######## block 1 ########
**Block 1: supply network**

The bar under the picture is 20 um long. Pins as bars on the die edge.
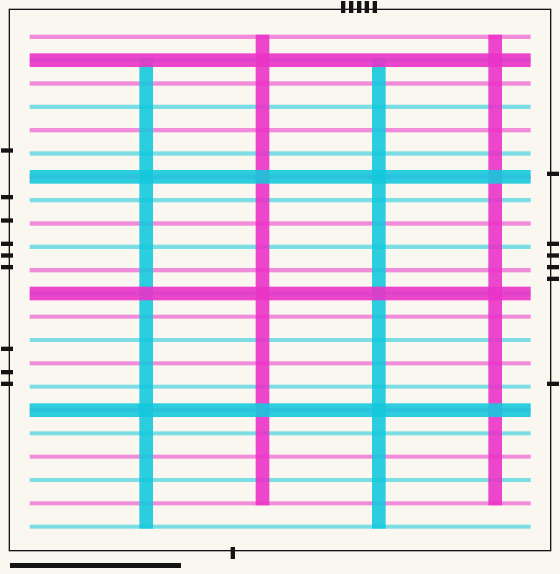

`config.mk`:
```
export PLATFORM = sky130hd
export DESIGN_NAME = if_ctrl
export DESIGN_NICKNAME = d
export VERILOG_FILES = /design/src/rtl/if_ctrl.sv
export SDC_FILE = /design/constraint.sdc
export NUM_CORES = 1
export LEC_CHECK = 0
export CAP_MARGIN = 20
export CORE_MARGIN = 2
export CORE_UTILIZATION = 30
export CTS_CLUSTER_DIAMETER = 120
export CTS_CLUSTER_SIZE = 16
export DETAILED_ROUTE_END_ITERATION = 8
export PLACE_DENSITY = 0.53
export SYNTH_ARGS = -nofsm -noshare
export SYNTH_HDL_FRONTEND = slang
export SYNTH_SLANG_ARGS = --single-unit
```
`constraint.sdc`:
```
create_clock -name clk -period 2.1 [get_ports clk]
set_clock_uncertainty 0.1 [all_clocks]
set_input_delay 0.525 -clock clk [delete_from_list [all_inputs] [get_ports clk]]
set_output_delay 0.525 -clock clk [all_outputs]
set_load 0.005 [all_outputs]
```
`src/rtl/if_ctrl.sv`:
```
// -----------------------------------------------------------------------------
// if_ctrl -- instruction-fetch control for a 5-stage MIPS-style pipeline.
//
// Sequences the fetch stage around a variable-latency instruction memory.
// It handles load-use stalls from ID and redirects (beq / j / jr) resolved in
// ID. It inserts IF/ID bubbles after a redirect and counts stall cycles.
//
// Parameters:
//   FLUSH_CYCLES    1..7  cycles if_id_flush is held per redirect, counting
//                         the redirect cycle itself.
// Ports:
//   clk             in   rising-edge clock
//   reset           in   asynchronous active-high reset
//   imem_ack        in   instruction memory returns the requested word
//   load_use_hazard in   ID-stage load-use stall request
//   branch_taken    in   ID-stage beq resolved taken
//   jump            in   ID-stage j
//   jump_reg        in   ID-stage jr
//   pc_write        out  PC load enable
//   pc_src          out  next-PC select: 00 pc+4, 01 beq, 10 jr, 11 j
//   if_id_write     out  IF/ID load enable
//   if_id_flush     out  IF/ID clear (bubble insert)
//   imem_req        out  instruction fetch request
//   stall_cnt       out  saturating count of non-IDLE cycles with pc_write=0
//
// Handshake: imem_req is held high in every non-IDLE state. A cycle with
// imem_ack=1 completes the fetch. Only then may the PC advance or redirect.
// A redirect that arrives while the memory is still busy is parked in a
// one-entry pending register. That register is applied on the completing
// cycle.
// -----------------------------------------------------------------------------
module if_ctrl #(
    parameter int FLUSH_CYCLES = 1
) (
    input  logic       clk,
    input  logic       reset,
    input  logic       imem_ack,
    input  logic       load_use_hazard,
    input  logic       branch_taken,
    input  logic       jump,
    input  logic       jump_reg,
    output logic       pc_write,
    output logic [1:0] pc_src,
    output logic       if_id_write,
    output logic       if_id_flush,
    output logic       imem_req,
    output logic [7:0] stall_cnt
);

    typedef enum logic [1:0] {
        S_IDLE  = 2'd0,
        S_FETCH = 2'd1,
        S_WAIT  = 2'd2,
        S_FLUSH = 2'd3
    } state_t;

    localparam logic [2:0] FLUSH_M1 = 3'(FLUSH_CYCLES - 1);

    state_t     state_q, state_d;
    logic       pend_valid_q, pend_valid_d;
    logic [1:0] pend_code_q, pend_code_d;
    logic [2:0] flush_cnt_q, flush_cnt_d;
    logic [7:0] stall_cnt_q, stall_cnt_d;

    // Redirect priority: jr > j > beq.
    logic       redir_valid;
    logic [1:0] redir_code;

    // Completion actions selected by the state decode below.
    logic       do_redir;
    logic       do_normal;
    logic [1:0] use_code;

    always_comb begin
        redir_valid = jump_reg | jump | branch_taken;
        if (jump_reg)      redir_code = 2'b10;
        else if (jump)     redir_code = 2'b11;
        else if (branch_taken) redir_code = 2'b01;
        else               redir_code = 2'b00;
    end

    always_comb begin
        state_d      = state_q;
        pend_valid_d = pend_valid_q;
        pend_code_d  = pend_code_q;
        flush_cnt_d  = flush_cnt_q;
        pc_write     = 1'b0;
        pc_src       = 2'b00;
        if_id_write  = 1'b0;
        if_id_flush  = 1'b0;
        imem_req     = 1'b0;
        do_redir     = 1'b0;
        do_normal    = 1'b0;
        use_code     = 2'b00;

        case (state_q)
            S_IDLE: begin
                if_id_flush = 1'b1;
                state_d     = S_FETCH;
            end

            S_FETCH: begin
                imem_req = 1'b1;
                // A hazard freezes everything. Redirects are dropped because ID
                // re-presents them once the stall clears.
                if (!load_use_hazard) begin
                    if (imem_ack) begin
                        if (redir_valid) begin
                            do_redir = 1'b1;
                            use_code = redir_code;
                        end else begin
                            do_normal = 1'b1;
                        end
                    end else begin
                        state_d = S_WAIT;
                        if (redir_valid) begin
                            pend_valid_d = 1'b1;
                            pend_code_d  = redir_code;
                        end
                    end
                end
            end

            S_WAIT: begin
                imem_req = 1'b1;
                if (!load_use_hazard) begin
                    if (imem_ack) begin
                        pend_valid_d = 1'b0;
                        // The parked redirect wins. Otherwise a redirect
                        // arriving on the completing cycle is still honoured.
                        if (pend_valid_q) begin
                            do_redir = 1'b1;
                            use_code = pend_code_q;
                        end else if (redir_valid) begin
                            do_redir = 1'b1;
                            use_code = redir_code;
                        end else begin
                            do_normal = 1'b1;
                        end
                    end else if (!pend_valid_q && redir_valid) begin
                        pend_valid_d = 1'b1;
                        pend_code_d  = redir_code;
                    end
                end
            end

            S_FLUSH: begin
                imem_req    = 1'b1;
                if_id_flush = 1'b1;
                pc_write    = imem_ack;
                if (imem_ack) begin
                    flush_cnt_d = flush_cnt_q - 3'd1;
                    if (flush_cnt_q <= 3'd1) begin
                        state_d = S_FETCH;
                    end
                end
            end

            default: begin
                state_d = S_IDLE;
            end
        endcase

        if (do_normal) begin
            pc_write    = 1'b1;
            if_id_write = 1'b1;
            state_d     = S_FETCH;
        end

        if (do_redir) begin
            pc_write    = 1'b1;
            pc_src      = use_code;
            if_id_flush = 1'b1;
            flush_cnt_d = FLUSH_M1;
            state_d     = (FLUSH_CYCLES > 1) ? S_FLUSH : S_FETCH;
        end
    end

    always_comb begin
        stall_cnt_d = stall_cnt_q;
        if (state_q != S_IDLE && !pc_write && stall_cnt_q != 8'hFF) begin
            stall_cnt_d = stall_cnt_q + 8'd1;
        end
    end

    assign stall_cnt = stall_cnt_q;

    always_ff @(posedge clk or posedge reset) begin
        if (reset) begin
            state_q      <= S_IDLE;
            pend_valid_q <= 1'b0;
            pend_code_q  <= 2'b00;
            flush_cnt_q  <= 3'd0;
            stall_cnt_q  <= 8'd0;
        end else begin
            state_q      <= state_d;
            pend_valid_q <= pend_valid_d;
            pend_code_q  <= pend_code_d;
            flush_cnt_q  <= flush_cnt_d;
            stall_cnt_q  <= stall_cnt_d;
        end
    end

endmodule

```
######## block 2 ########
`src/rtl/ram_pkg.sv`:
```
// Shared RAM8x8 definitions: macro geometry and the BIST controller state encoding.
package ram_pkg;

    localparam int RAM_AW = 3;
    localparam int RAM_DW = 8;

    typedef enum logic [2:0] {
        IDLE   = 3'd0,
        W_ASC  = 3'd1,
        RW_RD  = 3'd2,
        RW_WR  = 3'd3,
        R_DESC = 3'd4,
        DONE   = 3'd5
    } bist_state_t;

endpackage

```
`src/rtl/ram_bist_ctrl_if.sv`:
```
// RAM macro port bundle (addr, D, we, Q) between the BIST controller and a 1RW RAM.
interface ram_bist_ctrl_if #(
    parameter int AW = 3,
    parameter int DW = 8
);
    // No handshake: the RAM writes ram_d to ram_addr at the clock edge when ram_we=1,
    // and ram_q is a combinational read of ram_addr, valid in the same cycle.
    logic [AW-1:0] ram_addr;
    logic [DW-1:0] ram_d;
    logic          ram_we;
    logic [DW-1:0] ram_q;

    modport master (output ram_addr, output ram_d, output ram_we, input ram_q);
    modport slave  (input ram_addr, input ram_d, input ram_we, output ram_q);
endinterface

```
`src/rtl/ram_bist_addr_gen.sv`:
```
// Up/down address counter for the march, with synchronous load and terminal-count flag.
module ram_bist_addr_gen #(
    parameter int AW = 3
) (
    input  logic          clk,
    input  logic          rst,
    input  logic          load,
    input  logic [AW-1:0] load_val,
    input  logic          en,
    input  logic          up,
    output logic [AW-1:0] addr,
    output logic          tc
);
    logic [AW-1:0] addr_q, addr_d;

    always_comb begin
        addr_d = addr_q;
        if (load) begin
            addr_d = load_val;
        end else if (en) begin
            addr_d = up ? addr_q + 1'b1 : addr_q - 1'b1;
        end
    end

    always_ff @(posedge clk or posedge rst) begin
        if (rst) addr_q <= '0;
        else     addr_q <= addr_d;
    end

    assign addr = addr_q;
    // Terminal count is direction dependent: top word going up, word 0 going down.
    assign tc   = up ? (addr_q == {AW{1'b1}}) : (addr_q == '0);
endmodule

```
`src/rtl/ram_bist_ctrl.sv`:
```
// March BIST initiator for a 1RW RAM: write P up, read-P/write-~P up, read-~P down.
// Optional feature macro: BIST_CONT_ON_FAIL_EN (run to completion and count every mismatch).
module ram_bist_ctrl
    import ram_pkg::*;
#(
    parameter int            AW      = RAM_AW,
    parameter int            DW      = RAM_DW,
    parameter logic [DW-1:0] PATTERN = 8'hA5
) (
    input  logic                   clk,
    input  logic                   rst,
    input  logic                   start,
    ram_bist_ctrl_if.master        ram,
    output logic                   busy,
    output logic                   done,
    output logic                   pass,
    output logic [AW-1:0]          fail_addr,
    output logic [DW-1:0]          fail_data,
`ifdef BIST_CONT_ON_FAIL_EN
    output logic [AW+1:0]          err_cnt,
`endif
    output bist_state_t            state_dbg
);
    bist_state_t   state_q, state_d;
    logic          cnt_load, cnt_en, cnt_up, cnt_tc;
    logic [AW-1:0] cnt_addr;
    logic          cmp_en, mismatch, start_ok;
    logic [DW-1:0] exp_data;
    logic          fail_seen_q, fail_seen_d;
    logic [AW-1:0] fail_addr_q, fail_addr_d;
    logic [DW-1:0] fail_data_q, fail_data_d;
    logic [AW+1:0] err_cnt_q, err_cnt_d;

    ram_bist_addr_gen #(.AW(AW)) u_addr_gen (
        .clk      (clk),
        .rst      (rst),
        .load     (cnt_load),
        .load_val ('0),
        .en       (cnt_en),
        .up       (cnt_up),
        .addr     (cnt_addr),
        .tc       (cnt_tc)
    );

    assign start_ok = start && (state_q == IDLE || state_q == DONE);
    assign mismatch = cmp_en && (ram.ram_q != exp_data);

    always_comb begin
        state_d  = state_q;
        cnt_load = 1'b0;
        cnt_en   = 1'b0;
        cnt_up   = 1'b1;
        cmp_en   = 1'b0;
        exp_data = PATTERN;
        unique case (state_q)
            IDLE, DONE: begin
                if (start) begin
                    state_d  = W_ASC;
                    cnt_load = 1'b1;
                end
            end
            W_ASC: begin
                cnt_en = 1'b1;
                if (cnt_tc) state_d = RW_RD;
            end
            RW_RD: begin
                cmp_en  = 1'b1;
                state_d = RW_WR;
            end
            RW_WR: begin
                // Last RW word holds its address: R_DESC starts at the same top word.
                if (cnt_tc) begin
                    state_d = R_DESC;
                end else begin
                    cnt_en  = 1'b1;
                    state_d = RW_RD;
                end
            end
            R_DESC: begin
                cmp_en   = 1'b1;
                exp_data = ~PATTERN;
                cnt_up   = 1'b0;
                cnt_en   = 1'b1;
                if (cnt_tc) state_d = DONE;
            end
            default: state_d = IDLE;
        endcase
`ifndef BIST_CONT_ON_FAIL_EN
        if (mismatch) state_d = DONE;
`endif
    end

    always_comb begin
        fail_seen_d = fail_seen_q;
        fail_addr_d = fail_addr_q;
        fail_data_d = fail_data_q;
        err_cnt_d   = err_cnt_q;
        if (start_ok) begin
            fail_seen_d = 1'b0;
            fail_addr_d = '0;
            fail_data_d = '0;
            err_cnt_d   = '0;
        end else if (mismatch) begin
            if (!fail_seen_q) begin
                fail_seen_d = 1'b1;
                fail_addr_d = cnt_addr;
                fail_data_d = ram.ram_q;
            end
            if (err_cnt_q != {(AW+2){1'b1}}) err_cnt_d = err_cnt_q + 1'b1;
        end
    end

    always_ff @(posedge clk or posedge rst) begin
        if (rst) begin
            state_q     <= IDLE;
            fail_seen_q <= 1'b0;
            fail_addr_q <= '0;
            fail_data_q <= '0;
            err_cnt_q   <= '0;
        end else begin
            state_q     <= state_d;
            fail_seen_q <= fail_seen_d;
            fail_addr_q <= fail_addr_d;
            fail_data_q <= fail_data_d;
            err_cnt_q   <= err_cnt_d;
        end
    end

    assign busy         = (state_q != IDLE) && (state_q != DONE);
    assign done         = (state_q == DONE);
    assign pass         = done && !fail_seen_q;
    assign fail_addr    = fail_addr_q;
    assign fail_data    = fail_data_q;
    assign state_dbg    = state_q;
    assign ram.ram_addr = busy ? cnt_addr : '0;
    assign ram.ram_we   = (state_q == W_ASC) || (state_q == RW_WR);
    assign ram.ram_d    = (state_q == W_ASC) ? PATTERN :
                          (state_q == RW_WR) ? ~PATTERN : '0;
`ifdef BIST_CONT_ON_FAIL_EN
    assign err_cnt      = err_cnt_q;
`endif
endmodule

```
`src/flat_wrapper.sv`:
```
// flat-port wrapper written by rule: the top's interface ports become plain ports
module ram_bist_ctrl_flat import ram_pkg::*;
#(
    parameter int            AW      = RAM_AW,
    parameter int            DW      = RAM_DW,
    parameter logic [DW-1:0] PATTERN = 8'hA5
)
  (clk, rst, start, busy, done, pass, fail_addr, fail_data, state_dbg, ram_ram_addr, ram_ram_d, ram_ram_we, ram_ram_q);
  ram_bist_ctrl_if #(.AW(AW), .DW(DW)) ram_i ();
  input  logic clk;
  input  logic rst;
  input  logic start;
  output logic busy;
  output logic done;
  output logic pass;
  output logic [AW-1:0] fail_addr;
  output logic [DW-1:0] fail_data;
  output bist_state_t state_dbg;
  output wire logic [$bits(ram_i.ram_addr)-1:0] ram_ram_addr;
  output wire logic [$bits(ram_i.ram_d)-1:0] ram_ram_d;
  output wire logic [$bits(ram_i.ram_we)-1:0] ram_ram_we;
  input wire logic [$bits(ram_i.ram_q)-1:0] ram_ram_q;
  assign ram_ram_addr = ram_i.ram_addr;
  assign ram_ram_d = ram_i.ram_d;
  assign ram_ram_we = ram_i.ram_we;
  assign ram_i.ram_q = ram_ram_q;
  ram_bist_ctrl #(.AW(AW), .DW(DW), .PATTERN(PATTERN)) u_core (.clk(clk), .rst(rst), .start(start), .ram(ram_i), .busy(busy), .done(done), .pass(pass), .fail_addr(fail_addr), .fail_data(fail_data), .state_dbg(state_dbg));
endmodule
```
`config.mk`:
```
export PLATFORM = sky130hd
export DESIGN_NAME = ram_bist_ctrl_flat
export DESIGN_NICKNAME = d
export VERILOG_FILES = /design/src/rtl/ram_pkg.sv /design/src/rtl/ram_bist_ctrl_if.sv /design/src/rtl/ram_bist_addr_gen.sv /design/src/rtl/ram_bist_ctrl.sv /design/src/flat_wrapper.sv
export SDC_FILE = /design/constraint.sdc
export NUM_CORES = 1
export LEC_CHECK = 0
export CORE_MARGIN = 2
export CORE_UTILIZATION = 40
export DETAILED_ROUTE_END_ITERATION = 8
export GPL_TIMING_DRIVEN = 0
export PLACE_DENSITY = 0.75
export SLEW_MARGIN = 20
export SYNTH_ARGS = -nofsm -noshare
export SYNTH_HDL_FRONTEND = slang
export SYNTH_SLANG_ARGS = --single-unit
```
`constraint.sdc`:
```
create_clock -name clk -period 1.9 [get_ports clk]
set_input_delay 0.38 -clock clk [delete_from_list [all_inputs] [get_ports clk]]
set_output_delay 0.38 -clock clk [all_outputs]
set_load 0.05 [all_outputs]
```
######## block 3 ########
===== src/rtl/prog_count_div_pkg.sv =====
// Shared constants for the programmable counter/divider.
package prog_count_div_pkg;

  // Step mode encodings as seen on the mode input.
  localparam logic [1:0] MODE_UP     = 2'b00;
  localparam logic [1:0] MODE_DOWN   = 2'b01;
  localparam logic [1:0] MODE_BOUNCE = 2'b10;
  localparam logic [1:0] MODE_HOLD   = 2'b11;

  // Bounce direction state.
  typedef enum logic {
    DIR_UP   = 1'b0,
    DIR_DOWN = 1'b1
  } dir_t;

endpackage : prog_count_div_pkg


===== src/rtl/prog_count_div_tick_gen.sv =====
// Programmable-ratio step strobe generator with a 50% square-wave output.
module tick_gen #(
  parameter int unsigned DIV_W = 27
) (
  input  logic             clk,
  input  logic             rst,
  input  logic             en,
  input  logic             clear,
  input  logic [DIV_W-1:0] div_ratio,
  output logic             step_c,
  output logic             clk_out
);

  logic [DIV_W-1:0] div_cnt;
  logic             wrap_c;

  // >= so that shrinking the ratio below the current count wraps at once.
  assign wrap_c = (div_cnt >= div_ratio);
  assign step_c = !rst && !clear && en && wrap_c;

  // Period counter and square wave; clear drops the partial period but keeps clk_out.
  always_ff @(posedge clk) begin
    if (rst) begin
      div_cnt <= '0;
      clk_out <= 1'b0;
    end else if (clear) begin
      div_cnt <= '0;
    end else if (en) begin
      if (wrap_c) begin
        div_cnt <= '0;
        clk_out <= ~clk_out;
      end else begin
        div_cnt <= DIV_W'(div_cnt + 1'b1);
      end
    end
  end

endmodule : tick_gen


===== src/rtl/prog_count_div.sv =====
// Counter/divider: programmable tick, multi-mode step counter, terminal-count flag.
module prog_count_div
  import prog_count_div_pkg::*;
#(
  parameter int unsigned WIDTH = 8,
  parameter int unsigned DIV_W = 27
) (
  input  logic             clk,
  input  logic             rst,
  input  logic             en,
  input  logic [DIV_W-1:0] div_ratio,
  input  logic [1:0]       mode,
  input  logic [WIDTH-1:0] max_val,
  input  logic             load,
  input  logic [WIDTH-1:0] load_val,
  output logic [WIDTH-1:0] count,
  output logic             tick,
  output logic             clk_out,
  output logic             tc,
  output logic             dir
);

  logic             step_c;
  dir_t             dir_state;
  dir_t             dir_nxt;
  logic [WIDTH-1:0] count_nxt;
  logic             tc_nxt;
  logic [WIDTH-1:0] bounce_top_c;
  logic [WIDTH-1:0] bounce_bot_c;

  tick_gen #(
    .DIV_W (DIV_W)
  ) u_tick_gen (
    .clk       (clk),
    .rst       (rst),
    .en        (en),
    .clear     (load),
    .div_ratio (div_ratio),
    .step_c    (step_c),
    .clk_out   (clk_out)
  );

  // Turn-around values; a zero ceiling pins the bounce at 0.
  assign bounce_top_c = (max_val == '0) ? '0 : WIDTH'(max_val - 1'b1);
  assign bounce_bot_c = (max_val == '0) ? '0 : WIDTH'(1);

  // Count, direction and terminal-count registers; load outranks stepping.
  always_ff @(posedge clk) begin
    if (rst) begin
      dir_state <= DIR_UP;
      count     <= '0;
      tick      <= 1'b0;
      tc        <= 1'b0;
    end else if (load) begin
      dir_state <= DIR_UP;
      count     <= load_val;
      tick      <= 1'b0;
      tc        <= 1'b0;
    end else begin
      dir_state <= dir_nxt;
      count     <= count_nxt;
      tick      <= step_c;
      tc        <= tc_nxt;
    end
  end

  // Next count/direction per mode; direction resets whenever not bouncing.
  always_comb begin
    count_nxt = count;
    tc_nxt    = 1'b0;
    dir_nxt   = (mode == MODE_BOUNCE) ? dir_state : DIR_UP;
    if (step_c) begin
      unique case (mode)
        MODE_UP: begin
          if (count >= max_val) begin
            count_nxt = '0;
            tc_nxt    = 1'b1;
          end else begin
            count_nxt = WIDTH'(count + 1'b1);
          end
        end
        MODE_DOWN: begin
          if (count == '0) begin
            count_nxt = max_val;
            tc_nxt    = 1'b1;
          end else begin
            count_nxt = WIDTH'(count - 1'b1);
          end
        end
        MODE_BOUNCE: begin
          if (dir_state == DIR_UP) begin
            if (count >= max_val) begin
              dir_nxt   = DIR_DOWN;
              tc_nxt    = 1'b1;
              count_nxt = bounce_top_c;
            end else begin
              count_nxt = WIDTH'(count + 1'b1);
            end
          end else begin
            if (count == '0) begin
              dir_nxt   = DIR_UP;
              tc_nxt    = 1'b1;
              count_nxt = bounce_bot_c;
            end else begin
              count_nxt = WIDTH'(count - 1'b1);
            end
          end
        end
        default: begin
          count_nxt = count;
        end
      endcase
    end
  end

  assign dir = (dir_state == DIR_DOWN);

endmodule : prog_count_div


===== config.mk =====
export PLATFORM = sky130hd
export DESIGN_NAME = prog_count_div
export DESIGN_NICKNAME = d
export VERILOG_FILES = /design/src/rtl/prog_count_div_pkg.sv /design/src/rtl/prog_count_div_tick_gen.sv /design/src/rtl/prog_count_div.sv
export SDC_FILE = /design/constraint.sdc
export NUM_CORES = 1
export LEC_CHECK = 0
export ABC_AREA = 1
export CORE_MARGIN = 3
export CORE_UTILIZATION = 60
export DETAILED_ROUTE_END_ITERATION = 10
export MAX_ROUTING_LAYER = met4
export PLACE_DENSITY = 0.88
export SETUP_SLACK_MARGIN = 0.05
export SLEW_MARGIN = 10
export SYNTH_ARGS = -nofsm -noshare
export SYNTH_HDL_FRONTEND = slang
export SYNTH_SLANG_ARGS = --single-unit

===== constraint.sdc =====
create_clock -name clk -period 4.4 [get_ports clk]
set_clock_uncertainty 0.2 [all_clocks]
set_input_delay 0.88 -clock clk [delete_from_list [all_inputs] [get_ports clk]]
set_output_delay 0.88 -clock clk [all_outputs]
set_load 0.1 [all_outputs]

**Block 1: the clock network**

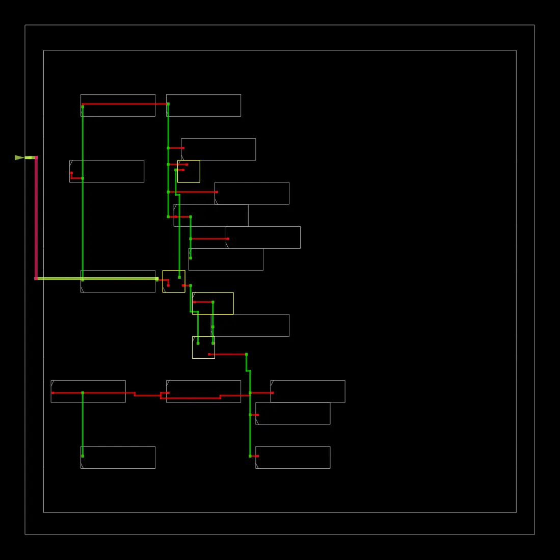
clk sinks: 16
clkbuf count: 4

**Block 1: wiring by layer**

The bar under the picture is 20 um long. Two of the layers only.
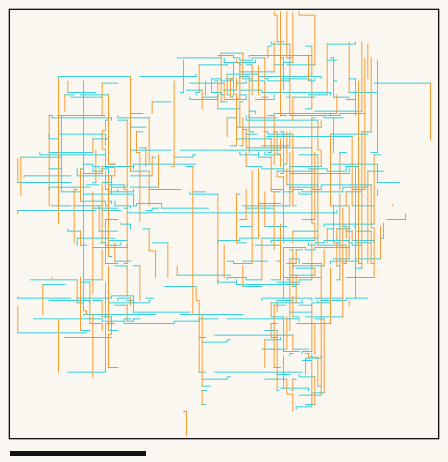
Orange stands for metal 2, wire length 1,310 um. Cyan stands for metal 1, wire length 1,230 um.
All-Layer GR Usage: 14.31%
Via Count: 997
wire length per cell: 12.36 um

Notes on 'supply network' of block 1 above:
Cyan stands for VSS. Magenta stands for VDD.
The core has 21 rows. 21 signal pins sit on the boundary. 4 straps on met5. 22 met1 rails follow the rows.
total core area: 3337 um^2
Chip Width: 62.98 um
Vert. Die Dim: 62.98 um

==> notes.md, block 1 <==
yosys + openroad results -> outcome=finished with violations, failing checks=negative setup slack, post-route setup slack=-0.1209 ns, Sequential Area=401.6 um^2, Starting DRT DRC Count=31, most numerous logic cells after layout=buf_4 (31), dfrtp_1 (15), clkdlybuf4s50_1 (10), nor2_1 (9), inv_1 (8), Non-Clock Buffer Area Fraction=between 20% and 30%, vias in the first global route=approximately 1,100, number of logic gates=82, maximum net fanout on the critical path=2, Post-Syn Nets=124, global route overflow=0, Largest register FFs=8, DRT Pass-1 Iters=4, flip-flops=16, final WL=2633 um, final setup fails=5, Dominant cell area share=a little under two fifths, routability cong.=roughly 0.8, highest routed layer=met4, fmax=between 400 and 500 MHz, TNS Setup=-0.4523 ns, Post-synth top cells=dfrtp_1 (16), nor2_1 (12), inv_1 (10), # Cells Yosys=about 110, XOR/XNOR Fraction of Synth Area=under 10%, Hold Crit Class=reg -> reg, logic area=701.9 um^2, Synth logic family=simple AND/OR/NAND/NOR gates, CP endpoint=if_id_flush, R2R Setup Slk=approximately 0.15 ns, Yosys warnings=0, combinational share of cell area=about two fifths, flop share of the area=a little under a quarter, largest class=combinational gates, crit end category=output pin, post-route minimum period=between 2 and 2.5 ns, cell family with the largest share of critical-path delay=buffers and inverters, MaxCap Viol Count=0, n_taps=about 46, placed cell area=approximately 1500 um^2, r2r worst-path depth=9, Reg clk slew, reported paths=~0.09 ns, met3 usage=~2.2%, final tally of max-slew violations=0, register area share after synthesis=a little under two fifths, met3 wire length=77 um, Max Buffers Root-to-Sink=2, cells after synthesis=about 110, Levels on crit path=6, hpwl dp=between 1500 and 2000 um
**Block 2: the clock network**

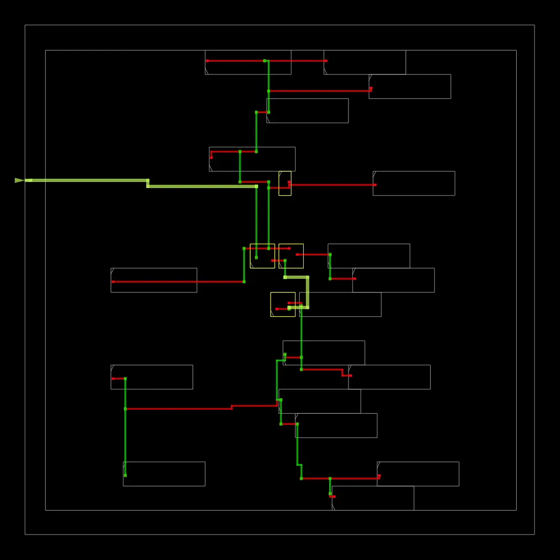
clkbuf count: 4
flip-flops: 18
clk sinks: 18
Worst-Skew Late Latency: 0.29 ns

==> notes.md, block 2 <==
yosys + openroad results -> outcome=finished with violations, failing checks=negative setup slack, EDFF count, synth=0, first-pass GRT wire length=between 5000 and 6000 um, final core occ=between 60% and 70%, placed cell area=about 1600 um^2, vias per cell=5.297, num rows=19, Vert. Die Dim=57.24 um, Hold Fails Final Rpt=0, Post-CTS Setup Repair Bufs=13, n_taps=31, area fraction in mux cells=12.47%, ys async rst share=100.0%, Routed Antenna Nets=0, clock skew=around 0.015 ns, maximum net fanout on the critical path=10, adder share=1.766%, Via Count=1,160, top cells, area=dfrtp_1 (40%), mux2i_1 (11%), nand2_1 (6.0%), final layout net count=201, routing usage on met1=27.18%, number of logic gates=82, root buffer cell=clkbuf_4, min-delay src=ram_ram_q[3], critical path type=reg -> out, Cell Type Count=31, Max Buffers Root-to-Sink=2, OpenROAD warning count=29, post-route setup slack=-0.008685 ns, CP peak stage delay=about 0.46 ns, global route overflow=0, CP cell instances=clkbuf_8, nor3_4, buf_6, nor2_2, buf_6, Reg clk slew, reported paths=between 0.1 and 0.15 ns, combinational share of cell area=roughly 33%, pre-CTS setup slack=-0.4378 ns, Hold Crit Endpoint=u_core.fail_data[3], TNS Setup=-0.02119 ns, Plain + repair buffers=67, final setup fails=3, design area=~1900 um^2, met2 wire length=1700 um, cell taking the most area after synthesis=dfrtp_1, highest-count logic cell in the final layout=nand2_1, post-route minimum period=~1.9 ns, Flops after synth=18, Post-Syn Nets=between 100 and 150, worst slew pin tran=a little over 0.7 ns, Synth Cell Area=between 1000 and 1500 um^2, non-filler cells, final=~220, Starting DRT DRC Count=between 40 and 50, wire length per cell=between 10 and 15 um, r2r worst-path depth=8, PortBufs=39, aoi share=roughly 14%
**Block 3: the clock network**

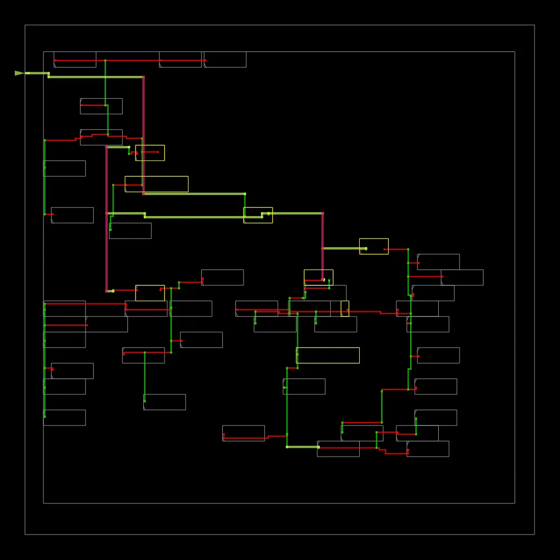
clk sinks: 39
total CTS buffers: 5

==> notes.md, block 3 <==
yosys + openroad results -> Slew headroom=a little over a third, first-pass GRT wire length=18,320 um, outcome=finished, final reports clean, Vert. Die Dim=between 80 and 90 um, vias per cell=between 5 and 6, H-tree Lvls=2, met3 usage=around 4.5%, Tcrit/Tclk final=74.67%, cell taking the most area after synthesis=dfxtp_1, flop share of the area=16.02%, n_taps=77, placed cell area=between 4000 and 5000 um^2, Inverters, non-clock=118, CP cell instances=clkdlybuf4s50_1, logic area=~2800 um^2, final tally of max-slew violations=0, Cell Type Count=37, Hold Crit Endpoint=u_tick_gen.div_cnt[0], R2R Setup Slk=1.81 ns, CP arrival=between 2 and 2.5 ns, area fraction in mux cells=0%

==> screenshots <==
M2 wires.
The bar under the picture is 20 um long.
image #1
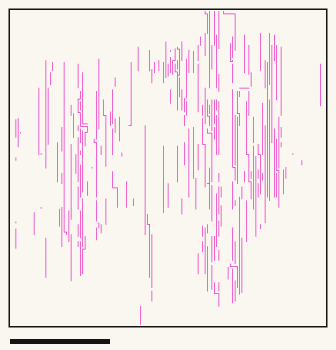
image #2
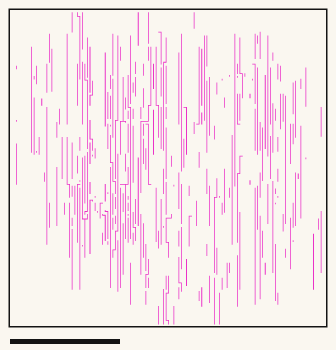
image #3
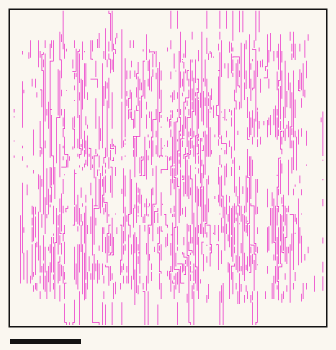
- largest die: image #3
- smallest die: image #2
| from | picture |
|---|---|
| block 1 | image #1 |
| block 2 | image #2 |
| block 3 | image #3 |


######## block 4 ########
**Block 4: wiring by layer**

The bar under the picture is 20 um long. Two of the layers only.
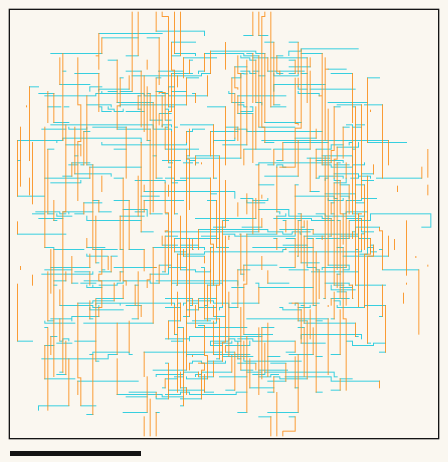

File: src/rtl/alsu_pkg.sv
// rtl/alsu_pkg.sv - shared op encodings and FSM states for the chunked add/sub unit
package alsu_pkg;

  typedef enum logic [1:0] {
    OP_ADD  = 2'b00,
    OP_SUB  = 2'b01,
    OP_NEGB = 2'b10,
    OP_NEGA = 2'b11
  } op_e;

  typedef enum logic [1:0] {
    IDLE = 2'b00,
    RUN  = 2'b01,
    NEG  = 2'b10,
    DONE = 2'b11
  } state_e;

endpackage

File: src/rtl/chunk_ripple_adder.sv
// rtl/chunk_ripple_adder.sv - CHUNK-bit combinational ripple adder slice
module chunk_ripple_adder #(
  parameter int CHUNK = 2
) (
  input  logic [CHUNK-1:0] i_x,
  input  logic [CHUNK-1:0] i_y,
  input  logic             i_cin,
  output logic [CHUNK-1:0] o_s,
  output logic             o_cout
);

  logic [CHUNK:0] w_c;

  always_comb begin
    w_c    = '0;
    o_s    = '0;
    w_c[0] = i_cin;
    for (int i = 0; i < CHUNK; i++) begin
      o_s[i]   = i_x[i] ^ i_y[i] ^ w_c[i];
      w_c[i+1] = (i_x[i] & i_y[i]) | (w_c[i] & (i_x[i] ^ i_y[i]));
    end
    o_cout = w_c[CHUNK];
  end

endmodule

File: src/rtl/chunked_addsub_unit.sv
// rtl/chunked_addsub_unit.sv - multi-cycle add/sub/negate unit, one CHUNK slice per clock
module chunked_addsub_unit
  import alsu_pkg::*;
#(
  parameter int WIDTH = 8,
  parameter int CHUNK = 2
) (
  input  logic             clk,
  input  logic             rst,
  input  logic             in_valid,
  output logic             in_ready,
  input  logic [WIDTH-1:0] a,
  input  logic [WIDTH-1:0] b,
  input  logic [1:0]       op,
  output logic             out_valid,
  input  logic             out_ready,
  output logic [WIDTH-1:0] sum,
  output logic             carry_out,
  output logic             negative
);

  localparam int N  = (CHUNK > 0) ? WIDTH / CHUNK : 1;
  localparam int CW = (N > 1) ? $clog2(N) : 1;
  localparam logic [CW-1:0] LAST = CW'(N - 1);

  generate
    if ((CHUNK < 1) ? 1'b1 : ((WIDTH % CHUNK) != 0)) begin : g_bad_cfg
      $error("chunked_addsub_unit: WIDTH must be a positive multiple of CHUNK");
    end
  endgenerate

  state_e           r_state;
  state_e           w_next;
  logic [CW-1:0]    r_cnt;
  logic             r_carry;
  logic [WIDTH-1:0] r_x;
  logic [WIDTH-1:0] r_y;
  logic [WIDTH-1:0] r_res;
  op_e              r_op;
  logic             r_carry_out;
  logic             r_negative;

  int               w_lsb;
  logic             w_last;
  logic [CHUNK-1:0] w_ax;
  logic [CHUNK-1:0] w_ay;
  logic [CHUNK-1:0] w_s;
  logic             w_cout;

  // The single slice is shared: RUN feeds X/Y, NEG feeds ~result with Y=0.
  always_comb begin
    w_lsb  = int'(r_cnt) * CHUNK;
    w_last = (r_cnt == LAST);
    w_ax   = '0;
    w_ay   = '0;
    if (r_state == NEG) begin
      w_ax = ~r_res[w_lsb +: CHUNK];
    end else begin
      w_ax = r_x[w_lsb +: CHUNK];
      w_ay = r_y[w_lsb +: CHUNK];
    end
  end

  chunk_ripple_adder #(.CHUNK(CHUNK)) u_slice (
    .i_x    (w_ax),
    .i_y    (w_ay),
    .i_cin  (r_carry),
    .o_s    (w_s),
    .o_cout (w_cout)
  );

  always_ff @(posedge clk or posedge rst) begin
    if (rst) begin
      r_state <= IDLE;
    end else begin
      r_state <= w_next;
    end
  end

  always_comb begin
    w_next = r_state;
    case (r_state)
      IDLE: if (in_valid) w_next = RUN;
      RUN:  if (w_last) w_next = ((r_op == OP_SUB) && !w_cout) ? NEG : DONE;
      NEG:  if (w_last) w_next = DONE;
      DONE: if (out_ready) w_next = IDLE;
      default: w_next = IDLE;
    endcase
  end

  always_comb begin
    in_ready  = (r_state == IDLE);
    out_valid = (r_state == DONE);
    sum       = r_res;
    carry_out = r_carry_out;
    negative  = r_negative;
  end

  always_ff @(posedge clk or posedge rst) begin
    if (rst) begin
      r_cnt       <= '0;
      r_carry     <= 1'b0;
      r_x         <= '0;
      r_y         <= '0;
      r_res       <= '0;
      r_op        <= OP_ADD;
      r_carry_out <= 1'b0;
      r_negative  <= 1'b0;
    end else begin
      case (r_state)
        IDLE: begin
          if (in_valid) begin
            r_cnt       <= '0;
            r_op        <= op_e'(op);
            r_carry_out <= 1'b0;
            r_negative  <= 1'b0;
            case (op_e'(op))
              OP_ADD:  begin r_x <= a;   r_y <= b;   r_carry <= 1'b0; end
              OP_SUB:  begin r_x <= a;   r_y <= ~b;  r_carry <= 1'b1; end
              OP_NEGB: begin r_x <= '0;  r_y <= ~b;  r_carry <= 1'b1; end
              default: begin r_x <= ~a;  r_y <= '0;  r_carry <= 1'b1; end
            endcase
          end
        end
        RUN, NEG: begin
          r_res[w_lsb +: CHUNK] <= w_s;
          r_carry               <= w_cout;
          r_cnt                 <= w_last ? '0 : r_cnt + 1'b1;
          if ((r_state == RUN) && w_last) begin
            if (r_op == OP_ADD) r_carry_out <= w_cout;
            // A missing carry on SUB is a borrow: rerun as a negate pass.
            if ((r_op == OP_SUB) && !w_cout) begin
              r_carry    <= 1'b1;
              r_negative <= 1'b1;
            end
          end
        end
        default: ;
      endcase
    end
  end

endmodule

File: config.mk
export PLATFORM = sky130hd
export DESIGN_NAME = chunked_addsub_unit
export DESIGN_NICKNAME = d
export VERILOG_FILES = /design/src/rtl/alsu_pkg.sv /design/src/rtl/chunk_ripple_adder.sv /design/src/rtl/chunked_addsub_unit.sv
export SDC_FILE = /design/constraint.sdc
export NUM_CORES = 1
export LEC_CHECK = 0
export CAP_MARGIN = 10
export CORE_UTILIZATION = 50
export CTS_CLUSTER_SIZE = 10
export DETAILED_ROUTE_END_ITERATION = 8
export PLACE_DENSITY = 0.74
export SETUP_SLACK_MARGIN = 0.1
export SLEW_MARGIN = 20
export SYNTH_ARGS = -nofsm -noshare
export SYNTH_HDL_FRONTEND = slang
export SYNTH_SLANG_ARGS = --single-unit
File: constraint.sdc
create_clock -name clk -period 3.85 [get_ports clk]
set_input_delay 1.155 -clock clk [delete_from_list [all_inputs] [get_ports clk]]
set_output_delay 1.155 -clock clk [all_outputs]
set_load 0.02 [all_outputs]
######## block 5 ########
===== config.mk =====
export PLATFORM = sky130hd
export DESIGN_NAME = pending_req_arbiter
export DESIGN_NICKNAME = d
export VERILOG_FILES = /design/src/rtl/pending_req_arbiter.sv
export SDC_FILE = /design/constraint.sdc
export NUM_CORES = 1
export LEC_CHECK = 0
export CAP_MARGIN = 25
export CORE_AREA = 2 2 99 101
export DETAILED_ROUTE_END_ITERATION = 6
export DIE_AREA = 0 0 101 103
export PLACE_DENSITY_LB_ADDON = 0.1
export SYNTH_ARGS = -nofsm -noshare
export SYNTH_HDL_FRONTEND = slang
export SYNTH_SLANG_ARGS = --single-unit

===== constraint.sdc =====
create_clock -name clk -period 5.3 [get_ports clk]
set_input_delay 0.53 -clock clk [delete_from_list [all_inputs] [get_ports clk]]
set_output_delay 0.53 -clock clk [all_outputs]
set_load 0.05 [all_outputs]

===== src/rtl/pending_req_arbiter.sv =====
// Collects rising edges on 32 request lines into a sticky pending vector and
// presents one eligible request at a time (fixed priority or round-robin).
module pending_req_arbiter #(
    parameter int unsigned RR_MODE = 0
) (
    input  logic        clk,
    input  logic        rst,
    input  logic [31:0] req_in,
    input  logic [31:0] mask,
    output logic [4:0]  out_idx,
    output logic        out_valid,
    input  logic        out_ready,
    output logic [31:0] pending,
    output logic [5:0]  pend_cnt,
    output logic        drop
);

    // Handshake: a request is transferred in a cycle where out_valid and
    // out_ready are both 1; once out_valid rises, out_idx holds until then.
    typedef enum logic {IDLE, PRESENT} state_t;

    state_t      state_q, state_d;
    logic [31:0] req_prev_q;
    logic [31:0] pending_q, pending_d;
    logic [5:0]  cnt_q, cnt_d;
    logic        drop_q, drop_d;
    logic [4:0]  out_idx_q;
    logic [4:0]  last_idx_q;
    logic [31:0] edge_v, clr_v, eligible;
    logic [4:0]  sel_idx;
    logic [4:0]  cand;
    logic        accept;

    assign accept   = (state_q == PRESENT) && out_ready;
    assign edge_v   = req_in & ~req_prev_q;
    assign clr_v    = accept ? (32'd1 << out_idx_q) : 32'd0;
    assign eligible = pending_q & ~mask;

    // A new edge on the bit being cleared wins, so it is ORed in after the clear.
    always_comb begin
        pending_d = (pending_q & ~clr_v) | edge_v;
        drop_d    = |(edge_v & pending_q & ~clr_v);
        cnt_d     = '0;
        for (int i = 0; i < 32; i++) begin
            cnt_d = cnt_d + 6'(pending_d[i]);
        end
    end

    // Round-robin walks downward from last_idx-1; k = 32 wraps to last_idx itself,
    // and later iterations overwrite earlier ones, so the smallest k wins.
    always_comb begin
        sel_idx = '0;
        cand    = '0;
        if (RR_MODE != 0) begin
            for (int k = 32; k >= 1; k--) begin
                cand = last_idx_q - 5'(k);
                if (eligible[cand]) sel_idx = cand;
            end
        end else begin
            for (int i = 0; i < 32; i++) begin
                if (eligible[i]) sel_idx = 5'(i);
            end
        end
    end

    always_ff @(posedge clk) begin
        if (rst) state_q <= IDLE;
        else     state_q <= state_d;
    end

    always_comb begin
        state_d = state_q;
        case (state_q)
            IDLE:    if (eligible != 32'd0) state_d = PRESENT;
            PRESENT: if (out_ready)         state_d = IDLE;
            default: state_d = IDLE;
        endcase
    end

    always_comb begin
        out_valid = (state_q == PRESENT);
        out_idx   = out_idx_q;
        pending   = pending_q;
        pend_cnt  = cnt_q;
        drop      = drop_q;
    end

    // req_prev tracks req_in even in reset so held-high lines raise nothing.
    always_ff @(posedge clk) begin
        req_prev_q <= req_in;
        if (rst) begin
            pending_q  <= '0;
            cnt_q      <= '0;
            drop_q     <= 1'b0;
            out_idx_q  <= '0;
            last_idx_q <= '0;
        end else begin
            pending_q <= pending_d;
            cnt_q     <= cnt_d;
            drop_q    <= drop_d;
            if (state_q == IDLE && eligible != 32'd0) out_idx_q <= sel_idx;
            if (accept) last_idx_q <= out_idx_q;
        end
    end

endmodule

######## block 6 ########
[config.mk]
export PLATFORM = sky130hd
export DESIGN_NAME = gardner_ted
export DESIGN_NICKNAME = d
export VERILOG_FILES = /design/src/rtl/gardner_ted.sv
export SDC_FILE = /design/constraint.sdc
export NUM_CORES = 2
export LEC_CHECK = 0
export ABC_CLOCK_PERIOD_IN_PS = 15000
export CORE_ASPECT_RATIO = 0.6
export CORE_MARGIN = 2
export CORE_UTILIZATION = 54
export CTS_CLUSTER_SIZE = 16
export DETAILED_ROUTE_END_ITERATION = 10
export PLACE_DENSITY = 0.69
export SLEW_MARGIN = 5
export SYNTH_ARGS = -nofsm -noshare
export SYNTH_HDL_FRONTEND = slang
export SYNTH_SLANG_ARGS = --single-unit
[constraint.sdc]
create_clock -name clk -period 15 [get_ports clk]
set_input_delay 4.5 -clock clk [delete_from_list [all_inputs] [get_ports clk]]
set_output_delay 4.5 -clock clk [all_outputs]
set_load 0.02 [all_outputs]
[src/rtl/gardner_ted.sv]
// gardner_ted: Gardner timing-error detector with optional PI loop filter.
// On each accepted on-time strobe the detector combines the previous on-time
// sample, the midpoint sample (MID_DELAY clocks after the previous strobe) and
// the current on-time sample into a saturated Gardner error, then filters it
// and emits the negated, saturated correction word.
//
// Build option: define GARDNER_TED_LOOP_FILTER_EN to include the proportional +
// saturating-integral loop filter; otherwise error_n = sat(-e).
//
// Ports:
//   clk          32.768 MHz clock, posedge logic
//   rst_n        asynchronous active-low reset
//   I_32M/Q_32M  signed I/Q samples, one per clk
//   strobe       one-cycle on-time marker from the timing corrector
//   error_n      signed negated filtered timing error, held between updates
//   error_valid  one-cycle pulse, 3 clk after the accepted strobe
module gardner_ted #(
    parameter int WIDTH     = 16,
    parameter int MID_DELAY = 16,
    parameter int KP_SHIFT  = 1,
    parameter int KI_SHIFT  = 4,
    parameter int ACC_EXT   = 4
) (
    input  logic                    clk,
    input  logic                    rst_n,
    input  logic signed [WIDTH-1:0] I_32M,
    input  logic signed [WIDTH-1:0] Q_32M,
    input  logic                    strobe,
    output logic signed [WIDTH-1:0] error_n,
    output logic                    error_valid
);
    localparam int CW = $clog2(MID_DELAY + 1);
    localparam int PW = 2 * WIDTH + 2;
    // cnt is cleared on the strobe edge, so the cycle sampled MID_DELAY edges
    // later still shows MID_DELAY-1.
    localparam logic [CW-1:0] MID_LAST = CW'(MID_DELAY - 1);
    localparam logic signed [PW-1:0] LIM_P = {{(PW-WIDTH+1){1'b0}}, {(WIDTH-1){1'b1}}};

    if (MID_DELAY < 1 || KP_SHIFT < 0 || KI_SHIFT < 0 || ACC_EXT < 0) begin : g_bad_cfg
        $error("gardner_ted: invalid parameter set");
    end

    typedef enum logic [1:0] {S_INIT, S_MID, S_ON} state_t;
    state_t state, state_next;

    logic [CW-1:0]           cnt;
    logic                    cap_prev, cap_mid, launch, cnt_clr, cnt_inc;
    logic signed [WIDTH-1:0] prev_i, prev_q, mid_i, mid_q;
    logic signed [WIDTH-1:0] lp_i, lp_q, cur_i, cur_q;
    logic signed [WIDTH:0]   d_i, d_q;
    logic signed [WIDTH-1:0] e_reg, e_next;
    logic                    v0, v1, v2;
    logic signed [PW-1:0]    mi_x, mq_x, di_x, dq_x, prod, e_wide;

    function automatic logic signed [PW-1:0] clamp_p(input logic signed [PW-1:0] x);
        if (x > LIM_P)
            return LIM_P;
        else if (x < -LIM_P)
            return -LIM_P;
        else
            return x;
    endfunction

    always_comb begin
        state_next = state;
        cap_prev   = 1'b0;
        cap_mid    = 1'b0;
        launch     = 1'b0;
        cnt_clr    = 1'b0;
        cnt_inc    = 1'b0;
        case (state)
            S_INIT: begin
                if (strobe) begin
                    cap_prev   = 1'b1;
                    cnt_clr    = 1'b1;
                    state_next = S_MID;
                end
            end
            S_MID: begin
                if (cnt == MID_LAST) begin
                    cap_mid    = 1'b1;
                    state_next = S_ON;
                end else if (strobe) begin
                    // symbol too short: restart the symbol from this sample
                    cap_prev = 1'b1;
                    cnt_clr  = 1'b1;
                end else begin
                    cnt_inc = 1'b1;
                end
            end
            S_ON: begin
                if (strobe) begin
                    launch     = 1'b1;
                    cap_prev   = 1'b1;
                    cnt_clr    = 1'b1;
                    state_next = S_MID;
                end
            end
            default: state_next = S_INIT;
        endcase
    end

    // Exact Gardner product on sign-extended operands, then scale and clamp.
    always_comb begin
        mi_x   = {{(PW-WIDTH){mid_i[WIDTH-1]}}, mid_i};
        mq_x   = {{(PW-WIDTH){mid_q[WIDTH-1]}}, mid_q};
        di_x   = {{(PW-WIDTH-1){d_i[WIDTH]}}, d_i};
        dq_x   = {{(PW-WIDTH-1){d_q[WIDTH]}}, d_q};
        prod   = mi_x * di_x + mq_x * dq_x;
        e_wide = clamp_p(prod >>> (WIDTH - 1));
        e_next = e_wide[WIDTH-1:0];
    end

`ifdef GARDNER_TED_LOOP_FILTER_EN
    localparam int AW = WIDTH + ACC_EXT;
    localparam int FW = AW + 2;
    localparam logic signed [FW-1:0] ALIM = {{(FW-AW+1){1'b0}}, {(AW-1){1'b1}}};
    localparam logic signed [FW-1:0] OLIM = {{(FW-WIDTH+1){1'b0}}, {(WIDTH-1){1'b1}}};

    logic signed [AW-1:0]    acc, acc_new;
    logic signed [WIDTH-1:0] e_ki, e_kp, filt_out;
    logic signed [FW-1:0]    acc_sum, acc_sat, v, neg_sat;

    function automatic logic signed [FW-1:0] clamp_f(input logic signed [FW-1:0] x,
                                                     input logic signed [FW-1:0] lim);
        if (x > lim)
            return lim;
        else if (x < -lim)
            return -lim;
        else
            return x;
    endfunction

    always_comb begin
        e_ki     = e_reg >>> KI_SHIFT;
        e_kp     = e_reg >>> KP_SHIFT;
        acc_sum  = {{(FW-AW){acc[AW-1]}}, acc} + {{(FW-WIDTH){e_ki[WIDTH-1]}}, e_ki};
        acc_sat  = clamp_f(acc_sum, ALIM);
        acc_new  = acc_sat[AW-1:0];
        v        = {{(FW-WIDTH){e_kp[WIDTH-1]}}, e_kp} + acc_sat;
        neg_sat  = clamp_f(-v, OLIM);
        filt_out = neg_sat[WIDTH-1:0];
    end

    always_ff @(posedge clk or negedge rst_n) begin
        if (!rst_n) begin
            acc     <= '0;
            error_n <= '0;
        end else if (v2) begin
            acc     <= acc_new;
            error_n <= filt_out;
        end
    end
`else
    // e is already clamped to +/-L, so its negation cannot overflow.
    always_ff @(posedge clk or negedge rst_n) begin
        if (!rst_n)
            error_n <= '0;
        else if (v2)
            error_n <= -e_reg;
    end
`endif

    always_ff @(posedge clk or negedge rst_n) begin
        if (!rst_n) begin
            state       <= S_INIT;
            cnt         <= '0;
            prev_i      <= '0;
            prev_q      <= '0;
            mid_i       <= '0;
            mid_q       <= '0;
            lp_i        <= '0;
            lp_q        <= '0;
            cur_i       <= '0;
            cur_q       <= '0;
            d_i         <= '0;
            d_q         <= '0;
            e_reg       <= '0;
            v0          <= 1'b0;
            v1          <= 1'b0;
            v2          <= 1'b0;
            error_valid <= 1'b0;
        end else begin
            state <= state_next;
            if (cnt_clr)
                cnt <= '0;
            else if (cnt_inc)
                cnt <= cnt + 1'b1;
            if (cap_prev) begin
                prev_i <= I_32M;
                prev_q <= Q_32M;
            end
            if (cap_mid) begin
                mid_i <= I_32M;
                mid_q <= Q_32M;
            end
            // prev is overwritten on the launch edge, so snapshot the old one
            v0 <= launch;
            if (launch) begin
                lp_i  <= prev_i;
                lp_q  <= prev_q;
                cur_i <= I_32M;
                cur_q <= Q_32M;
            end
            v1 <= v0;
            if (v0) begin
                d_i <= {lp_i[WIDTH-1], lp_i} - {cur_i[WIDTH-1], cur_i};
                d_q <= {lp_q[WIDTH-1], lp_q} - {cur_q[WIDTH-1], cur_q};
            end
            v2 <= v1;
            if (v1)
                e_reg <= e_next;
            error_valid <= v2;
        end
    end
endmodule
######## block 7 ########
===== src/rtl/ifu_fetch_ctrl.sv =====
// IFU fetch controller: takes one FTQ fetch block at a time, issues an aligned
// I-cache read and hands the returned line with a slot mask to predecode.
module ifu_fetch_ctrl #(
    parameter int unsigned XLEN          = 32,
    parameter int unsigned PredictWidth  = 4,
    parameter int unsigned BLOCK_BYTES   = 16,
    parameter int unsigned FTQ_IDX_WIDTH = 6
) (
    input  logic                          clk,
    input  logic                          rst_n,
    input  logic                          flush,
    input  logic                          ftq_req_valid,
    output logic                          ftq_req_ready,
    input  logic [XLEN-1:0]               ftq_req_pc,
    input  logic [FTQ_IDX_WIDTH-1:0]      ftq_req_idx,
    output logic                          icache_req_valid,
    input  logic                          icache_req_ready,
    output logic [XLEN-1:0]               icache_req_addr,
    input  logic                          icache_resp_valid,
    input  logic [BLOCK_BYTES*8-1:0]      icache_resp_data,
    output logic                          out_valid,
    input  logic                          out_ready,
    output logic [PredictWidth*32-1:0]    out_insts,
    output logic [PredictWidth-1:0]       out_mask,
    output logic [((PredictWidth > 1) ? $clog2(PredictWidth) : 1)-1:0] out_first_slot,
    output logic [XLEN-1:0]               out_pc,
    output logic [FTQ_IDX_WIDTH-1:0]      out_ftq_idx,
    output logic                          busy
);

    localparam int unsigned DATA_WIDTH = BLOCK_BYTES * 8;
    localparam int unsigned INST_W     = PredictWidth * 32;
    localparam int unsigned OFF_W      = $clog2(BLOCK_BYTES);
    localparam int unsigned SLOT_W     = (PredictWidth > 1) ? $clog2(PredictWidth) : 1;

    typedef enum logic [2:0] {
        S_IDLE  = 3'd0,
        S_REQ   = 3'd1,
        S_WAIT  = 3'd2,
        S_OUT   = 3'd3,
        S_DRAIN = 3'd4
    } state_t;

    state_t                     r_state;
    state_t                     w_next;
    logic [XLEN-1:0]            r_pc;
    logic [FTQ_IDX_WIDTH-1:0]   r_idx;
    logic                       w_accept;
    logic                       w_load;
    logic                       w_req_hs;
    logic [SLOT_W-1:0]          w_off;
    logic [PredictWidth-1:0]    w_mask;
    logic [XLEN-1:0]            w_addr;

    assign ftq_req_ready = (r_state == S_IDLE) && !flush;
    assign w_accept      = ftq_req_ready && ftq_req_valid;
    assign w_req_hs      = icache_req_valid && icache_req_ready;
    assign w_load        = (r_state == S_WAIT) && icache_resp_valid && !flush;
    assign w_addr        = {ftq_req_pc[XLEN-1:OFF_W], OFF_W'(0)};
    assign w_off         = SLOT_W'(r_pc[OFF_W-1:2]);

    // Slots below the start offset belong to an earlier fetch block
    always_comb begin
        w_mask = '0;
        for (int unsigned i = 0; i < PredictWidth; i++) begin
            w_mask[i] = (i >= 32'(w_off));
        end
    end

    // Next-state logic; flush dominates, an outstanding read is always drained
    always_comb begin
        w_next = r_state;
        case (r_state)
            S_IDLE: begin
                if (w_accept) w_next = S_REQ;
            end
            S_REQ: begin
                if (flush)         w_next = w_req_hs ? S_DRAIN : S_IDLE;
                else if (w_req_hs) w_next = S_WAIT;
            end
            S_WAIT: begin
                if (flush)                  w_next = icache_resp_valid ? S_IDLE : S_DRAIN;
                else if (icache_resp_valid) w_next = S_OUT;
            end
            S_OUT: begin
                if (flush || out_ready) w_next = S_IDLE;
            end
            S_DRAIN: begin
                if (icache_resp_valid) w_next = S_IDLE;
            end
            default: w_next = S_IDLE;
        endcase
    end

    // State register and registered outputs, all derived from next state
    always_ff @(posedge clk or negedge rst_n) begin
        if (!rst_n) begin
            r_state          <= S_IDLE;
            r_pc             <= '0;
            r_idx            <= '0;
            icache_req_valid <= 1'b0;
            icache_req_addr  <= '0;
            out_valid        <= 1'b0;
            out_insts        <= '0;
            out_mask         <= '0;
            out_first_slot   <= '0;
            out_pc           <= '0;
            out_ftq_idx      <= '0;
            busy             <= 1'b0;
        end else begin
            r_state          <= w_next;
            icache_req_valid <= (w_next == S_REQ);
            out_valid        <= (w_next == S_OUT);
            busy             <= (w_next != S_IDLE);
            if (w_accept) begin
                r_pc            <= ftq_req_pc;
                r_idx           <= ftq_req_idx;
                icache_req_addr <= w_addr;
            end
            if (w_load) begin
                out_insts      <= INST_W'(icache_resp_data[DATA_WIDTH-1:0]);
                out_mask       <= w_mask;
                out_first_slot <= w_off;
                out_pc         <= r_pc;
                out_ftq_idx    <= r_idx;
            end
        end
    end

endmodule


===== config.mk =====
export PLATFORM = sky130hd
export DESIGN_NAME = ifu_fetch_ctrl
export DESIGN_NICKNAME = d
export VERILOG_FILES = /design/src/rtl/ifu_fetch_ctrl.sv
export SDC_FILE = /design/constraint.sdc
export NUM_CORES = 1
export LEC_CHECK = 0
export CORE_AREA = 3 3 148 150
export CTS_BUF_LIST = sky130_fd_sc_hd__clkbuf_2
export DETAILED_ROUTE_END_ITERATION = 6
export DIE_AREA = 0 0 151 153
export PLACE_DENSITY = 0.78
export SYNTH_ARGS = -nofsm -noshare
export SYNTH_HDL_FRONTEND = slang
export SYNTH_SLANG_ARGS = --single-unit

===== constraint.sdc =====
create_clock -name clk -period 2.5 [get_ports clk]
set_input_delay 0.5 -clock clk [delete_from_list [all_inputs] [get_ports clk]]
set_output_delay 0.5 -clock clk [all_outputs]
set_load 0.01 [all_outputs]

######## block 8 ########
File: src/rtl/vending_ctrl.sv
// ---------------------------------------------------------------------------------------------
// vending_ctrl: parametrised beverage vending controller.
//
// Coins are summed into a credit register in half-units. A vend starts the cycle after the coin
// that brings credit to PRICE or more. Any change, and any cancelled credit, is paid back one
// half-unit coin pulse per cycle.
//
// Optional feature: define VEND_TIMEOUT_EN to refund credit left idle in ACCUM for TIMEOUT
// cycles. Without it, tmo_o is tied low and credit is held indefinitely.
//
// Ports
//   clk_i       rising-edge clock
//   rst_ni      asynchronous active-low reset
//   half_i      half-unit coin, 1-cycle pulse
//   one_i       one-unit coin, 1-cycle pulse
//   cancel_i    refund request, 1-cycle pulse
//   bev_o       dispense beverage, 1-cycle pulse (Moore)
//   chg_half_o  eject one half-unit coin, one pulse per coin (Moore)
//   coin_rej_o  coin refused this cycle (combinational on the coin inputs)
//   busy_o      high in VEND or CHANGE (Moore)
//   credit_o    current credit in half-units
//   tmo_o       timeout refund started, 1-cycle pulse
// ---------------------------------------------------------------------------------------------
module vending_ctrl #(
   parameter int unsigned PRICE    = 4,
   parameter int unsigned CREDIT_W = 4,
   parameter int unsigned TIMEOUT  = 255
) (
   input  logic                clk_i,
   input  logic                rst_ni,
   input  logic                half_i,
   input  logic                one_i,
   input  logic                cancel_i,
   output logic                bev_o,
   output logic                chg_half_o,
   output logic                coin_rej_o,
   output logic                busy_o,
   output logic [CREDIT_W-1:0] credit_o,
   output logic                tmo_o
);

   typedef enum logic [1:0] {StIdle, StAccum, StVend, StChange} state_e;

   localparam logic [CREDIT_W:0]   PriceWide = (CREDIT_W+1)'(PRICE);
   localparam logic [CREDIT_W-1:0] PriceNarrow = CREDIT_W'(PRICE);

   state_e              state_q, state_d;
   logic [CREDIT_W-1:0] credit_q, credit_d;

   logic                coin;
   logic                coin_accept;
   logic                tmo_hit;
   logic [CREDIT_W:0]   coin_val;
   logic [CREDIT_W:0]   credit_sum;

   assign coin = half_i | one_i;

   // one wins when both coins arrive together; the half coin is silently discarded.
   assign coin_val   = {{(CREDIT_W-1){1'b0}}, one_i, half_i & ~one_i};
   // One bit wider than the register so the PRICE comparison never sees a wrapped sum.
   assign credit_sum = {1'b0, credit_q} + coin_val;

`ifdef VEND_TIMEOUT_EN
   localparam int unsigned TmoW = (TIMEOUT > 1) ? $clog2(TIMEOUT) : 1;
   localparam logic [TmoW-1:0] TmoLast = TmoW'(TIMEOUT - 1);

   logic [TmoW-1:0] tmo_cnt_q, tmo_cnt_d;

   // A coin or a cancel in the terminal cycle takes priority over the timeout.
   assign tmo_hit = (state_q == StAccum) && !coin && !cancel_i && (tmo_cnt_q == TmoLast);

   always_comb begin
      tmo_cnt_d = '0;
      if (state_q == StAccum && state_d == StAccum && !coin_accept) begin
         tmo_cnt_d = tmo_cnt_q + TmoW'(1);
      end
   end

   always_ff @(posedge clk_i or negedge rst_ni) begin
      if (!rst_ni) begin
         tmo_cnt_q <= '0;
      end else begin
         tmo_cnt_q <= tmo_cnt_d;
      end
   end
`else
   logic unused_timeout;
   assign unused_timeout = ^TIMEOUT;
   assign tmo_hit        = 1'b0;
`endif

   // State and credit registers.
   always_ff @(posedge clk_i or negedge rst_ni) begin
      if (!rst_ni) begin
         state_q  <= StIdle;
         credit_q <= '0;
      end else begin
         state_q  <= state_d;
         credit_q <= credit_d;
      end
   end

   // Next-state and credit update.
   always_comb begin
      state_d     = state_q;
      credit_d    = credit_q;
      coin_accept = 1'b0;
      unique case (state_q)
         StIdle, StAccum: begin
            // cancel only matters once there is credit to refund.
            if (state_q == StAccum && cancel_i) begin
               state_d = StChange;
            end else if (coin) begin
               coin_accept = 1'b1;
               credit_d    = credit_sum[CREDIT_W-1:0];
               state_d     = (credit_sum >= PriceWide) ? StVend : StAccum;
            end else if (tmo_hit) begin
               state_d = StChange;
            end
         end
         StVend: begin
            credit_d = credit_q - PriceNarrow;
            state_d  = (credit_q > PriceNarrow) ? StChange : StIdle;
         end
         StChange: begin
            if (credit_q != '0) begin
               credit_d = credit_q - CREDIT_W'(1);
            end
            if (credit_q <= CREDIT_W'(1)) begin
               state_d = StIdle;
            end
         end
         default: begin
            state_d  = StIdle;
            credit_d = '0;
         end
      endcase
   end

   // Outputs.
   always_comb begin
      bev_o      = (state_q == StVend);
      chg_half_o = (state_q == StChange);
      busy_o     = (state_q == StVend) || (state_q == StChange);
      // Refused when busy, or when a cancel in ACCUM beats the coin.
      coin_rej_o = coin && (busy_o || (state_q == StAccum && cancel_i));
      credit_o   = credit_q;
      tmo_o      = tmo_hit;
   end

endmodule

File: config.mk
export PLATFORM = sky130hd
export DESIGN_NAME = vending_ctrl
export DESIGN_NICKNAME = d
export VERILOG_FILES = /design/src/rtl/vending_ctrl.sv
export SDC_FILE = /design/constraint.sdc
export NUM_CORES = 1
export LEC_CHECK = 0
export CAP_MARGIN = 20
export CORE_UTILIZATION = 40
export DETAILED_ROUTE_END_ITERATION = 10
export GPL_ROUTABILITY_DRIVEN = 1
export GPL_TIMING_DRIVEN = 0
export PLACE_DENSITY = 0.67
export SLEW_MARGIN = 25
export SYNTH_ARGS = -nofsm -noshare
export SYNTH_HDL_FRONTEND = slang
export SYNTH_SLANG_ARGS = --single-unit
File: constraint.sdc
create_clock -name clk_i -period 2.22 [get_ports clk_i]
set_clock_uncertainty 0.15 [all_clocks]
set_input_delay 0.666 -clock clk_i [delete_from_list [all_inputs] [get_ports clk_i]]
set_output_delay 0.666 -clock clk_i [all_outputs]
set_load 0.05 [all_outputs]
**Block 6: M2 wires**

The bar under the picture is 100 um long.
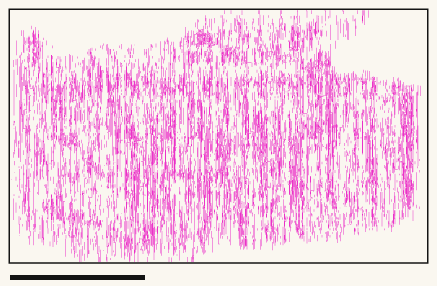
The wires run mostly vertical. 3,299 nets have wire on it. The layer holds 42% of the routed length. The longest straight run is 79.4 um.

**Block 6: wiring by layer**

The bar under the picture is 100 um long. Two of the layers only.
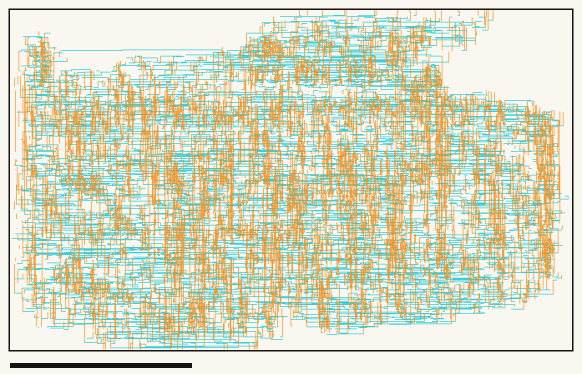
Cyan stands for metal 1, wire length 35.6 mm. Orange stands for metal 2, wire length 32.6 mm.
final WL: 77,820 um
All-Layer GR Usage: 28.50%
Via Count: 20,820

==> notes.md, block 6 <==
yosys + openroad results -> final-layout fill cell count=4,682, M1 WL=~36,000 um, EDFF count, synth=0, critical path type=reg -> reg, Chip Width=~310 um, Cell Type Count=approximately 60, H-tree Lvls=1, PortBufs=approximately 51, Reg clk slew, reported paths=around 0.07 ns, aoi share=about 4.5%, Routed Antenna Nets=0, main flop type=dfrtp_1, Hold Slack=0.4849 ns, Starting DRT DRC Count=1,723, met3 usage=about 8.3%, outcome=finished, final reports clean, Hold Fails Final Rpt=0, most numerous logic cells after layout=inv_1 (694), fa_1 (615), nand2_1 (316), and2_1 (289), dfrtp_1 (205), clkbuf count=30
**Block 4: signal wires on met3**

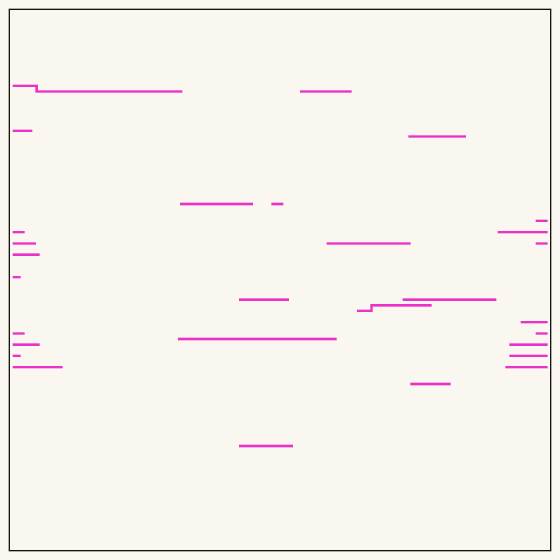
25 nets have wire on it. The layer carries 155 um of wire. The layer holds 3.9% of the routed length.
Via Count: 1,509
met3 usage: 4.688%

Notes on 'wiring by layer' of block 4 above:
Orange stands for metal 2, wire length 2,080 um. Cyan stands for metal 1, wire length 1,720 um.
All-Layer GR Usage: 21.89%
wire length per cell: 14.81 um

==> notes.md, block 4 <==
yosys + openroad results -> design area=roughly 2400 um^2, Hold Crit Class=reg -> reg, Post-CTS Hold Buffers=0, Tcrit/Tclk final=roughly 77%, aoi share=between 10% and 20%, M1 WL=1722 um, Simple Share, Synth=a little over an eighth, Max Buffers Root-to-Sink=2, Reg clk slew, reported paths=0.06 ns, largest class=combinational gates, Plain + repair buffers=34, Hold Slack=~0.51 ns, r2r worst-path depth=9, Inverters, non-clock=10, cells after synthesis=~190, EDFF count, synth=0, Req. time, crit path=2.69 ns, CTS tree=built, Post-Syn Nets=around 230, Placed Cells incl. Taps=between 200 and 300, CP Launch Point=r_state[0], Die ar.=4261 um^2, outcome=finished, final reports clean, total core area=~3700 um^2, met2 usage=38.53%, adder share=a little over 10%, CP endpoint=in_ready, root buffer cell=clkbuf_8, flip-flops=33, cell family with the largest share of critical-path delay=buffers and inverters, met3 wire length=~150 um, Routed Antenna Nets=0, routability cong.=between 0.8 and 0.9, Slew headroom=59.60%, crit end category=output pin, critical path type=reg -> out, Ant. Diodes=0, clkbuf count=7, n_taps=48, Cell Type Count=approximately 40, # resized after CTS=0, Levels on crit path=3, placed cell area=around 2300 um^2, flop share of the area=33.93%, main flop type=dfrtp_1, yosys stat area=~2000 um^2, Worst-Skew Late Latency=about 0.28 ns, PortBufs=33, CP peak stage delay=around 0.67 ns, worst flop-to-flop path startpoint=r_cnt[0], Post-synth top cells=dfrtp_1 (33), nand2_1 (24), mux2i_1 (17), nor2_1 (17), a21oi_1 (15), post-route minimum period=2.975 ns, Flops after synth=33, vias in the first global route=1,597
**Block 5: M2 wires**

The bar under the picture is 20 um long.
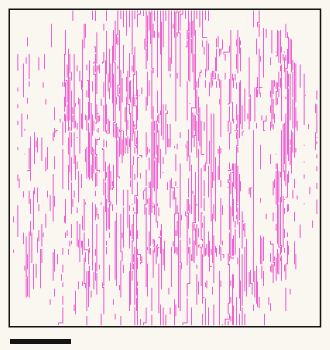
The layer holds 48% of the routed length. The wires run mostly vertical.
final WL: 12,020 um
Via Count: 3,676
met2 usage: 39.23%

**Block 5: the clock network**

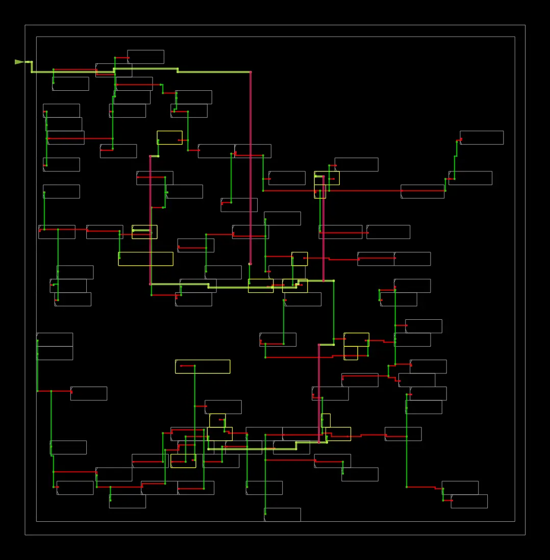
clock skew: 0.006524 ns

==> notes.md, block 5 <==
yosys + openroad results -> worst hold stages=2, met3 usage=3.593%, buffer and inverter count on the worst path=6, final-layout fill cell count=just over 800, initial antenna violation count=0, met3 wire length=479 um, min-delay src=pending[10], cells after synthesis=around 430, CTS tree=built, Tcrit/Tclk final=99.20%, largest class=combinational gates, outcome=finished, final reports clean, vias per cell=5.077, Inverters, non-clock=32, met2 wire length=5710 um, placed cell area=~5600 um^2, residual DRC count=0, worst flop-to-flop path startpoint=out_idx[3], MaxCap Viol Count=0, logic area=between 2000 and 2500 um^2, non-filler cells, final=slightly above 700, Hold Slack=~0.54 ns, clkbuf count=9, routability cong.=between 0.9 and 1, largest net degree at the start of global routing=between 40 and 50, Vert. Die Dim=103 um, M1 WL=approximately 5500 um, wire length per cell=16.60 um, Post-synth top cells=dfxtp_1 (77), nand2b_1 (43), nand2_1 (37), Placed Cells incl. Taps=700, cell taking the most area after synthesis=dfxtp_1, Hold Crit Endpoint=pending[10], CP cell instances=buf_6, nor2_4, buf_6, nand3_4, o21ai_2, nand2_1, fa_1, fa_2, fa_2, fa_1, inv_1, fa_1, inv_1, fa_1, ha_2, inv_2, fa_2, inv_2, a21o_1, a21oi_2, xor2_1, nor2_1, Post-Syn Nets=527, Chip Width=101 um, # Cells Yosys=429, Flops after synth=77, busiest grt layer=met2, design area=6008 um^2, hpwl dp=9859 um, I/O Pins=around 110, fmax=190.2 MHz, number of logic gates=around 310
**Block 7: the clock network**

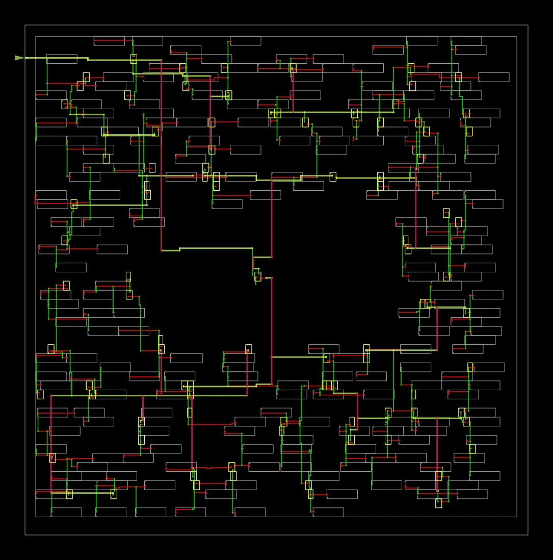
clock skew: 0.04976 ns
Worst-Skew Late Latency: 0.78 ns
total CTS buffers: 56
clkbuf count: 80

==> notes.md, block 7 <==
yosys + openroad results -> final core occ=a little over 60%, Reg clk slew, reported paths=about 0.090 ns, root buffer cell=clkbuf_2, Top reg by flops=out_insts, Starting DRT DRC Count=between 70 and 80, outcome=finished, final reports clean, FF-to-FF End=out_insts[107], final setup fails=0, highest-count logic cell in the final layout=clkdlybuf4s50_1, OpenROAD warning count=26, CP peak stage delay=0.43 ns, maximum net fanout on the critical path=3, placed cell area=12,350 um^2, CP cell instances=or2_4, nor3_1, buf_2, met3 wire length=2470 um, Routed Antenna Nets=0, worst slew pin tran=a little over 0.5 ns, initial antenna violation count=1, leading registers by flop count=out_insts x128, r_pc x32, out_pc x31, Req. time, crit path=around 2 ns, CP arrival=between 1.5 and 2 ns, CP Launch Point=r_state[2], DRT Pass-1 Iters=4, Dominant cell area share=~64%, Vert. Die Dim=153 um, top cells, area=dfrtp_1 (64%), mux2_2 (15%), mux2_1 (13%), Synth Cell Area=a little over 8000 um^2, logic area=about 2500 um^2, Hold Fails Final Rpt=0, design area=~13,000 um^2, most common cell in the netlist=dfrtp_1, Levels on crit path=3, Flops after synth=approximately 210, highest routed layer=met4, Initial Util=between 30 and 40%, Via Count=roughly 5,700, ys async rst share=100.0%, Sequential Area=about 5400 um^2, Max Buffers Root-to-Sink=3, hpwl dp=around 16,000 um, Slew headroom=about two thirds, vias per cell=about 4.6, XOR/XNOR Fraction of Synth Area=0%, MaxCap Viol Count=0, routing usage on met1=between 10% and 20%
**Block 8: the clock network**

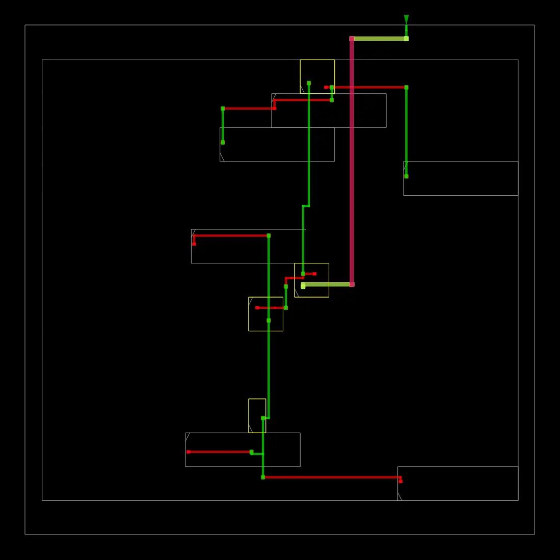
clkbuf count: 4
flip-flops: 6
clk sinks: 6
total CTS buffers: 3

==> notes.md, block 8 <==
yosys + openroad results -> final setup fails=2, routing usage on met1=between 30% and 40%, buffer and inverter count on the worst path=2, Via Count=~680, non-filler cells, final=between 100 and 150, first-pass GRT wire length=roughly 2700 um, share of layout cells above drive strength 1=33.33%, Post-Syn Nets=between 80 and 90, busiest grt layer=met2, Chip Width=roughly 40 um, highest routed layer=met4, Die ar.=approximately 1700 um^2, Flops after synth=6, post-route setup slack=-0.1179 ns, final WL=roughly 1600 um, design area=860.8 um^2, crit end category=flip-flop, Non-Clock Buffer Area Fraction=around a fifth, maximum net fanout on the critical path=2, EDFF count, synth=0, failing checks=negative setup slack, I/O Pins=14, outcome=finished with violations, largest class=combinational gates

==> screenshots <==
Supply network.
panel A
The bar under the picture is 50 um long. Pins as bars on the die edge.
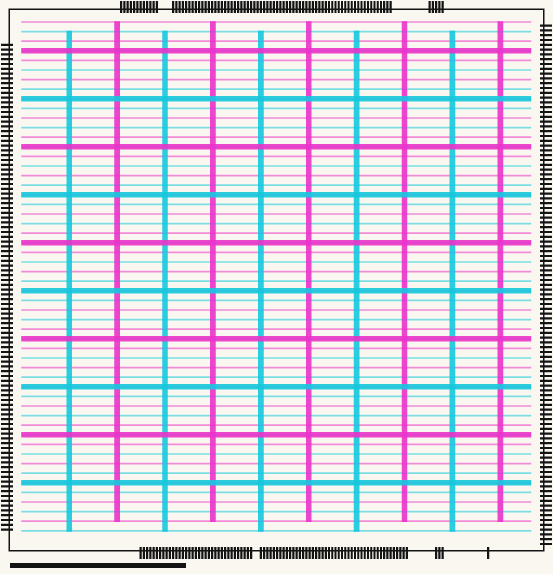
panel B
The bar under the picture is 20 um long. Pins as bars on the die edge.
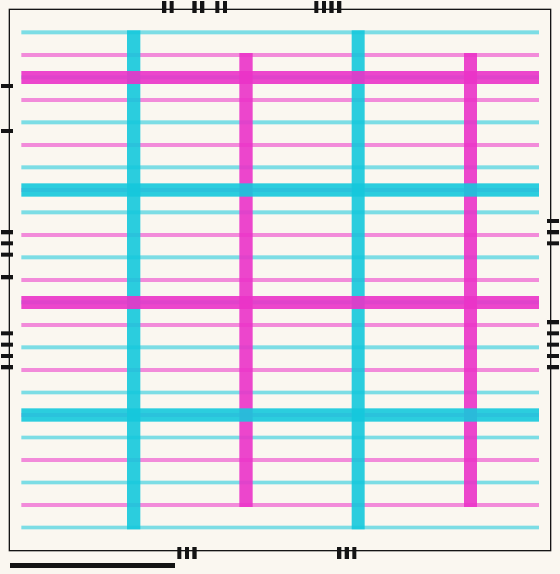
panel C
The bar under the picture is 100 um long. Pins as bars on the die edge.
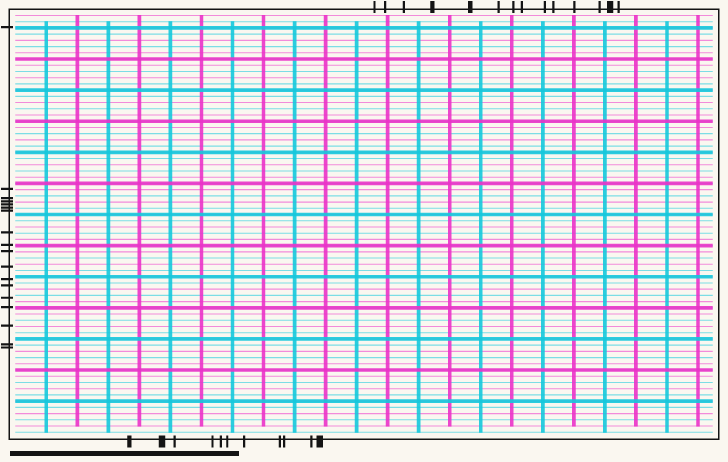
panel D
The bar under the picture is 10 um long. Pins as bars on the die edge.
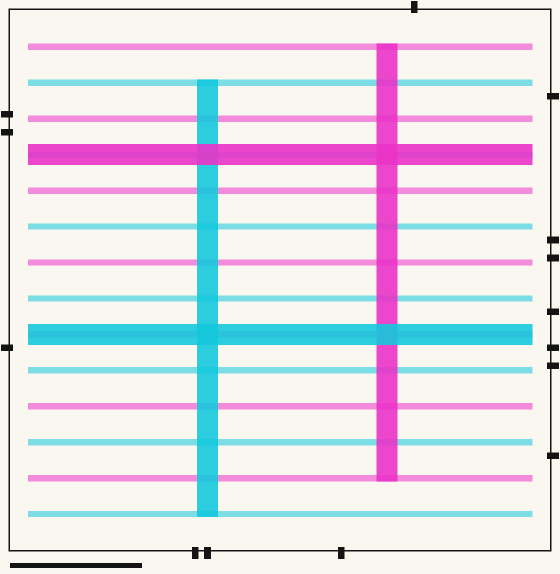
panel E
The bar under the picture is 20 um long. Pins as bars on the die edge.
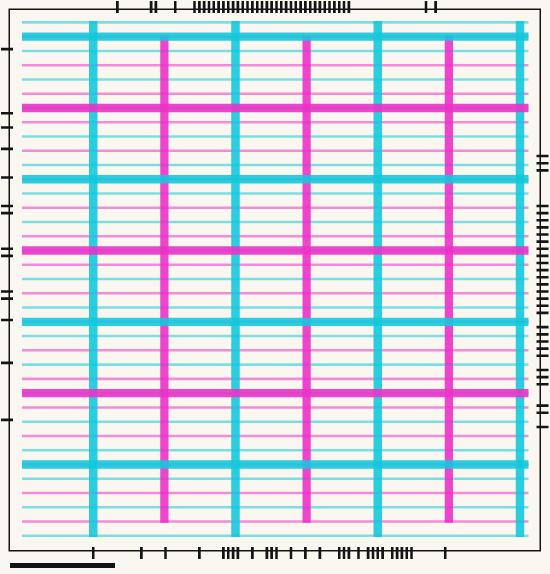
block 6 -> panel C
block 8 -> panel D
block 5 -> panel E
block 4 -> panel B
block 7 -> panel A

Key to panel D:
Cyan stands for VSS. Magenta stands for VDD.
14 met1 rails follow the rows. 2 straps on met4. 14 signal pins sit on the boundary.


######## block 9 ########
**Block 9: wiring by layer**

The bar under the picture is 20 um long. Two of the layers only.
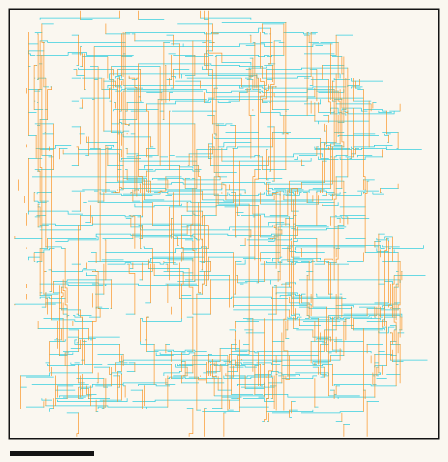

**src/rtl/core_pkg.sv**
```systemverilog
// Shared types and constants for the core's transmit path.
package core_pkg;

    typedef enum logic [1:0] {
        IDLE  = 2'd0,
        START = 2'd1,
        DATA  = 2'd2,
        STOP  = 2'd3
    } tx_state_t;

    localparam int   WORD_W     = 16;
    localparam int   FRAME_BITS = 18;
    localparam logic START_LVL  = 1'b0;
    localparam logic STOP_LVL   = 1'b1;
    localparam logic IDLE_LVL   = 1'b1;

endpackage

```
**src/rtl/sync_fifo.sv**
```systemverilog
// Synchronous FIFO with first-word-fall-through read port; pointers wrap modulo DEPTH.
module sync_fifo #(
    parameter  int WIDTH = 16,
    parameter  int DEPTH = 4,
    localparam int AW    = $clog2(DEPTH),
    localparam int CW    = AW + 1
) (
    input  logic             clk,
    input  logic             rst,
    input  logic             wr_en,
    input  logic [WIDTH-1:0] wr_data,
    input  logic             rd_en,
    output logic [WIDTH-1:0] rd_data,
    output logic             full,
    output logic             empty,
    output logic [CW-1:0]    count
);

    logic [WIDTH-1:0] mem_q [DEPTH];
    logic [AW-1:0]    wr_ptr_q;
    logic [AW-1:0]    rd_ptr_q;
    logic [CW-1:0]    count_q;
    logic             push_s;
    logic             pop_s;

    assign full    = (count_q == CW'(DEPTH));
    assign empty   = (count_q == {CW{1'b0}});
    assign count   = count_q;
    assign rd_data = mem_q[rd_ptr_q];
    assign push_s  = wr_en && !full;
    assign pop_s   = rd_en && !empty;

    // Pointer and occupancy registers.
    always_ff @(posedge clk) begin
        if (rst) begin
            wr_ptr_q <= {AW{1'b0}};
            rd_ptr_q <= {AW{1'b0}};
            count_q  <= {CW{1'b0}};
        end else begin
            if (push_s) wr_ptr_q <= wr_ptr_q + AW'(1);
            if (pop_s)  rd_ptr_q <= rd_ptr_q + AW'(1);
            case ({push_s, pop_s})
                2'b10:   count_q <= count_q + CW'(1);
                2'b01:   count_q <= count_q - CW'(1);
                default: count_q <= count_q;
            endcase
        end
    end

    // Storage array; contents need no reset since count gates visibility.
    always_ff @(posedge clk) begin
        if (push_s) mem_q[wr_ptr_q] <= wr_data;
    end

endmodule

```
**src/rtl/core_tx_serializer.sv**
```systemverilog
// Buffers 16-bit words from the core and sends each as start + 16 data bits
// (LSB first) + stop on a single wire, pulsing tx_done per completed frame.
module core_tx_serializer
    import core_pkg::*;
#(
    parameter int CLKS_PER_BIT = 4,
    parameter int FIFO_DEPTH   = 4
) (
    input  logic              clk,
    input  logic              rst,
    input  logic [WORD_W-1:0] data_in,
    input  logic              data_in_valid,
    output logic              tx_ready,
    output logic              tx_done,
    output logic              serial_out,
    output logic              tx_busy,
    output logic              overflow
);

    localparam int            TW        = $clog2(CLKS_PER_BIT);
    localparam int            CW        = $clog2(FIFO_DEPTH) + 1;
    localparam logic [TW-1:0] TICK_LAST = TW'(CLKS_PER_BIT - 1);

    tx_state_t         state_q, state_d;
    logic [TW-1:0]     tick_q, tick_d;
    logic [3:0]        bit_idx_q, bit_idx_d;
    logic [WORD_W-1:0] shift_q, shift_d;
    logic              serial_q, serial_d;
    logic              done_q, done_d;
    logic              ovf_q, ovf_d;

    logic [WORD_W-1:0] fifo_rd_data_s;
    logic              fifo_full_s;
    logic              fifo_empty_s;
    logic [CW-1:0]     fifo_count_s;
    logic              pop_s;
    logic              bit_end_s;

    sync_fifo #(
        .WIDTH (WORD_W),
        .DEPTH (FIFO_DEPTH)
    ) u_fifo (
        .clk     (clk),
        .rst     (rst),
        .wr_en   (data_in_valid),
        .wr_data (data_in),
        .rd_en   (pop_s),
        .rd_data (fifo_rd_data_s),
        .full    (fifo_full_s),
        .empty   (fifo_empty_s),
        .count   (fifo_count_s)
    );

    assign tx_ready   = (fifo_count_s != CW'(FIFO_DEPTH));
    assign tx_busy    = (state_q != IDLE) || (fifo_count_s != {CW{1'b0}});
    assign tx_done    = done_q;
    assign serial_out = serial_q;
    assign overflow   = ovf_q;
    assign bit_end_s  = (tick_q == TICK_LAST);

    // Next-state logic: frame sequencing, bit timing and line level.
    always_comb begin
        state_d   = state_q;
        tick_d    = bit_end_s ? {TW{1'b0}} : tick_q + TW'(1);
        bit_idx_d = bit_idx_q;
        shift_d   = shift_q;
        serial_d  = serial_q;
        done_d    = 1'b0;
        pop_s     = 1'b0;
        ovf_d     = ovf_q || (data_in_valid && !tx_ready);

        case (state_q)
            IDLE: begin
                tick_d    = {TW{1'b0}};
                bit_idx_d = 4'd0;
                if (!fifo_empty_s) begin
                    state_d  = START;
                    pop_s    = 1'b1;
                    shift_d  = fifo_rd_data_s;
                    serial_d = START_LVL;
                end else begin
                    serial_d = IDLE_LVL;
                end
            end
            START: begin
                if (bit_end_s) begin
                    state_d   = DATA;
                    bit_idx_d = 4'd0;
                    serial_d  = shift_q[0];
                end else begin
                    serial_d = START_LVL;
                end
            end
            DATA: begin
                if (bit_end_s && (bit_idx_q == 4'd15)) begin
                    state_d  = STOP;
                    serial_d = STOP_LVL;
                end else if (bit_end_s) begin
                    shift_d   = shift_q >> 1;
                    serial_d  = shift_q[1];
                    bit_idx_d = bit_idx_q + 4'd1;
                end else begin
                    serial_d = shift_q[0];
                end
            end
            STOP: begin
                if (bit_end_s) begin
                    done_d = 1'b1;
                    // Re-arm straight into START so consecutive frames have no idle gap.
                    if (!fifo_empty_s) begin
                        state_d  = START;
                        pop_s    = 1'b1;
                        shift_d  = fifo_rd_data_s;
                        serial_d = START_LVL;
                    end else begin
                        state_d  = IDLE;
                        serial_d = IDLE_LVL;
                    end
                end else begin
                    serial_d = STOP_LVL;
                end
            end
            default: begin
                state_d  = IDLE;
                serial_d = IDLE_LVL;
            end
        endcase
    end

    // State, counters and registered outputs.
    always_ff @(posedge clk) begin
        if (rst) begin
            state_q   <= IDLE;
            tick_q    <= {TW{1'b0}};
            bit_idx_q <= 4'd0;
            shift_q   <= {WORD_W{1'b0}};
            serial_q  <= IDLE_LVL;
            done_q    <= 1'b0;
            ovf_q     <= 1'b0;
        end else begin
            state_q   <= state_d;
            tick_q    <= tick_d;
            bit_idx_q <= bit_idx_d;
            shift_q   <= shift_d;
            serial_q  <= serial_d;
            done_q    <= done_d;
            ovf_q     <= ovf_d;
        end
    end

endmodule
```
**config.mk**
```make
export PLATFORM = sky130hd
export DESIGN_NAME = core_tx_serializer
export DESIGN_NICKNAME = d
export VERILOG_FILES = /design/src/rtl/core_pkg.sv /design/src/rtl/sync_fifo.sv /design/src/rtl/core_tx_serializer.sv
export SDC_FILE = /design/constraint.sdc
export NUM_CORES = 1
export LEC_CHECK = 0
export CELL_PAD_IN_SITES_DETAIL_PLACEMENT = 0
export CELL_PAD_IN_SITES_GLOBAL_PLACEMENT = 2
export CORE_UTILIZATION = 43
export CTS_BUF_LIST = sky130_fd_sc_hd__clkbuf_2
export DETAILED_ROUTE_END_ITERATION = 10
export GPL_TIMING_DRIVEN = 0
export HOLD_SLACK_MARGIN = 0.02
export PLACE_DENSITY_LB_ADDON = 0.1
export SETUP_SLACK_MARGIN = 0.2
export SKIP_LAST_GASP = 1
export SYNTH_ARGS = -nofsm -noshare
export SYNTH_HDL_FRONTEND = slang
export SYNTH_SLANG_ARGS = --single-unit
```
**constraint.sdc**
```tcl
create_clock -name clk -period 3.4 [get_ports clk]
set_input_delay 1.02 -clock clk [delete_from_list [all_inputs] [get_ports clk]]
set_output_delay 1.02 -clock clk [all_outputs]
set_load 0.01 [all_outputs]
```
######## block 10 ########
===== src/rtl/mult_pipe.sv =====
// Pipelined signed/unsigned fixed-point multiplier with scaling and saturation.
// Define MULT_PIPE_ROUND_EN to round half toward +inf before the scaling shift.
module mult_pipe #(
   parameter int A_WIDTH = 14,
   parameter int B_WIDTH = 14,
   parameter int P_WIDTH = 15,
   parameter int SHIFT   = 13,
   parameter int LATENCY = 3
) (
   input  logic               clk,
   input  logic               rst,
   input  logic               ce,
   input  logic               in_valid,
   input  logic               tc,
   input  logic [A_WIDTH-1:0] a,
   input  logic [B_WIDTH-1:0] b,
   input  logic               ovf_clr,
   output logic               out_valid,
   output logic [P_WIDTH-1:0] p,
   output logic               ovf,
   output logic               ovf_sticky
);

   localparam int W  = A_WIDTH + B_WIDTH;
   localparam int D  = LATENCY - 2;
   localparam int XW = (W + 1 > P_WIDTH + 1) ? W + 1 : P_WIDTH + 1;

   localparam logic [XW-1:0] UMAX = ~({XW{1'b1}} << P_WIDTH);
   localparam logic [XW-1:0] SMAX = UMAX >> 1;
   localparam logic [XW-1:0] SMIN = ~SMAX;

   logic [A_WIDTH-1:0] a_q;
   logic [B_WIDTH-1:0] b_q;
   logic               tc0_q, v0_q;

   logic [W-1:0] pr_q  [D];
   logic         ptc_q [D];
   logic         pv_q  [D];

   logic [P_WIDTH-1:0] p_q, p_d;
   logic               ovf_q, ovf_d;
   logic               ov_q, ov_d;
   logic               sticky_q, sticky_d;

   logic [W-1:0] ax, bx, prod_d;

   // Extending to full width first makes one multiplier serve both modes
   always_comb begin
      ax = {{B_WIDTH{tc0_q & a_q[A_WIDTH-1]}}, a_q};
      bx = {{A_WIDTH{tc0_q & b_q[B_WIDTH-1]}}, b_q};
      prod_d = ax * bx;
   end

   logic [W-1:0]        fp;
   logic                ftc, fv;
   logic [W:0]          ext, rnd, lsh, sh;
   logic signed [W:0]   ash;
   logic [XW-1:0]       xs;
   logic [P_WIDTH-1:0]  sat;
   logic                clamp;

   assign fp  = pr_q[D-1];
   assign ftc = ptc_q[D-1];
   assign fv  = pv_q[D-1];
   assign ext = {ftc & fp[W-1], fp};

`ifdef MULT_PIPE_ROUND_EN
   localparam int         RS  = (SHIFT > 0) ? SHIFT - 1 : 0;
   localparam logic [W:0] RND = (SHIFT > 0) ? ((W + 1)'(1) << RS) : '0;
   assign rnd = ext + RND;
`else
   assign rnd = ext;
`endif

   assign ash = $signed(rnd) >>> SHIFT;
   assign lsh = rnd >> SHIFT;
   assign sh  = ftc ? ash : lsh;

   always_comb begin
      clamp = 1'b0;
      sat   = sh[P_WIDTH-1:0];
      if (ftc) begin
         xs = XW'($signed(sh));
         if ($signed(xs) > $signed(SMAX)) begin
            clamp = 1'b1;
            sat   = SMAX[P_WIDTH-1:0];
         end else if ($signed(xs) < $signed(SMIN)) begin
            clamp = 1'b1;
            sat   = SMIN[P_WIDTH-1:0];
         end else begin
            sat   = xs[P_WIDTH-1:0];
         end
      end else begin
         xs = XW'(sh);
         if (xs > UMAX) begin
            clamp = 1'b1;
            sat   = UMAX[P_WIDTH-1:0];
         end else begin
            sat   = xs[P_WIDTH-1:0];
         end
      end
   end

   // A bubble keeps p but drops the per-sample flag
   always_comb begin
      p_d   = p_q;
      ovf_d = 1'b0;
      ov_d  = fv;
      if (fv) begin
         p_d   = sat;
         ovf_d = clamp;
      end
      sticky_d = (sticky_q & ~ovf_clr) | (ov_q & ovf_q);
   end

   always_ff @(posedge clk) begin
      if (rst) begin
         a_q      <= '0;
         b_q      <= '0;
         tc0_q    <= 1'b0;
         v0_q     <= 1'b0;
         for (int i = 0; i < D; i++) begin
            pr_q[i]  <= '0;
            ptc_q[i] <= 1'b0;
            pv_q[i]  <= 1'b0;
         end
         p_q      <= '0;
         ovf_q    <= 1'b0;
         ov_q     <= 1'b0;
         sticky_q <= 1'b0;
      end else if (ce) begin
         a_q      <= a;
         b_q      <= b;
         tc0_q    <= tc;
         v0_q     <= in_valid;
         pr_q[0]  <= prod_d;
         ptc_q[0] <= tc0_q;
         pv_q[0]  <= v0_q;
         for (int i = 1; i < D; i++) begin
            pr_q[i]  <= pr_q[i-1];
            ptc_q[i] <= ptc_q[i-1];
            pv_q[i]  <= pv_q[i-1];
         end
         p_q      <= p_d;
         ovf_q    <= ovf_d;
         ov_q     <= ov_d;
         sticky_q <= sticky_d;
      end
   end

   assign out_valid  = ov_q;
   assign p          = p_q;
   assign ovf        = ovf_q;
   // Visible in the same cycle as the overflowing sample
   assign ovf_sticky = sticky_q | (ov_q & ovf_q);

endmodule


===== config.mk =====
export PLATFORM = sky130hd
export DESIGN_NAME = mult_pipe
export DESIGN_NICKNAME = d
export VERILOG_FILES = /design/src/rtl/mult_pipe.sv
export SDC_FILE = /design/constraint.sdc
export NUM_CORES = 1
export LEC_CHECK = 0
export ABC_AREA = 1
export CORE_MARGIN = 2
export CORE_UTILIZATION = 40
export CTS_BUF_LIST = sky130_fd_sc_hd__clkbuf_2
export CTS_CLUSTER_SIZE = 24
export DETAILED_ROUTE_END_ITERATION = 10
export PLACE_DENSITY = 0.68
export REMOVE_ABC_BUFFERS = 1
export SLEW_MARGIN = 20
export SYNTH_ARGS = -nofsm -noshare
export SYNTH_HDL_FRONTEND = slang
export SYNTH_SLANG_ARGS = --single-unit

===== constraint.sdc =====
create_clock -name clk -period 10.25 [get_ports clk]
set_clock_uncertainty 0.15 [all_clocks]
set_input_delay 1.025 -clock clk [delete_from_list [all_inputs] [get_ports clk]]
set_output_delay 1.025 -clock clk [all_outputs]
set_load 0.1 [all_outputs]

######## block 11 ########
**src/rtl/freq_gate_ctrl.sv**
```systemverilog
// freq_gate_ctrl: gated edge counter for frequency measurement.
// The asynchronous input is synchronised, its rising edges are counted over
// a fixed window of GATE_CYCLES clocks, and the total is presented to a
// downstream reader through a valid/ready handshake.
module freq_gate_ctrl #(
    parameter int unsigned GATE_CYCLES = 50000000,
    parameter int unsigned CNT_WIDTH   = 32,
    parameter bit          CONTINUOUS  = 1'b0
) (
    input  logic                 clock,
    input  logic                 reset,
    input  logic                 sig_in,
    input  logic                 start,
    output logic [CNT_WIDTH-1:0] result,
    output logic                 result_valid,
    input  logic                 result_ready,
    output logic                 busy,
    output logic                 overflow
);

    // Gate counter holds GATE_CYCLES-1 down to 0.
    localparam int unsigned GCW = $clog2(GATE_CYCLES) + 1;
    localparam logic [GCW-1:0] GATE_LOAD = GCW'(GATE_CYCLES - 32'd1);
    localparam logic [GCW-1:0] GATE_ZERO = {GCW{1'b0}};
    localparam logic [GCW-1:0] GATE_ONE  = {{(GCW-1){1'b0}}, 1'b1};
    localparam logic [CNT_WIDTH-1:0] CNT_ZERO = {CNT_WIDTH{1'b0}};
    localparam logic [CNT_WIDTH-1:0] CNT_ONE  = {{(CNT_WIDTH-1){1'b0}}, 1'b1};
    localparam logic [CNT_WIDTH-1:0] CNT_MAX  = {CNT_WIDTH{1'b1}};

    typedef enum logic [1:0] {
        ST_IDLE = 2'd0,
        ST_GATE = 2'd1,
        ST_HOLD = 2'd2
    } state_t;

    // Saturating increment: returns {attempted_past_max, new_count}.
    function automatic logic [CNT_WIDTH:0] sat_inc(input logic [CNT_WIDTH-1:0] cnt);
        logic [CNT_WIDTH:0] res;
        if (cnt == CNT_MAX) begin
            res = {1'b1, cnt};
        end else begin
            res = {1'b0, cnt + CNT_ONE};
        end
        return res;
    endfunction

    // Synchroniser / edge-history flops
    logic s1_r, s2_r, s3_r;
    logic edge_pulse_s;

    // Registered state
    state_t               state_r;
    logic [GCW-1:0]       gate_cnt_r;
    logic [CNT_WIDTH-1:0] edge_cnt_r;
    logic                 ovf_acc_r;
    logic [CNT_WIDTH-1:0] result_r;
    logic                 result_valid_r;
    logic                 overflow_r;
    logic                 busy_r;

    // Next-state values
    state_t               state_nxt_s;
    logic [GCW-1:0]       gate_cnt_nxt_s;
    logic [CNT_WIDTH-1:0] edge_cnt_nxt_s;
    logic                 ovf_acc_nxt_s;
    logic [CNT_WIDTH-1:0] result_nxt_s;
    logic                 result_valid_nxt_s;
    logic                 overflow_nxt_s;
    logic                 busy_nxt_s;

    // Window-accumulation helpers
    logic [CNT_WIDTH:0]   inc_s;
    logic [CNT_WIDTH-1:0] cnt_upd_s;
    logic                 ovf_upd_s;

    assign edge_pulse_s = s2_r & ~s3_r;

    // Two-flop synchroniser plus history flop, running in every state.
    always_ff @(posedge clock) begin
        if (reset) begin
            s1_r <= 1'b0;
            s2_r <= 1'b0;
            s3_r <= 1'b0;
        end else begin
            s1_r <= sig_in;
            s2_r <= s1_r;
            s3_r <= s2_r;
        end
    end

    // Count including this cycle's edge, saturating and flagging overflow.
    always_comb begin
        inc_s = sat_inc(edge_cnt_r);
        if (edge_pulse_s) begin
            cnt_upd_s = inc_s[CNT_WIDTH-1:0];
            ovf_upd_s = ovf_acc_r | inc_s[CNT_WIDTH];
        end else begin
            cnt_upd_s = edge_cnt_r;
            ovf_upd_s = ovf_acc_r;
        end
    end

    // Next-state and next-output logic for the measurement FSM.
    always_comb begin
        state_nxt_s        = state_r;
        gate_cnt_nxt_s     = gate_cnt_r;
        edge_cnt_nxt_s     = edge_cnt_r;
        ovf_acc_nxt_s      = ovf_acc_r;
        result_nxt_s       = result_r;
        result_valid_nxt_s = result_valid_r;
        overflow_nxt_s     = overflow_r;

        case (state_r)
            ST_IDLE: begin
                if (start) begin
                    state_nxt_s    = ST_GATE;
                    gate_cnt_nxt_s = GATE_LOAD;
                    edge_cnt_nxt_s = CNT_ZERO;
                    ovf_acc_nxt_s  = 1'b0;
                end else begin
                    state_nxt_s = ST_IDLE;
                end
            end
            ST_GATE: begin
                edge_cnt_nxt_s = cnt_upd_s;
                ovf_acc_nxt_s  = ovf_upd_s;
                if (gate_cnt_r == GATE_ZERO) begin
                    // Last gate cycle: its edge is already in cnt_upd_s.
                    state_nxt_s        = ST_HOLD;
                    result_nxt_s       = cnt_upd_s;
                    overflow_nxt_s     = ovf_upd_s;
                    result_valid_nxt_s = 1'b1;
                end else begin
                    gate_cnt_nxt_s = gate_cnt_r - GATE_ONE;
                end
            end
            ST_HOLD: begin
                if (result_valid_r && result_ready) begin
                    result_valid_nxt_s = 1'b0;
                    if (CONTINUOUS) begin
                        state_nxt_s    = ST_GATE;
                        gate_cnt_nxt_s = GATE_LOAD;
                        edge_cnt_nxt_s = CNT_ZERO;
                        ovf_acc_nxt_s  = 1'b0;
                    end else begin
                        state_nxt_s = ST_IDLE;
                    end
                end else begin
                    state_nxt_s = ST_HOLD;
                end
            end
            default: begin
                // Unreachable encoding: recover to a clean idle.
                state_nxt_s        = ST_IDLE;
                result_valid_nxt_s = 1'b0;
            end
        endcase

        busy_nxt_s = (state_nxt_s != ST_IDLE);
    end

    // State and output registers; reset discards any window in progress.
    always_ff @(posedge clock) begin
        if (reset) begin
            state_r        <= ST_IDLE;
            gate_cnt_r     <= GATE_ZERO;
            edge_cnt_r     <= CNT_ZERO;
            ovf_acc_r      <= 1'b0;
            result_r       <= CNT_ZERO;
            result_valid_r <= 1'b0;
            overflow_r     <= 1'b0;
            busy_r         <= 1'b0;
        end else begin
            state_r        <= state_nxt_s;
            gate_cnt_r     <= gate_cnt_nxt_s;
            edge_cnt_r     <= edge_cnt_nxt_s;
            ovf_acc_r      <= ovf_acc_nxt_s;
            result_r       <= result_nxt_s;
            result_valid_r <= result_valid_nxt_s;
            overflow_r     <= overflow_nxt_s;
            busy_r         <= busy_nxt_s;
        end
    end

    assign result       = result_r;
    assign result_valid = result_valid_r;
    assign overflow     = overflow_r;
    assign busy         = busy_r;

endmodule

```
**config.mk**
```make
export PLATFORM = sky130hd
export DESIGN_NAME = freq_gate_ctrl
export DESIGN_NICKNAME = d
export VERILOG_FILES = /design/src/rtl/freq_gate_ctrl.sv
export SDC_FILE = /design/constraint.sdc
export NUM_CORES = 1
export LEC_CHECK = 0
export CORE_MARGIN = 3
export CORE_UTILIZATION = 47
export DETAILED_ROUTE_END_ITERATION = 12
export PLACE_DENSITY = 0.67
export REMOVE_ABC_BUFFERS = 1
export SLEW_MARGIN = 20
export SYNTH_ARGS = -nofsm -noshare
export SYNTH_HDL_FRONTEND = slang
export SYNTH_SLANG_ARGS = --single-unit
export TNS_END_PERCENT = 5
```
**constraint.sdc**
```tcl
create_clock -name clock -period 3.6 [get_ports clock]
set_clock_uncertainty 0.05 [all_clocks]
set_input_delay 0.36 -clock clock [delete_from_list [all_inputs] [get_ports clock]]
set_output_delay 0.36 -clock clock [all_outputs]
set_load 0.02 [all_outputs]
```
**Block 10: M2 wires**

The bar under the picture is 50 um long.
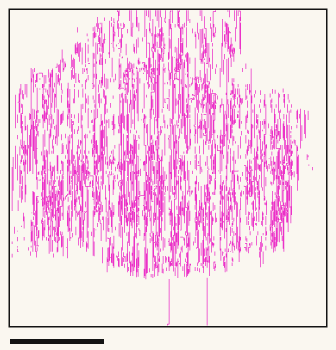
The layer holds 50% of the routed length. The layer carries 13,200 um of wire. 1,463 nets have wire on it. The longest straight run is 52.2 um. The wires run mostly vertical.

==> notes.md, block 10 <==
yosys + openroad results -> sequential power share=just under 40%, Hold Crit Class=reg -> reg, Sequential Area=around 1400 um^2, power density cells=~67 nW/um^2, routing usage on met1=a little over a quarter, main flop type=dfxtp_1, Req. time, crit path=about 10 ns, total power=a little under 0.8 mW, Placed Cells incl. Taps=between 1,500 and 2,000, register area share after synthesis=between 10% and 20%, flip-flops=about 64, Flops after synth=between 60 and 70, PortBufs=about 50, cell mode on critical path=fa_1, DRT Pass-1 Iters=5, top cells, area=fa_1 (39%), inv_1 (14%), nand2_1 (14%), CP arrival=around 7.3 ns, Clock buf/inv share=1.234%, Synth Cell Area=10,830 um^2, met3 usage=under 10%, switching portion of total power=about two fifths, Cell Type Count=29, All-Layer GR Usage=about 20%, Leak Pwr=roughly 6.4 nW, most numerous logic cells after layout=inv_1 (401), nand2_1 (395), fa_1 (209), nor2_1 (74), ha_1 (73), share of layout cells above drive strength 1=between 2 and 2.5%, final core occ=between 40% and 50%, aoi share=about 4.6%, ys async rst share=0%, buffer and inverter count on the worst path=4, Post-CTS Setup Repair Bufs=0, clk sinks=approximately 64, total CTS buffers=9, min-delay src=ovf, Comb group=between 0.2 and 0.3 mW, worst slew pin tran=between 1 and 1.5 ns, Hold Fails Final Rpt=0, M1 WL=11,480 um, TNS Setup=0 ns, outcome=finished, final reports clean, highest routed layer=met4, vias in the first global route=~9,000, cell family with the largest share of critical-path delay=adder cells, met2 wire length=between 10,000 and 15,000 um, Pwr top=sequential cells, Synth logic family=adder cells, post-route setup slack=~3.1 ns, cell taking the most area after synthesis=fa_1, # resized after CTS=0, OpenROAD warning count=25, first-pass GRT wire length=45,120 um, largest net degree at the start of global routing=43, flop share of the area=between 10% and 20%, R2R Setup Slk=~3.1 ns, # Cells Yosys=around 1,400, MaxCap Viol Count=0, FF-to-FF End=pr_q[0][24], design area=11,770 um^2, final WL=~26,000 um, H-tree Lvls=3, num rows=~60, XOR/XNOR Fraction of Synth Area=less than 1%, Hold Slack=approximately 0.32 ns, Slowest cell on crit path=fa_1, Hold Crit Endpoint=ovf, Levels on crit path=20, Vert. Die Dim=approximately 170 um, Chip Width=between 150 and 200 um, final setup fails=0
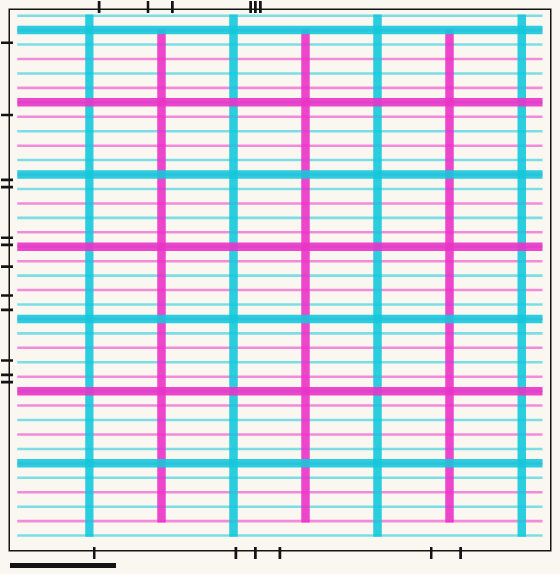
**Above:** block 9 (supply network).
The bar under the picture is 20 um long. Pins as bars on the die edge.
Magenta stands for VDD. Cyan stands for VSS.
7 straps on met4. The core has 36 rows. 37 met1 rails follow the rows.
Vert. Die Dim: 101.7 um
total core area: 9684 um^2
peak supply drop: 379.6 uV
Chip Width: 101.7 um

## Picture notes: 'wiring by layer' of block 9
Cyan stands for metal 1, wire length 4,390 um. Orange stands for metal 2, wire length 3,720 um.
All-Layer GR Usage: 18.26%
final WL: 8527 um
Via Count: 2,680
wire length per cell: 16.82 um

==> notes.md, block 9 <==
yosys + openroad results -> Flops after synth=around 100, first-pass GRT wire length=13,790 um, routing usage on met1=between 20% and 30%, worst slew pin tran=approximately 0.9 ns, Synth Cell Area=~4300 um^2, number of logic gates=189, TNS Setup=0 ns, n_taps=about 130, final layout net count=401, vias in the first global route=2,547, flop share of the area=a little under three fifths, Leak Pwr=approximately 1.6 nW, outcome=finished, final reports clean, non-filler cells, final=slightly above 500, switching portion of total power=a little under two fifths, Max Buffers Root-to-Sink=2, most numerous logic cells after layout=edfxtp_1 (64), dfxtp_1 (34), mux2i_1 (28), inv_1 (25), nand2_1 (24), clock skew=approximately 0.031 ns, Clock group=0.586 mW, Sequential Area=around 2600 um^2, post-route minimum period=between 3 and 4 ns, Hold Slack=between 0.4 and 0.5 ns, met2 usage=26.56%, Hold Crit Endpoint=tick_q[0], hpwl dp=~5700 um, Top reg by flops=u_fifo.mem_q, CP Launch Point=u_fifo.count[2], Post-CTS Setup Repair Bufs=0, Inverters, non-clock=25, cell taking the most area after synthesis=edfxtp_1, placed cell area=around 4700 um^2, crit end category=output pin, r2r worst-path depth=11, Int Pwr=around 2.4 mW, met3 usage=around 4.6%, logic gate share of total power=40.8%, final tally of max-slew violations=0, yosys stat area=between 4000 and 5000 um^2, FF-to-FF End=u_fifo.count[2], DRT Pass-1 Iters=4, buffer and inverter count on the worst path=1, Starting DRT DRC Count=roughly 130, top cells, area=edfxtp_1 (45%), dfxtp_1 (17%), mux2i_1 (6.6%), Slew headroom=approximately two fifths
**Block 11: signal wires on met3**

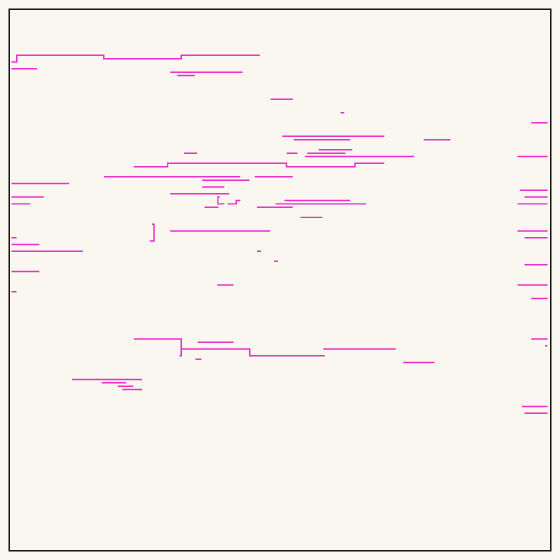
The layer holds 4.8% of the routed length. The layer carries 547 um of wire. The wires run mostly horizontal. 54 nets have wire on it. The longest straight run is 27.1 um.

**Block 11: M2 wires**

The bar under the picture is 20 um long.
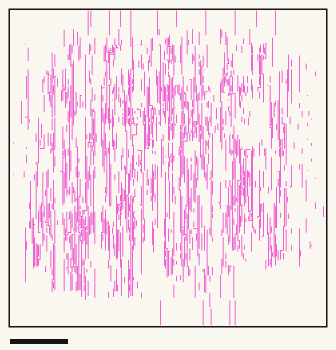
The layer carries 5,420 um of wire. The wires run mostly vertical. 506 nets have wire on it. The layer holds 48% of the routed length. The longest straight run is 34.3 um.

==> notes.md, block 11 <==
yosys + openroad results -> All-Layer GR Usage=20.07%, met2 wire length=5423 um, Hold Crit Endpoint=s2_r, Clock buf/inv share=around 2.8%, power density cells=around 350 nW/um^2, Slew headroom=between 40% and 50%, Worst-Skew Late Latency=around 0.36 ns, Tcrit/Tclk final=75.76%, CP arrival=~3.0 ns, met2 usage=between 30 and 40%, clkbuf count=10, Hold Fails Final Rpt=0, final-layout fill cell count=949, Synth logic family=simple AND/OR/NAND/NOR gates, Flop+latch power=1.16 mW, cells after synthesis=between 500 and 600, Worst setup SP type=flip-flop, placed cell area=around 5400 um^2, most common cell in the netlist=dfxtp_1, flip-flops=approximately 100, fmax=roughly 370 MHz, routing usage on met1=a little over a quarter, vias per cell=5.774, CP cell instances=or4_4, nor4_4, nand3_1, nor2_4, nor2_1, a211oi_1, Starting DRT DRC Count=approximately 210, combinational share of cell area=about half, largest class=combinational gates, total CTS buffers=9, Levels on crit path=6, crit end category=flip-flop, Layout area overhead=12.51%, M1 WL=5309 um, highest-count logic cell in the final layout=dfxtp_1, R2R Setup Slk=roughly 0.87 ns, MaxCap Viol Count=0, wire length per cell=about 15 um, Post-synth top cells=dfxtp_1 (100), nor2_1 (80), nand2_1 (50), critical path type=reg -> reg, r2r worst-path depth=6, Die ar.=around 12,000 um^2, switching portion of total power=between 20% and 30%, total power=between 1.5 and 2 mW, met3 usage=around 4.4%, Vert. Die Dim=108.7 um, number of logic gates=~440, outcome=finished, final reports clean, final layout net count=between 600 and 700, largest net degree at the start of global routing=39, Cell Type Count=about 56, # Cells Yosys=just under 600, CP peak stage delay=~0.70 ns, vias in the first global route=between 3,000 and 4,000, num rows=36, routability cong.=between 0.9 and 1, worst hold stages=1, CP endpoint=result[15], global route overflow=0, PortBufs=39, clk sinks=~100, Simple Share, Synth=between 20 and 30%, Comb group=0.190 mW, Chip Width=108.7 um, post-route setup slack=a little under 0.9 ns, Via Count=around 4,300

==> screenshots <==
The clock network.
(a)
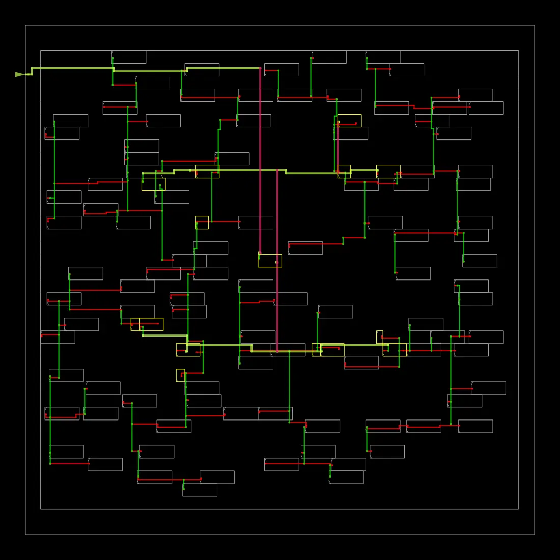
(b)
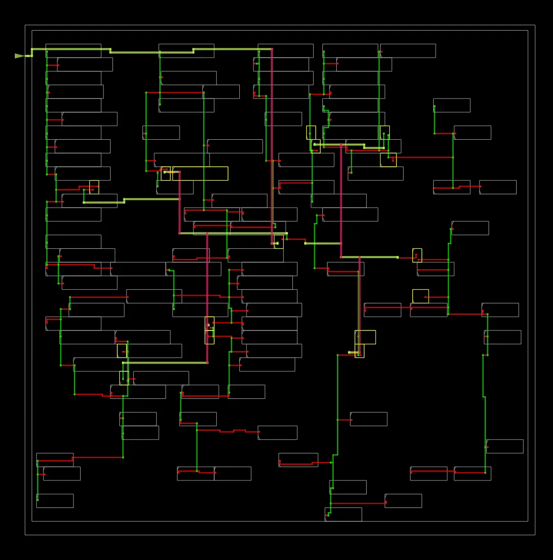
(c)
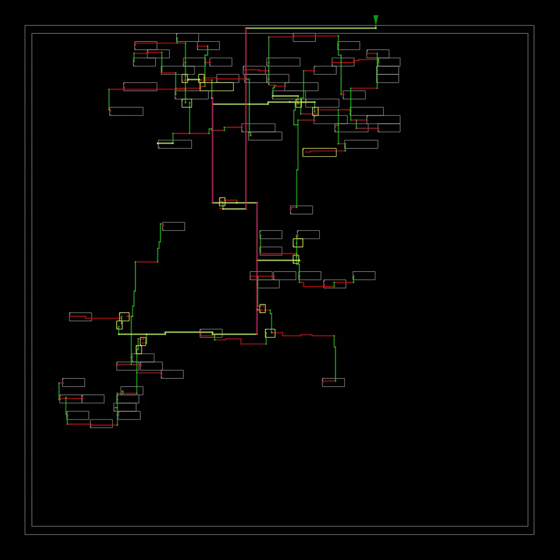
- fewest sequential cells: (c)
(c): block 10
(a): block 11
(b): block 9


######## block 12 ########
File: config.mk
export PLATFORM = sky130hd
export DESIGN_NAME = if_slice
export DESIGN_NICKNAME = d
export VERILOG_FILES = /design/src/rtl/if_slice.sv
export SDC_FILE = /design/constraint.sdc
export NUM_CORES = 1
export LEC_CHECK = 0
export CORE_MARGIN = 2
export CORE_UTILIZATION = 55
export DETAILED_ROUTE_END_ITERATION = 7
export PLACE_DENSITY = 0.82
export SLEW_MARGIN = 30
export SYNTH_ARGS = -nofsm -noshare
export SYNTH_HDL_FRONTEND = slang
export SYNTH_SLANG_ARGS = --single-unit
File: constraint.sdc
create_clock -name clk -period 4.18 [get_ports clk]
set_input_delay 0.836 -clock clk [delete_from_list [all_inputs] [get_ports clk]]
set_output_delay 0.836 -clock clk [all_outputs]
set_load 0.05 [all_outputs]
File: src/rtl/if_slice.sv
// ---------------------------------------------------------------------------
// if_slice -- instruction-fetch stage of the 16-bit 5-stage pipelined CPU.
//
// Owns the PC and the instruction-memory request/ready handshake, and
// produces the IF/ID pipeline register (instruction + PC+1) for decode.
// A one-entry skid buffer catches a word accepted from memory in the same
// cycle the hazard unit stalls. Bubbles are NOP_INSTR with valid=0.
//
// Ports:
//   clk          clock, all state updates on posedge
//   rst_n        asynchronous active-low reset
//   stall        hazard unit: hold IF/ID register and PC
//   redirect     taken branch/call/ret: load redirect_pc, squash fetch
//   redirect_pc  redirect target (word address)
//   imem_req     fetch request to instruction memory
//   imem_addr    fetch word address (= pc)
//   imem_rdata   instruction data, valid when imem_rdy=1
//   imem_rdy     memory accepts/returns the request this cycle
//   instr        IF/ID instruction
//   PC_inc       IF/ID PC+1 of instr
//   valid        IF/ID holds a real instruction
//   halted       fetch stopped on HALT_INSTR
// ---------------------------------------------------------------------------
module if_slice #(
  parameter logic [15:0] RESET_PC   = 16'h0000,
  parameter logic [15:0] NOP_INSTR  = 16'hF000,
  parameter logic [15:0] HALT_INSTR = 16'hFFFF
) (
  input  logic        clk,
  input  logic        rst_n,
  input  logic        stall,
  input  logic        redirect,
  input  logic [15:0] redirect_pc,
  output logic        imem_req,
  output logic [15:0] imem_addr,
  input  logic [15:0] imem_rdata,
  input  logic        imem_rdy,
  output logic [15:0] instr,
  output logic [15:0] PC_inc,
  output logic        valid,
  output logic        halted
);

  typedef enum logic [1:0] {
    FETCH = 2'd0,
    HOLD  = 2'd1,
    HALT  = 2'd2
  } state_t;

  state_t      state_q, state_d;
  logic [15:0] pc_q, pc_d;
  logic [15:0] instr_q, instr_d;
  logic [15:0] pc_inc_q, pc_inc_d;
  logic        valid_q, valid_d;
  logic [15:0] skid_instr_q, skid_instr_d;
  logic [15:0] skid_pc_inc_q, skid_pc_inc_d;
  logic        skid_valid_q, skid_valid_d;

  logic [15:0] pc_plus1;
  logic        accept;

  // Word addressing: the +1 simply wraps at 16 bits.
  assign pc_plus1 = pc_q + 16'd1;

  // Request is gated by rst_n so it drops the instant reset is asserted,
  // not at the next clock edge.
  assign imem_req  = rst_n & (state_q == FETCH);
  assign imem_addr = pc_q;
  assign accept    = imem_req & imem_rdy & ~redirect;

  assign instr  = instr_q;
  assign PC_inc = pc_inc_q;
  assign valid  = valid_q;
  assign halted = (state_q == HALT);

  always_comb begin
    state_d       = state_q;
    pc_d          = pc_q;
    instr_d       = instr_q;
    pc_inc_d      = pc_inc_q;
    valid_d       = valid_q;
    skid_instr_d  = skid_instr_q;
    skid_pc_inc_d = skid_pc_inc_q;
    skid_valid_d  = skid_valid_q;

    if (redirect) begin
      // Redirect beats stall, accept and HALT; any same-cycle memory
      // response is dropped because accept is masked above.
      pc_d         = redirect_pc;
      skid_valid_d = 1'b0;
      instr_d      = NOP_INSTR;
      pc_inc_d     = 16'h0000;
      valid_d      = 1'b0;
      state_d      = FETCH;
    end else begin
      case (state_q)
        FETCH: begin
          if (accept) begin
            pc_d = pc_plus1;
            if (!stall) begin
              instr_d  = imem_rdata;
              pc_inc_d = pc_plus1;
              valid_d  = 1'b1;
              if (imem_rdata == HALT_INSTR) begin
                state_d = HALT;
              end
            end else begin
              // Decode can't take it yet: park the word in the skid and
              // stop requesting until the stall clears.
              skid_instr_d  = imem_rdata;
              skid_pc_inc_d = pc_plus1;
              skid_valid_d  = 1'b1;
              state_d       = HOLD;
            end
          end else if (!stall) begin
            // IF/ID was consumed and nothing new arrived: insert a bubble.
            instr_d  = NOP_INSTR;
            pc_inc_d = 16'h0000;
            valid_d  = 1'b0;
          end
        end

        HOLD: begin
          if (!stall && skid_valid_q) begin
            instr_d      = skid_instr_q;
            pc_inc_d     = skid_pc_inc_q;
            valid_d      = 1'b1;
            skid_valid_d = 1'b0;
            state_d      = (skid_instr_q == HALT_INSTR) ? HALT : FETCH;
          end
        end

        HALT: begin
          // The halt word stays in IF/ID until decode takes it; after that
          // only bubbles until a redirect or reset.
          if (!stall) begin
            instr_d  = NOP_INSTR;
            pc_inc_d = 16'h0000;
            valid_d  = 1'b0;
          end
        end

        default: begin
          state_d = FETCH;
        end
      endcase
    end
  end

  always_ff @(posedge clk or negedge rst_n) begin
    if (!rst_n) begin
      state_q       <= FETCH;
      pc_q          <= RESET_PC;
      instr_q       <= NOP_INSTR;
      pc_inc_q      <= 16'h0000;
      valid_q       <= 1'b0;
      skid_instr_q  <= NOP_INSTR;
      skid_pc_inc_q <= 16'h0000;
      skid_valid_q  <= 1'b0;
    end else begin
      state_q       <= state_d;
      pc_q          <= pc_d;
      instr_q       <= instr_d;
      pc_inc_q      <= pc_inc_d;
      valid_q       <= valid_d;
      skid_instr_q  <= skid_instr_d;
      skid_pc_inc_q <= skid_pc_inc_d;
      skid_valid_q  <= skid_valid_d;
    end
  end

endmodule

==> notes.md <==
yosys + openroad results -> outcome=finished, final reports clean, Starting DRT DRC Count=about 360, Dominant cell area share=about two fifths, Die ar.=slightly above 9000 um^2, switching portion of total power=47.68%, # resized after CTS=0, NetSw=between 2 and 2.5 mW, Cell Type Count=roughly 58, EDFF count, synth=0, main flop type=dfrtp_1, Simple Share, Synth=between 10% and 20%, maximum net fanout on the critical path=12, Int Pwr=roughly 2.3 mW, post-route setup slack=approximately 1.1 ns, M1 WL=5296 um, design area=5736 um^2, CP endpoint=halted, global route overflow=0, Post-Syn Nets=approximately 550, Hold Slack=approximately 0.33 ns, # Cells Yosys=510, buffer and inverter count on the worst path=2, CP arrival=2.23 ns, MaxCap Viol Count=0, final tally of max-slew violations=0, Slowest cell on crit path=clkdlybuf4s50_1, TNS Setup=0 ns, r2r worst-path depth=7, crit end category=output pin, highest routed layer=met4, n_taps=roughly 110, R2R Setup Slk=roughly 1.4 ns, worst slew pin tran=0.9194 ns, H-tree Lvls=3, met3 wire length=896 um, Synth logic family=simple AND/OR/NAND/NOR gates, total core area=8175 um^2, largest class=combinational gates, critical path type=reg -> out, Post-synth top cells=nand2_1 (81), dfrtp_1 (76), o21ai_0 (44), peak supply drop=between 200 and 300 uV, Hold Fails Final Rpt=0, Yosys warnings=0, clkbuf count=10, XOR/XNOR Fraction of Synth Area=roughly 4.6%, Levels on crit path=3, clock skew=around 0.011 ns, Plain + repair buffers=97
**Block 12: signal wires on met3**

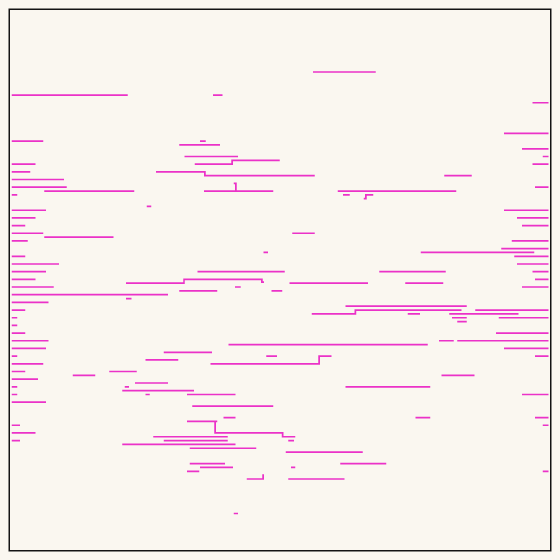
The longest straight run is 35.0 um. The wires run mostly horizontal. 102 nets have wire on it. The layer holds 7.2% of the routed length. The layer carries 897 um of wire.



==> layout pictures side by side <==
Signal wires on met3.
Plate I
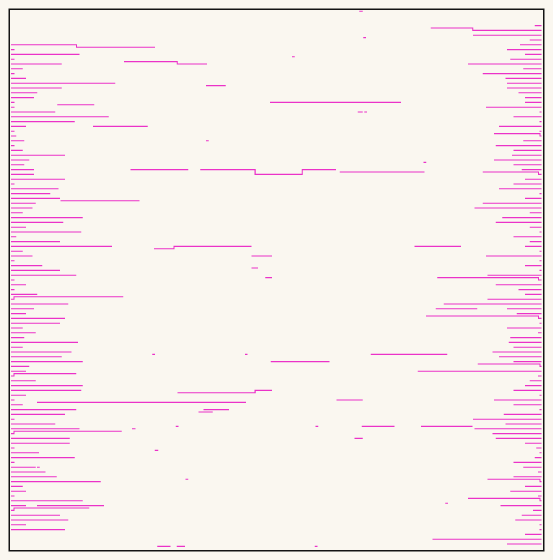
Plate II
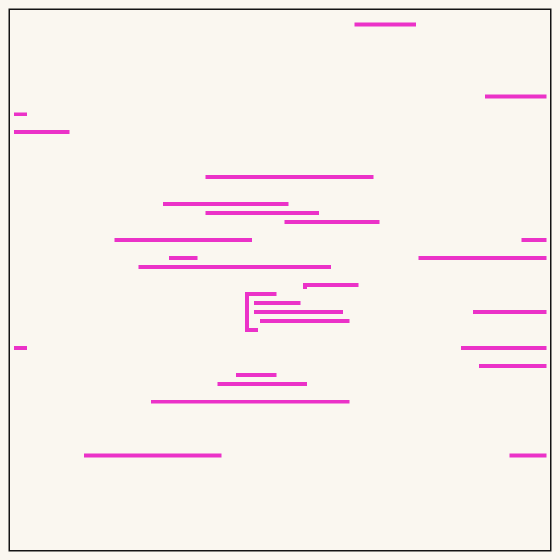
Plate III
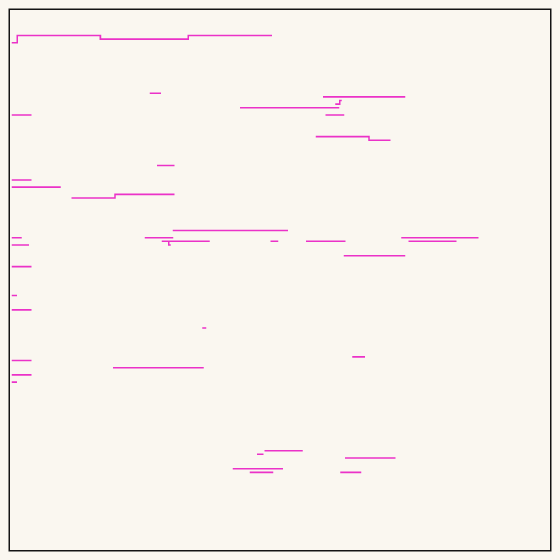
Plate IV
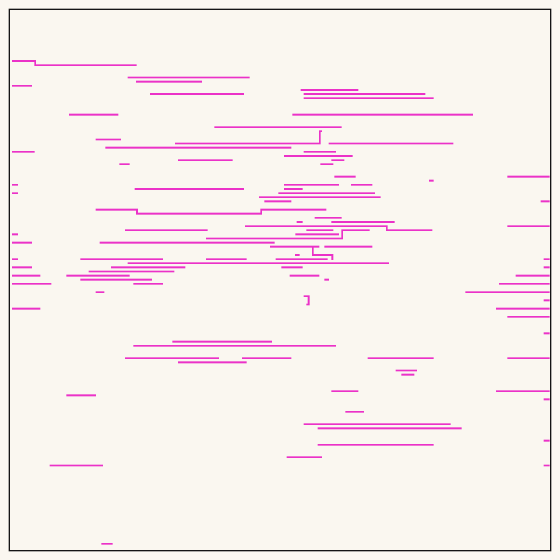
Plate V
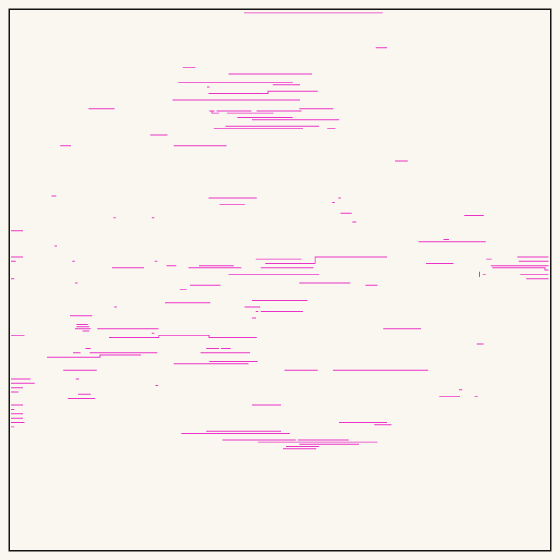
Plate VI
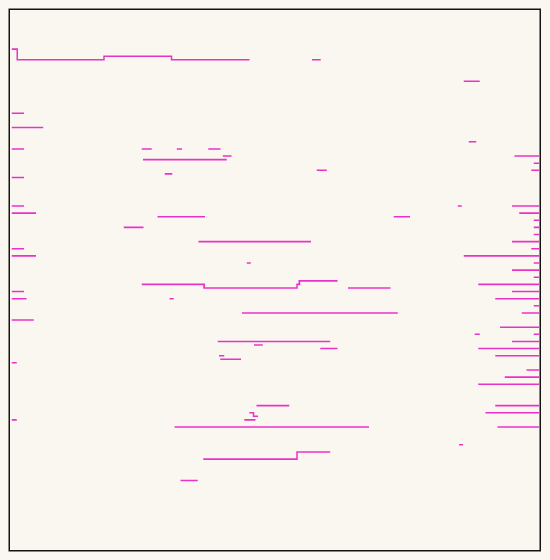
| picture | from |
|---|---|
| Plate III | block 9 |
| Plate I | block 7 |
| Plate II | block 8 |
| Plate V | block 10 |
| Plate IV | block 3 |
| Plate VI | block 5 |

Key to Plate I:
The layer carries 2,470 um of wire. The wires run mostly horizontal.


==> gallery <==
The clock network.
shot_01.png
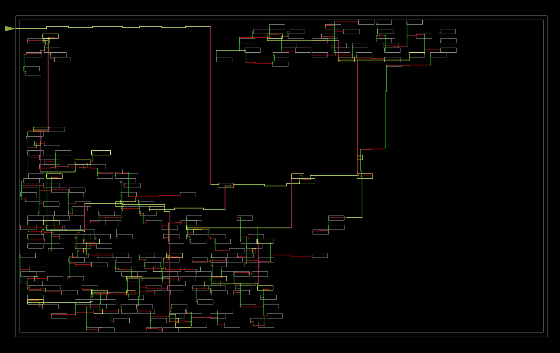
shot_02.png
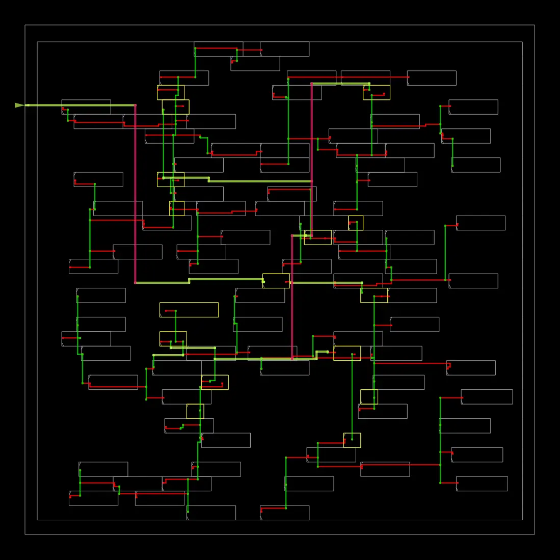
shot_03.png
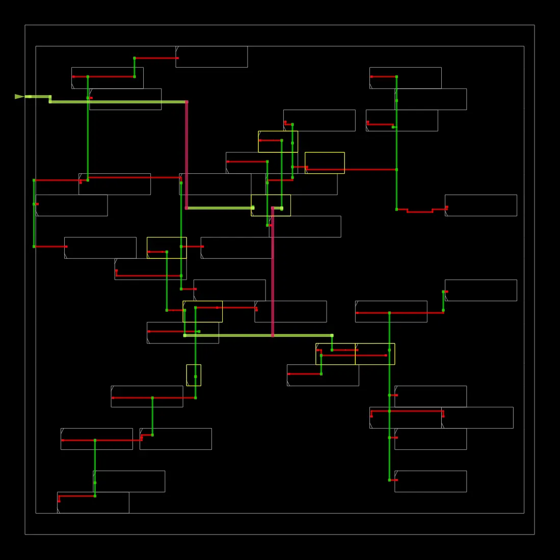
Of these, most clock buffers: shot_01.png
Of these, fewest sequential cells: shot_03.png
shot_03.png is block 4.
shot_01.png is block 6.
shot_02.png is block 12.

Power is estimated from default activity; no workload was simulated.
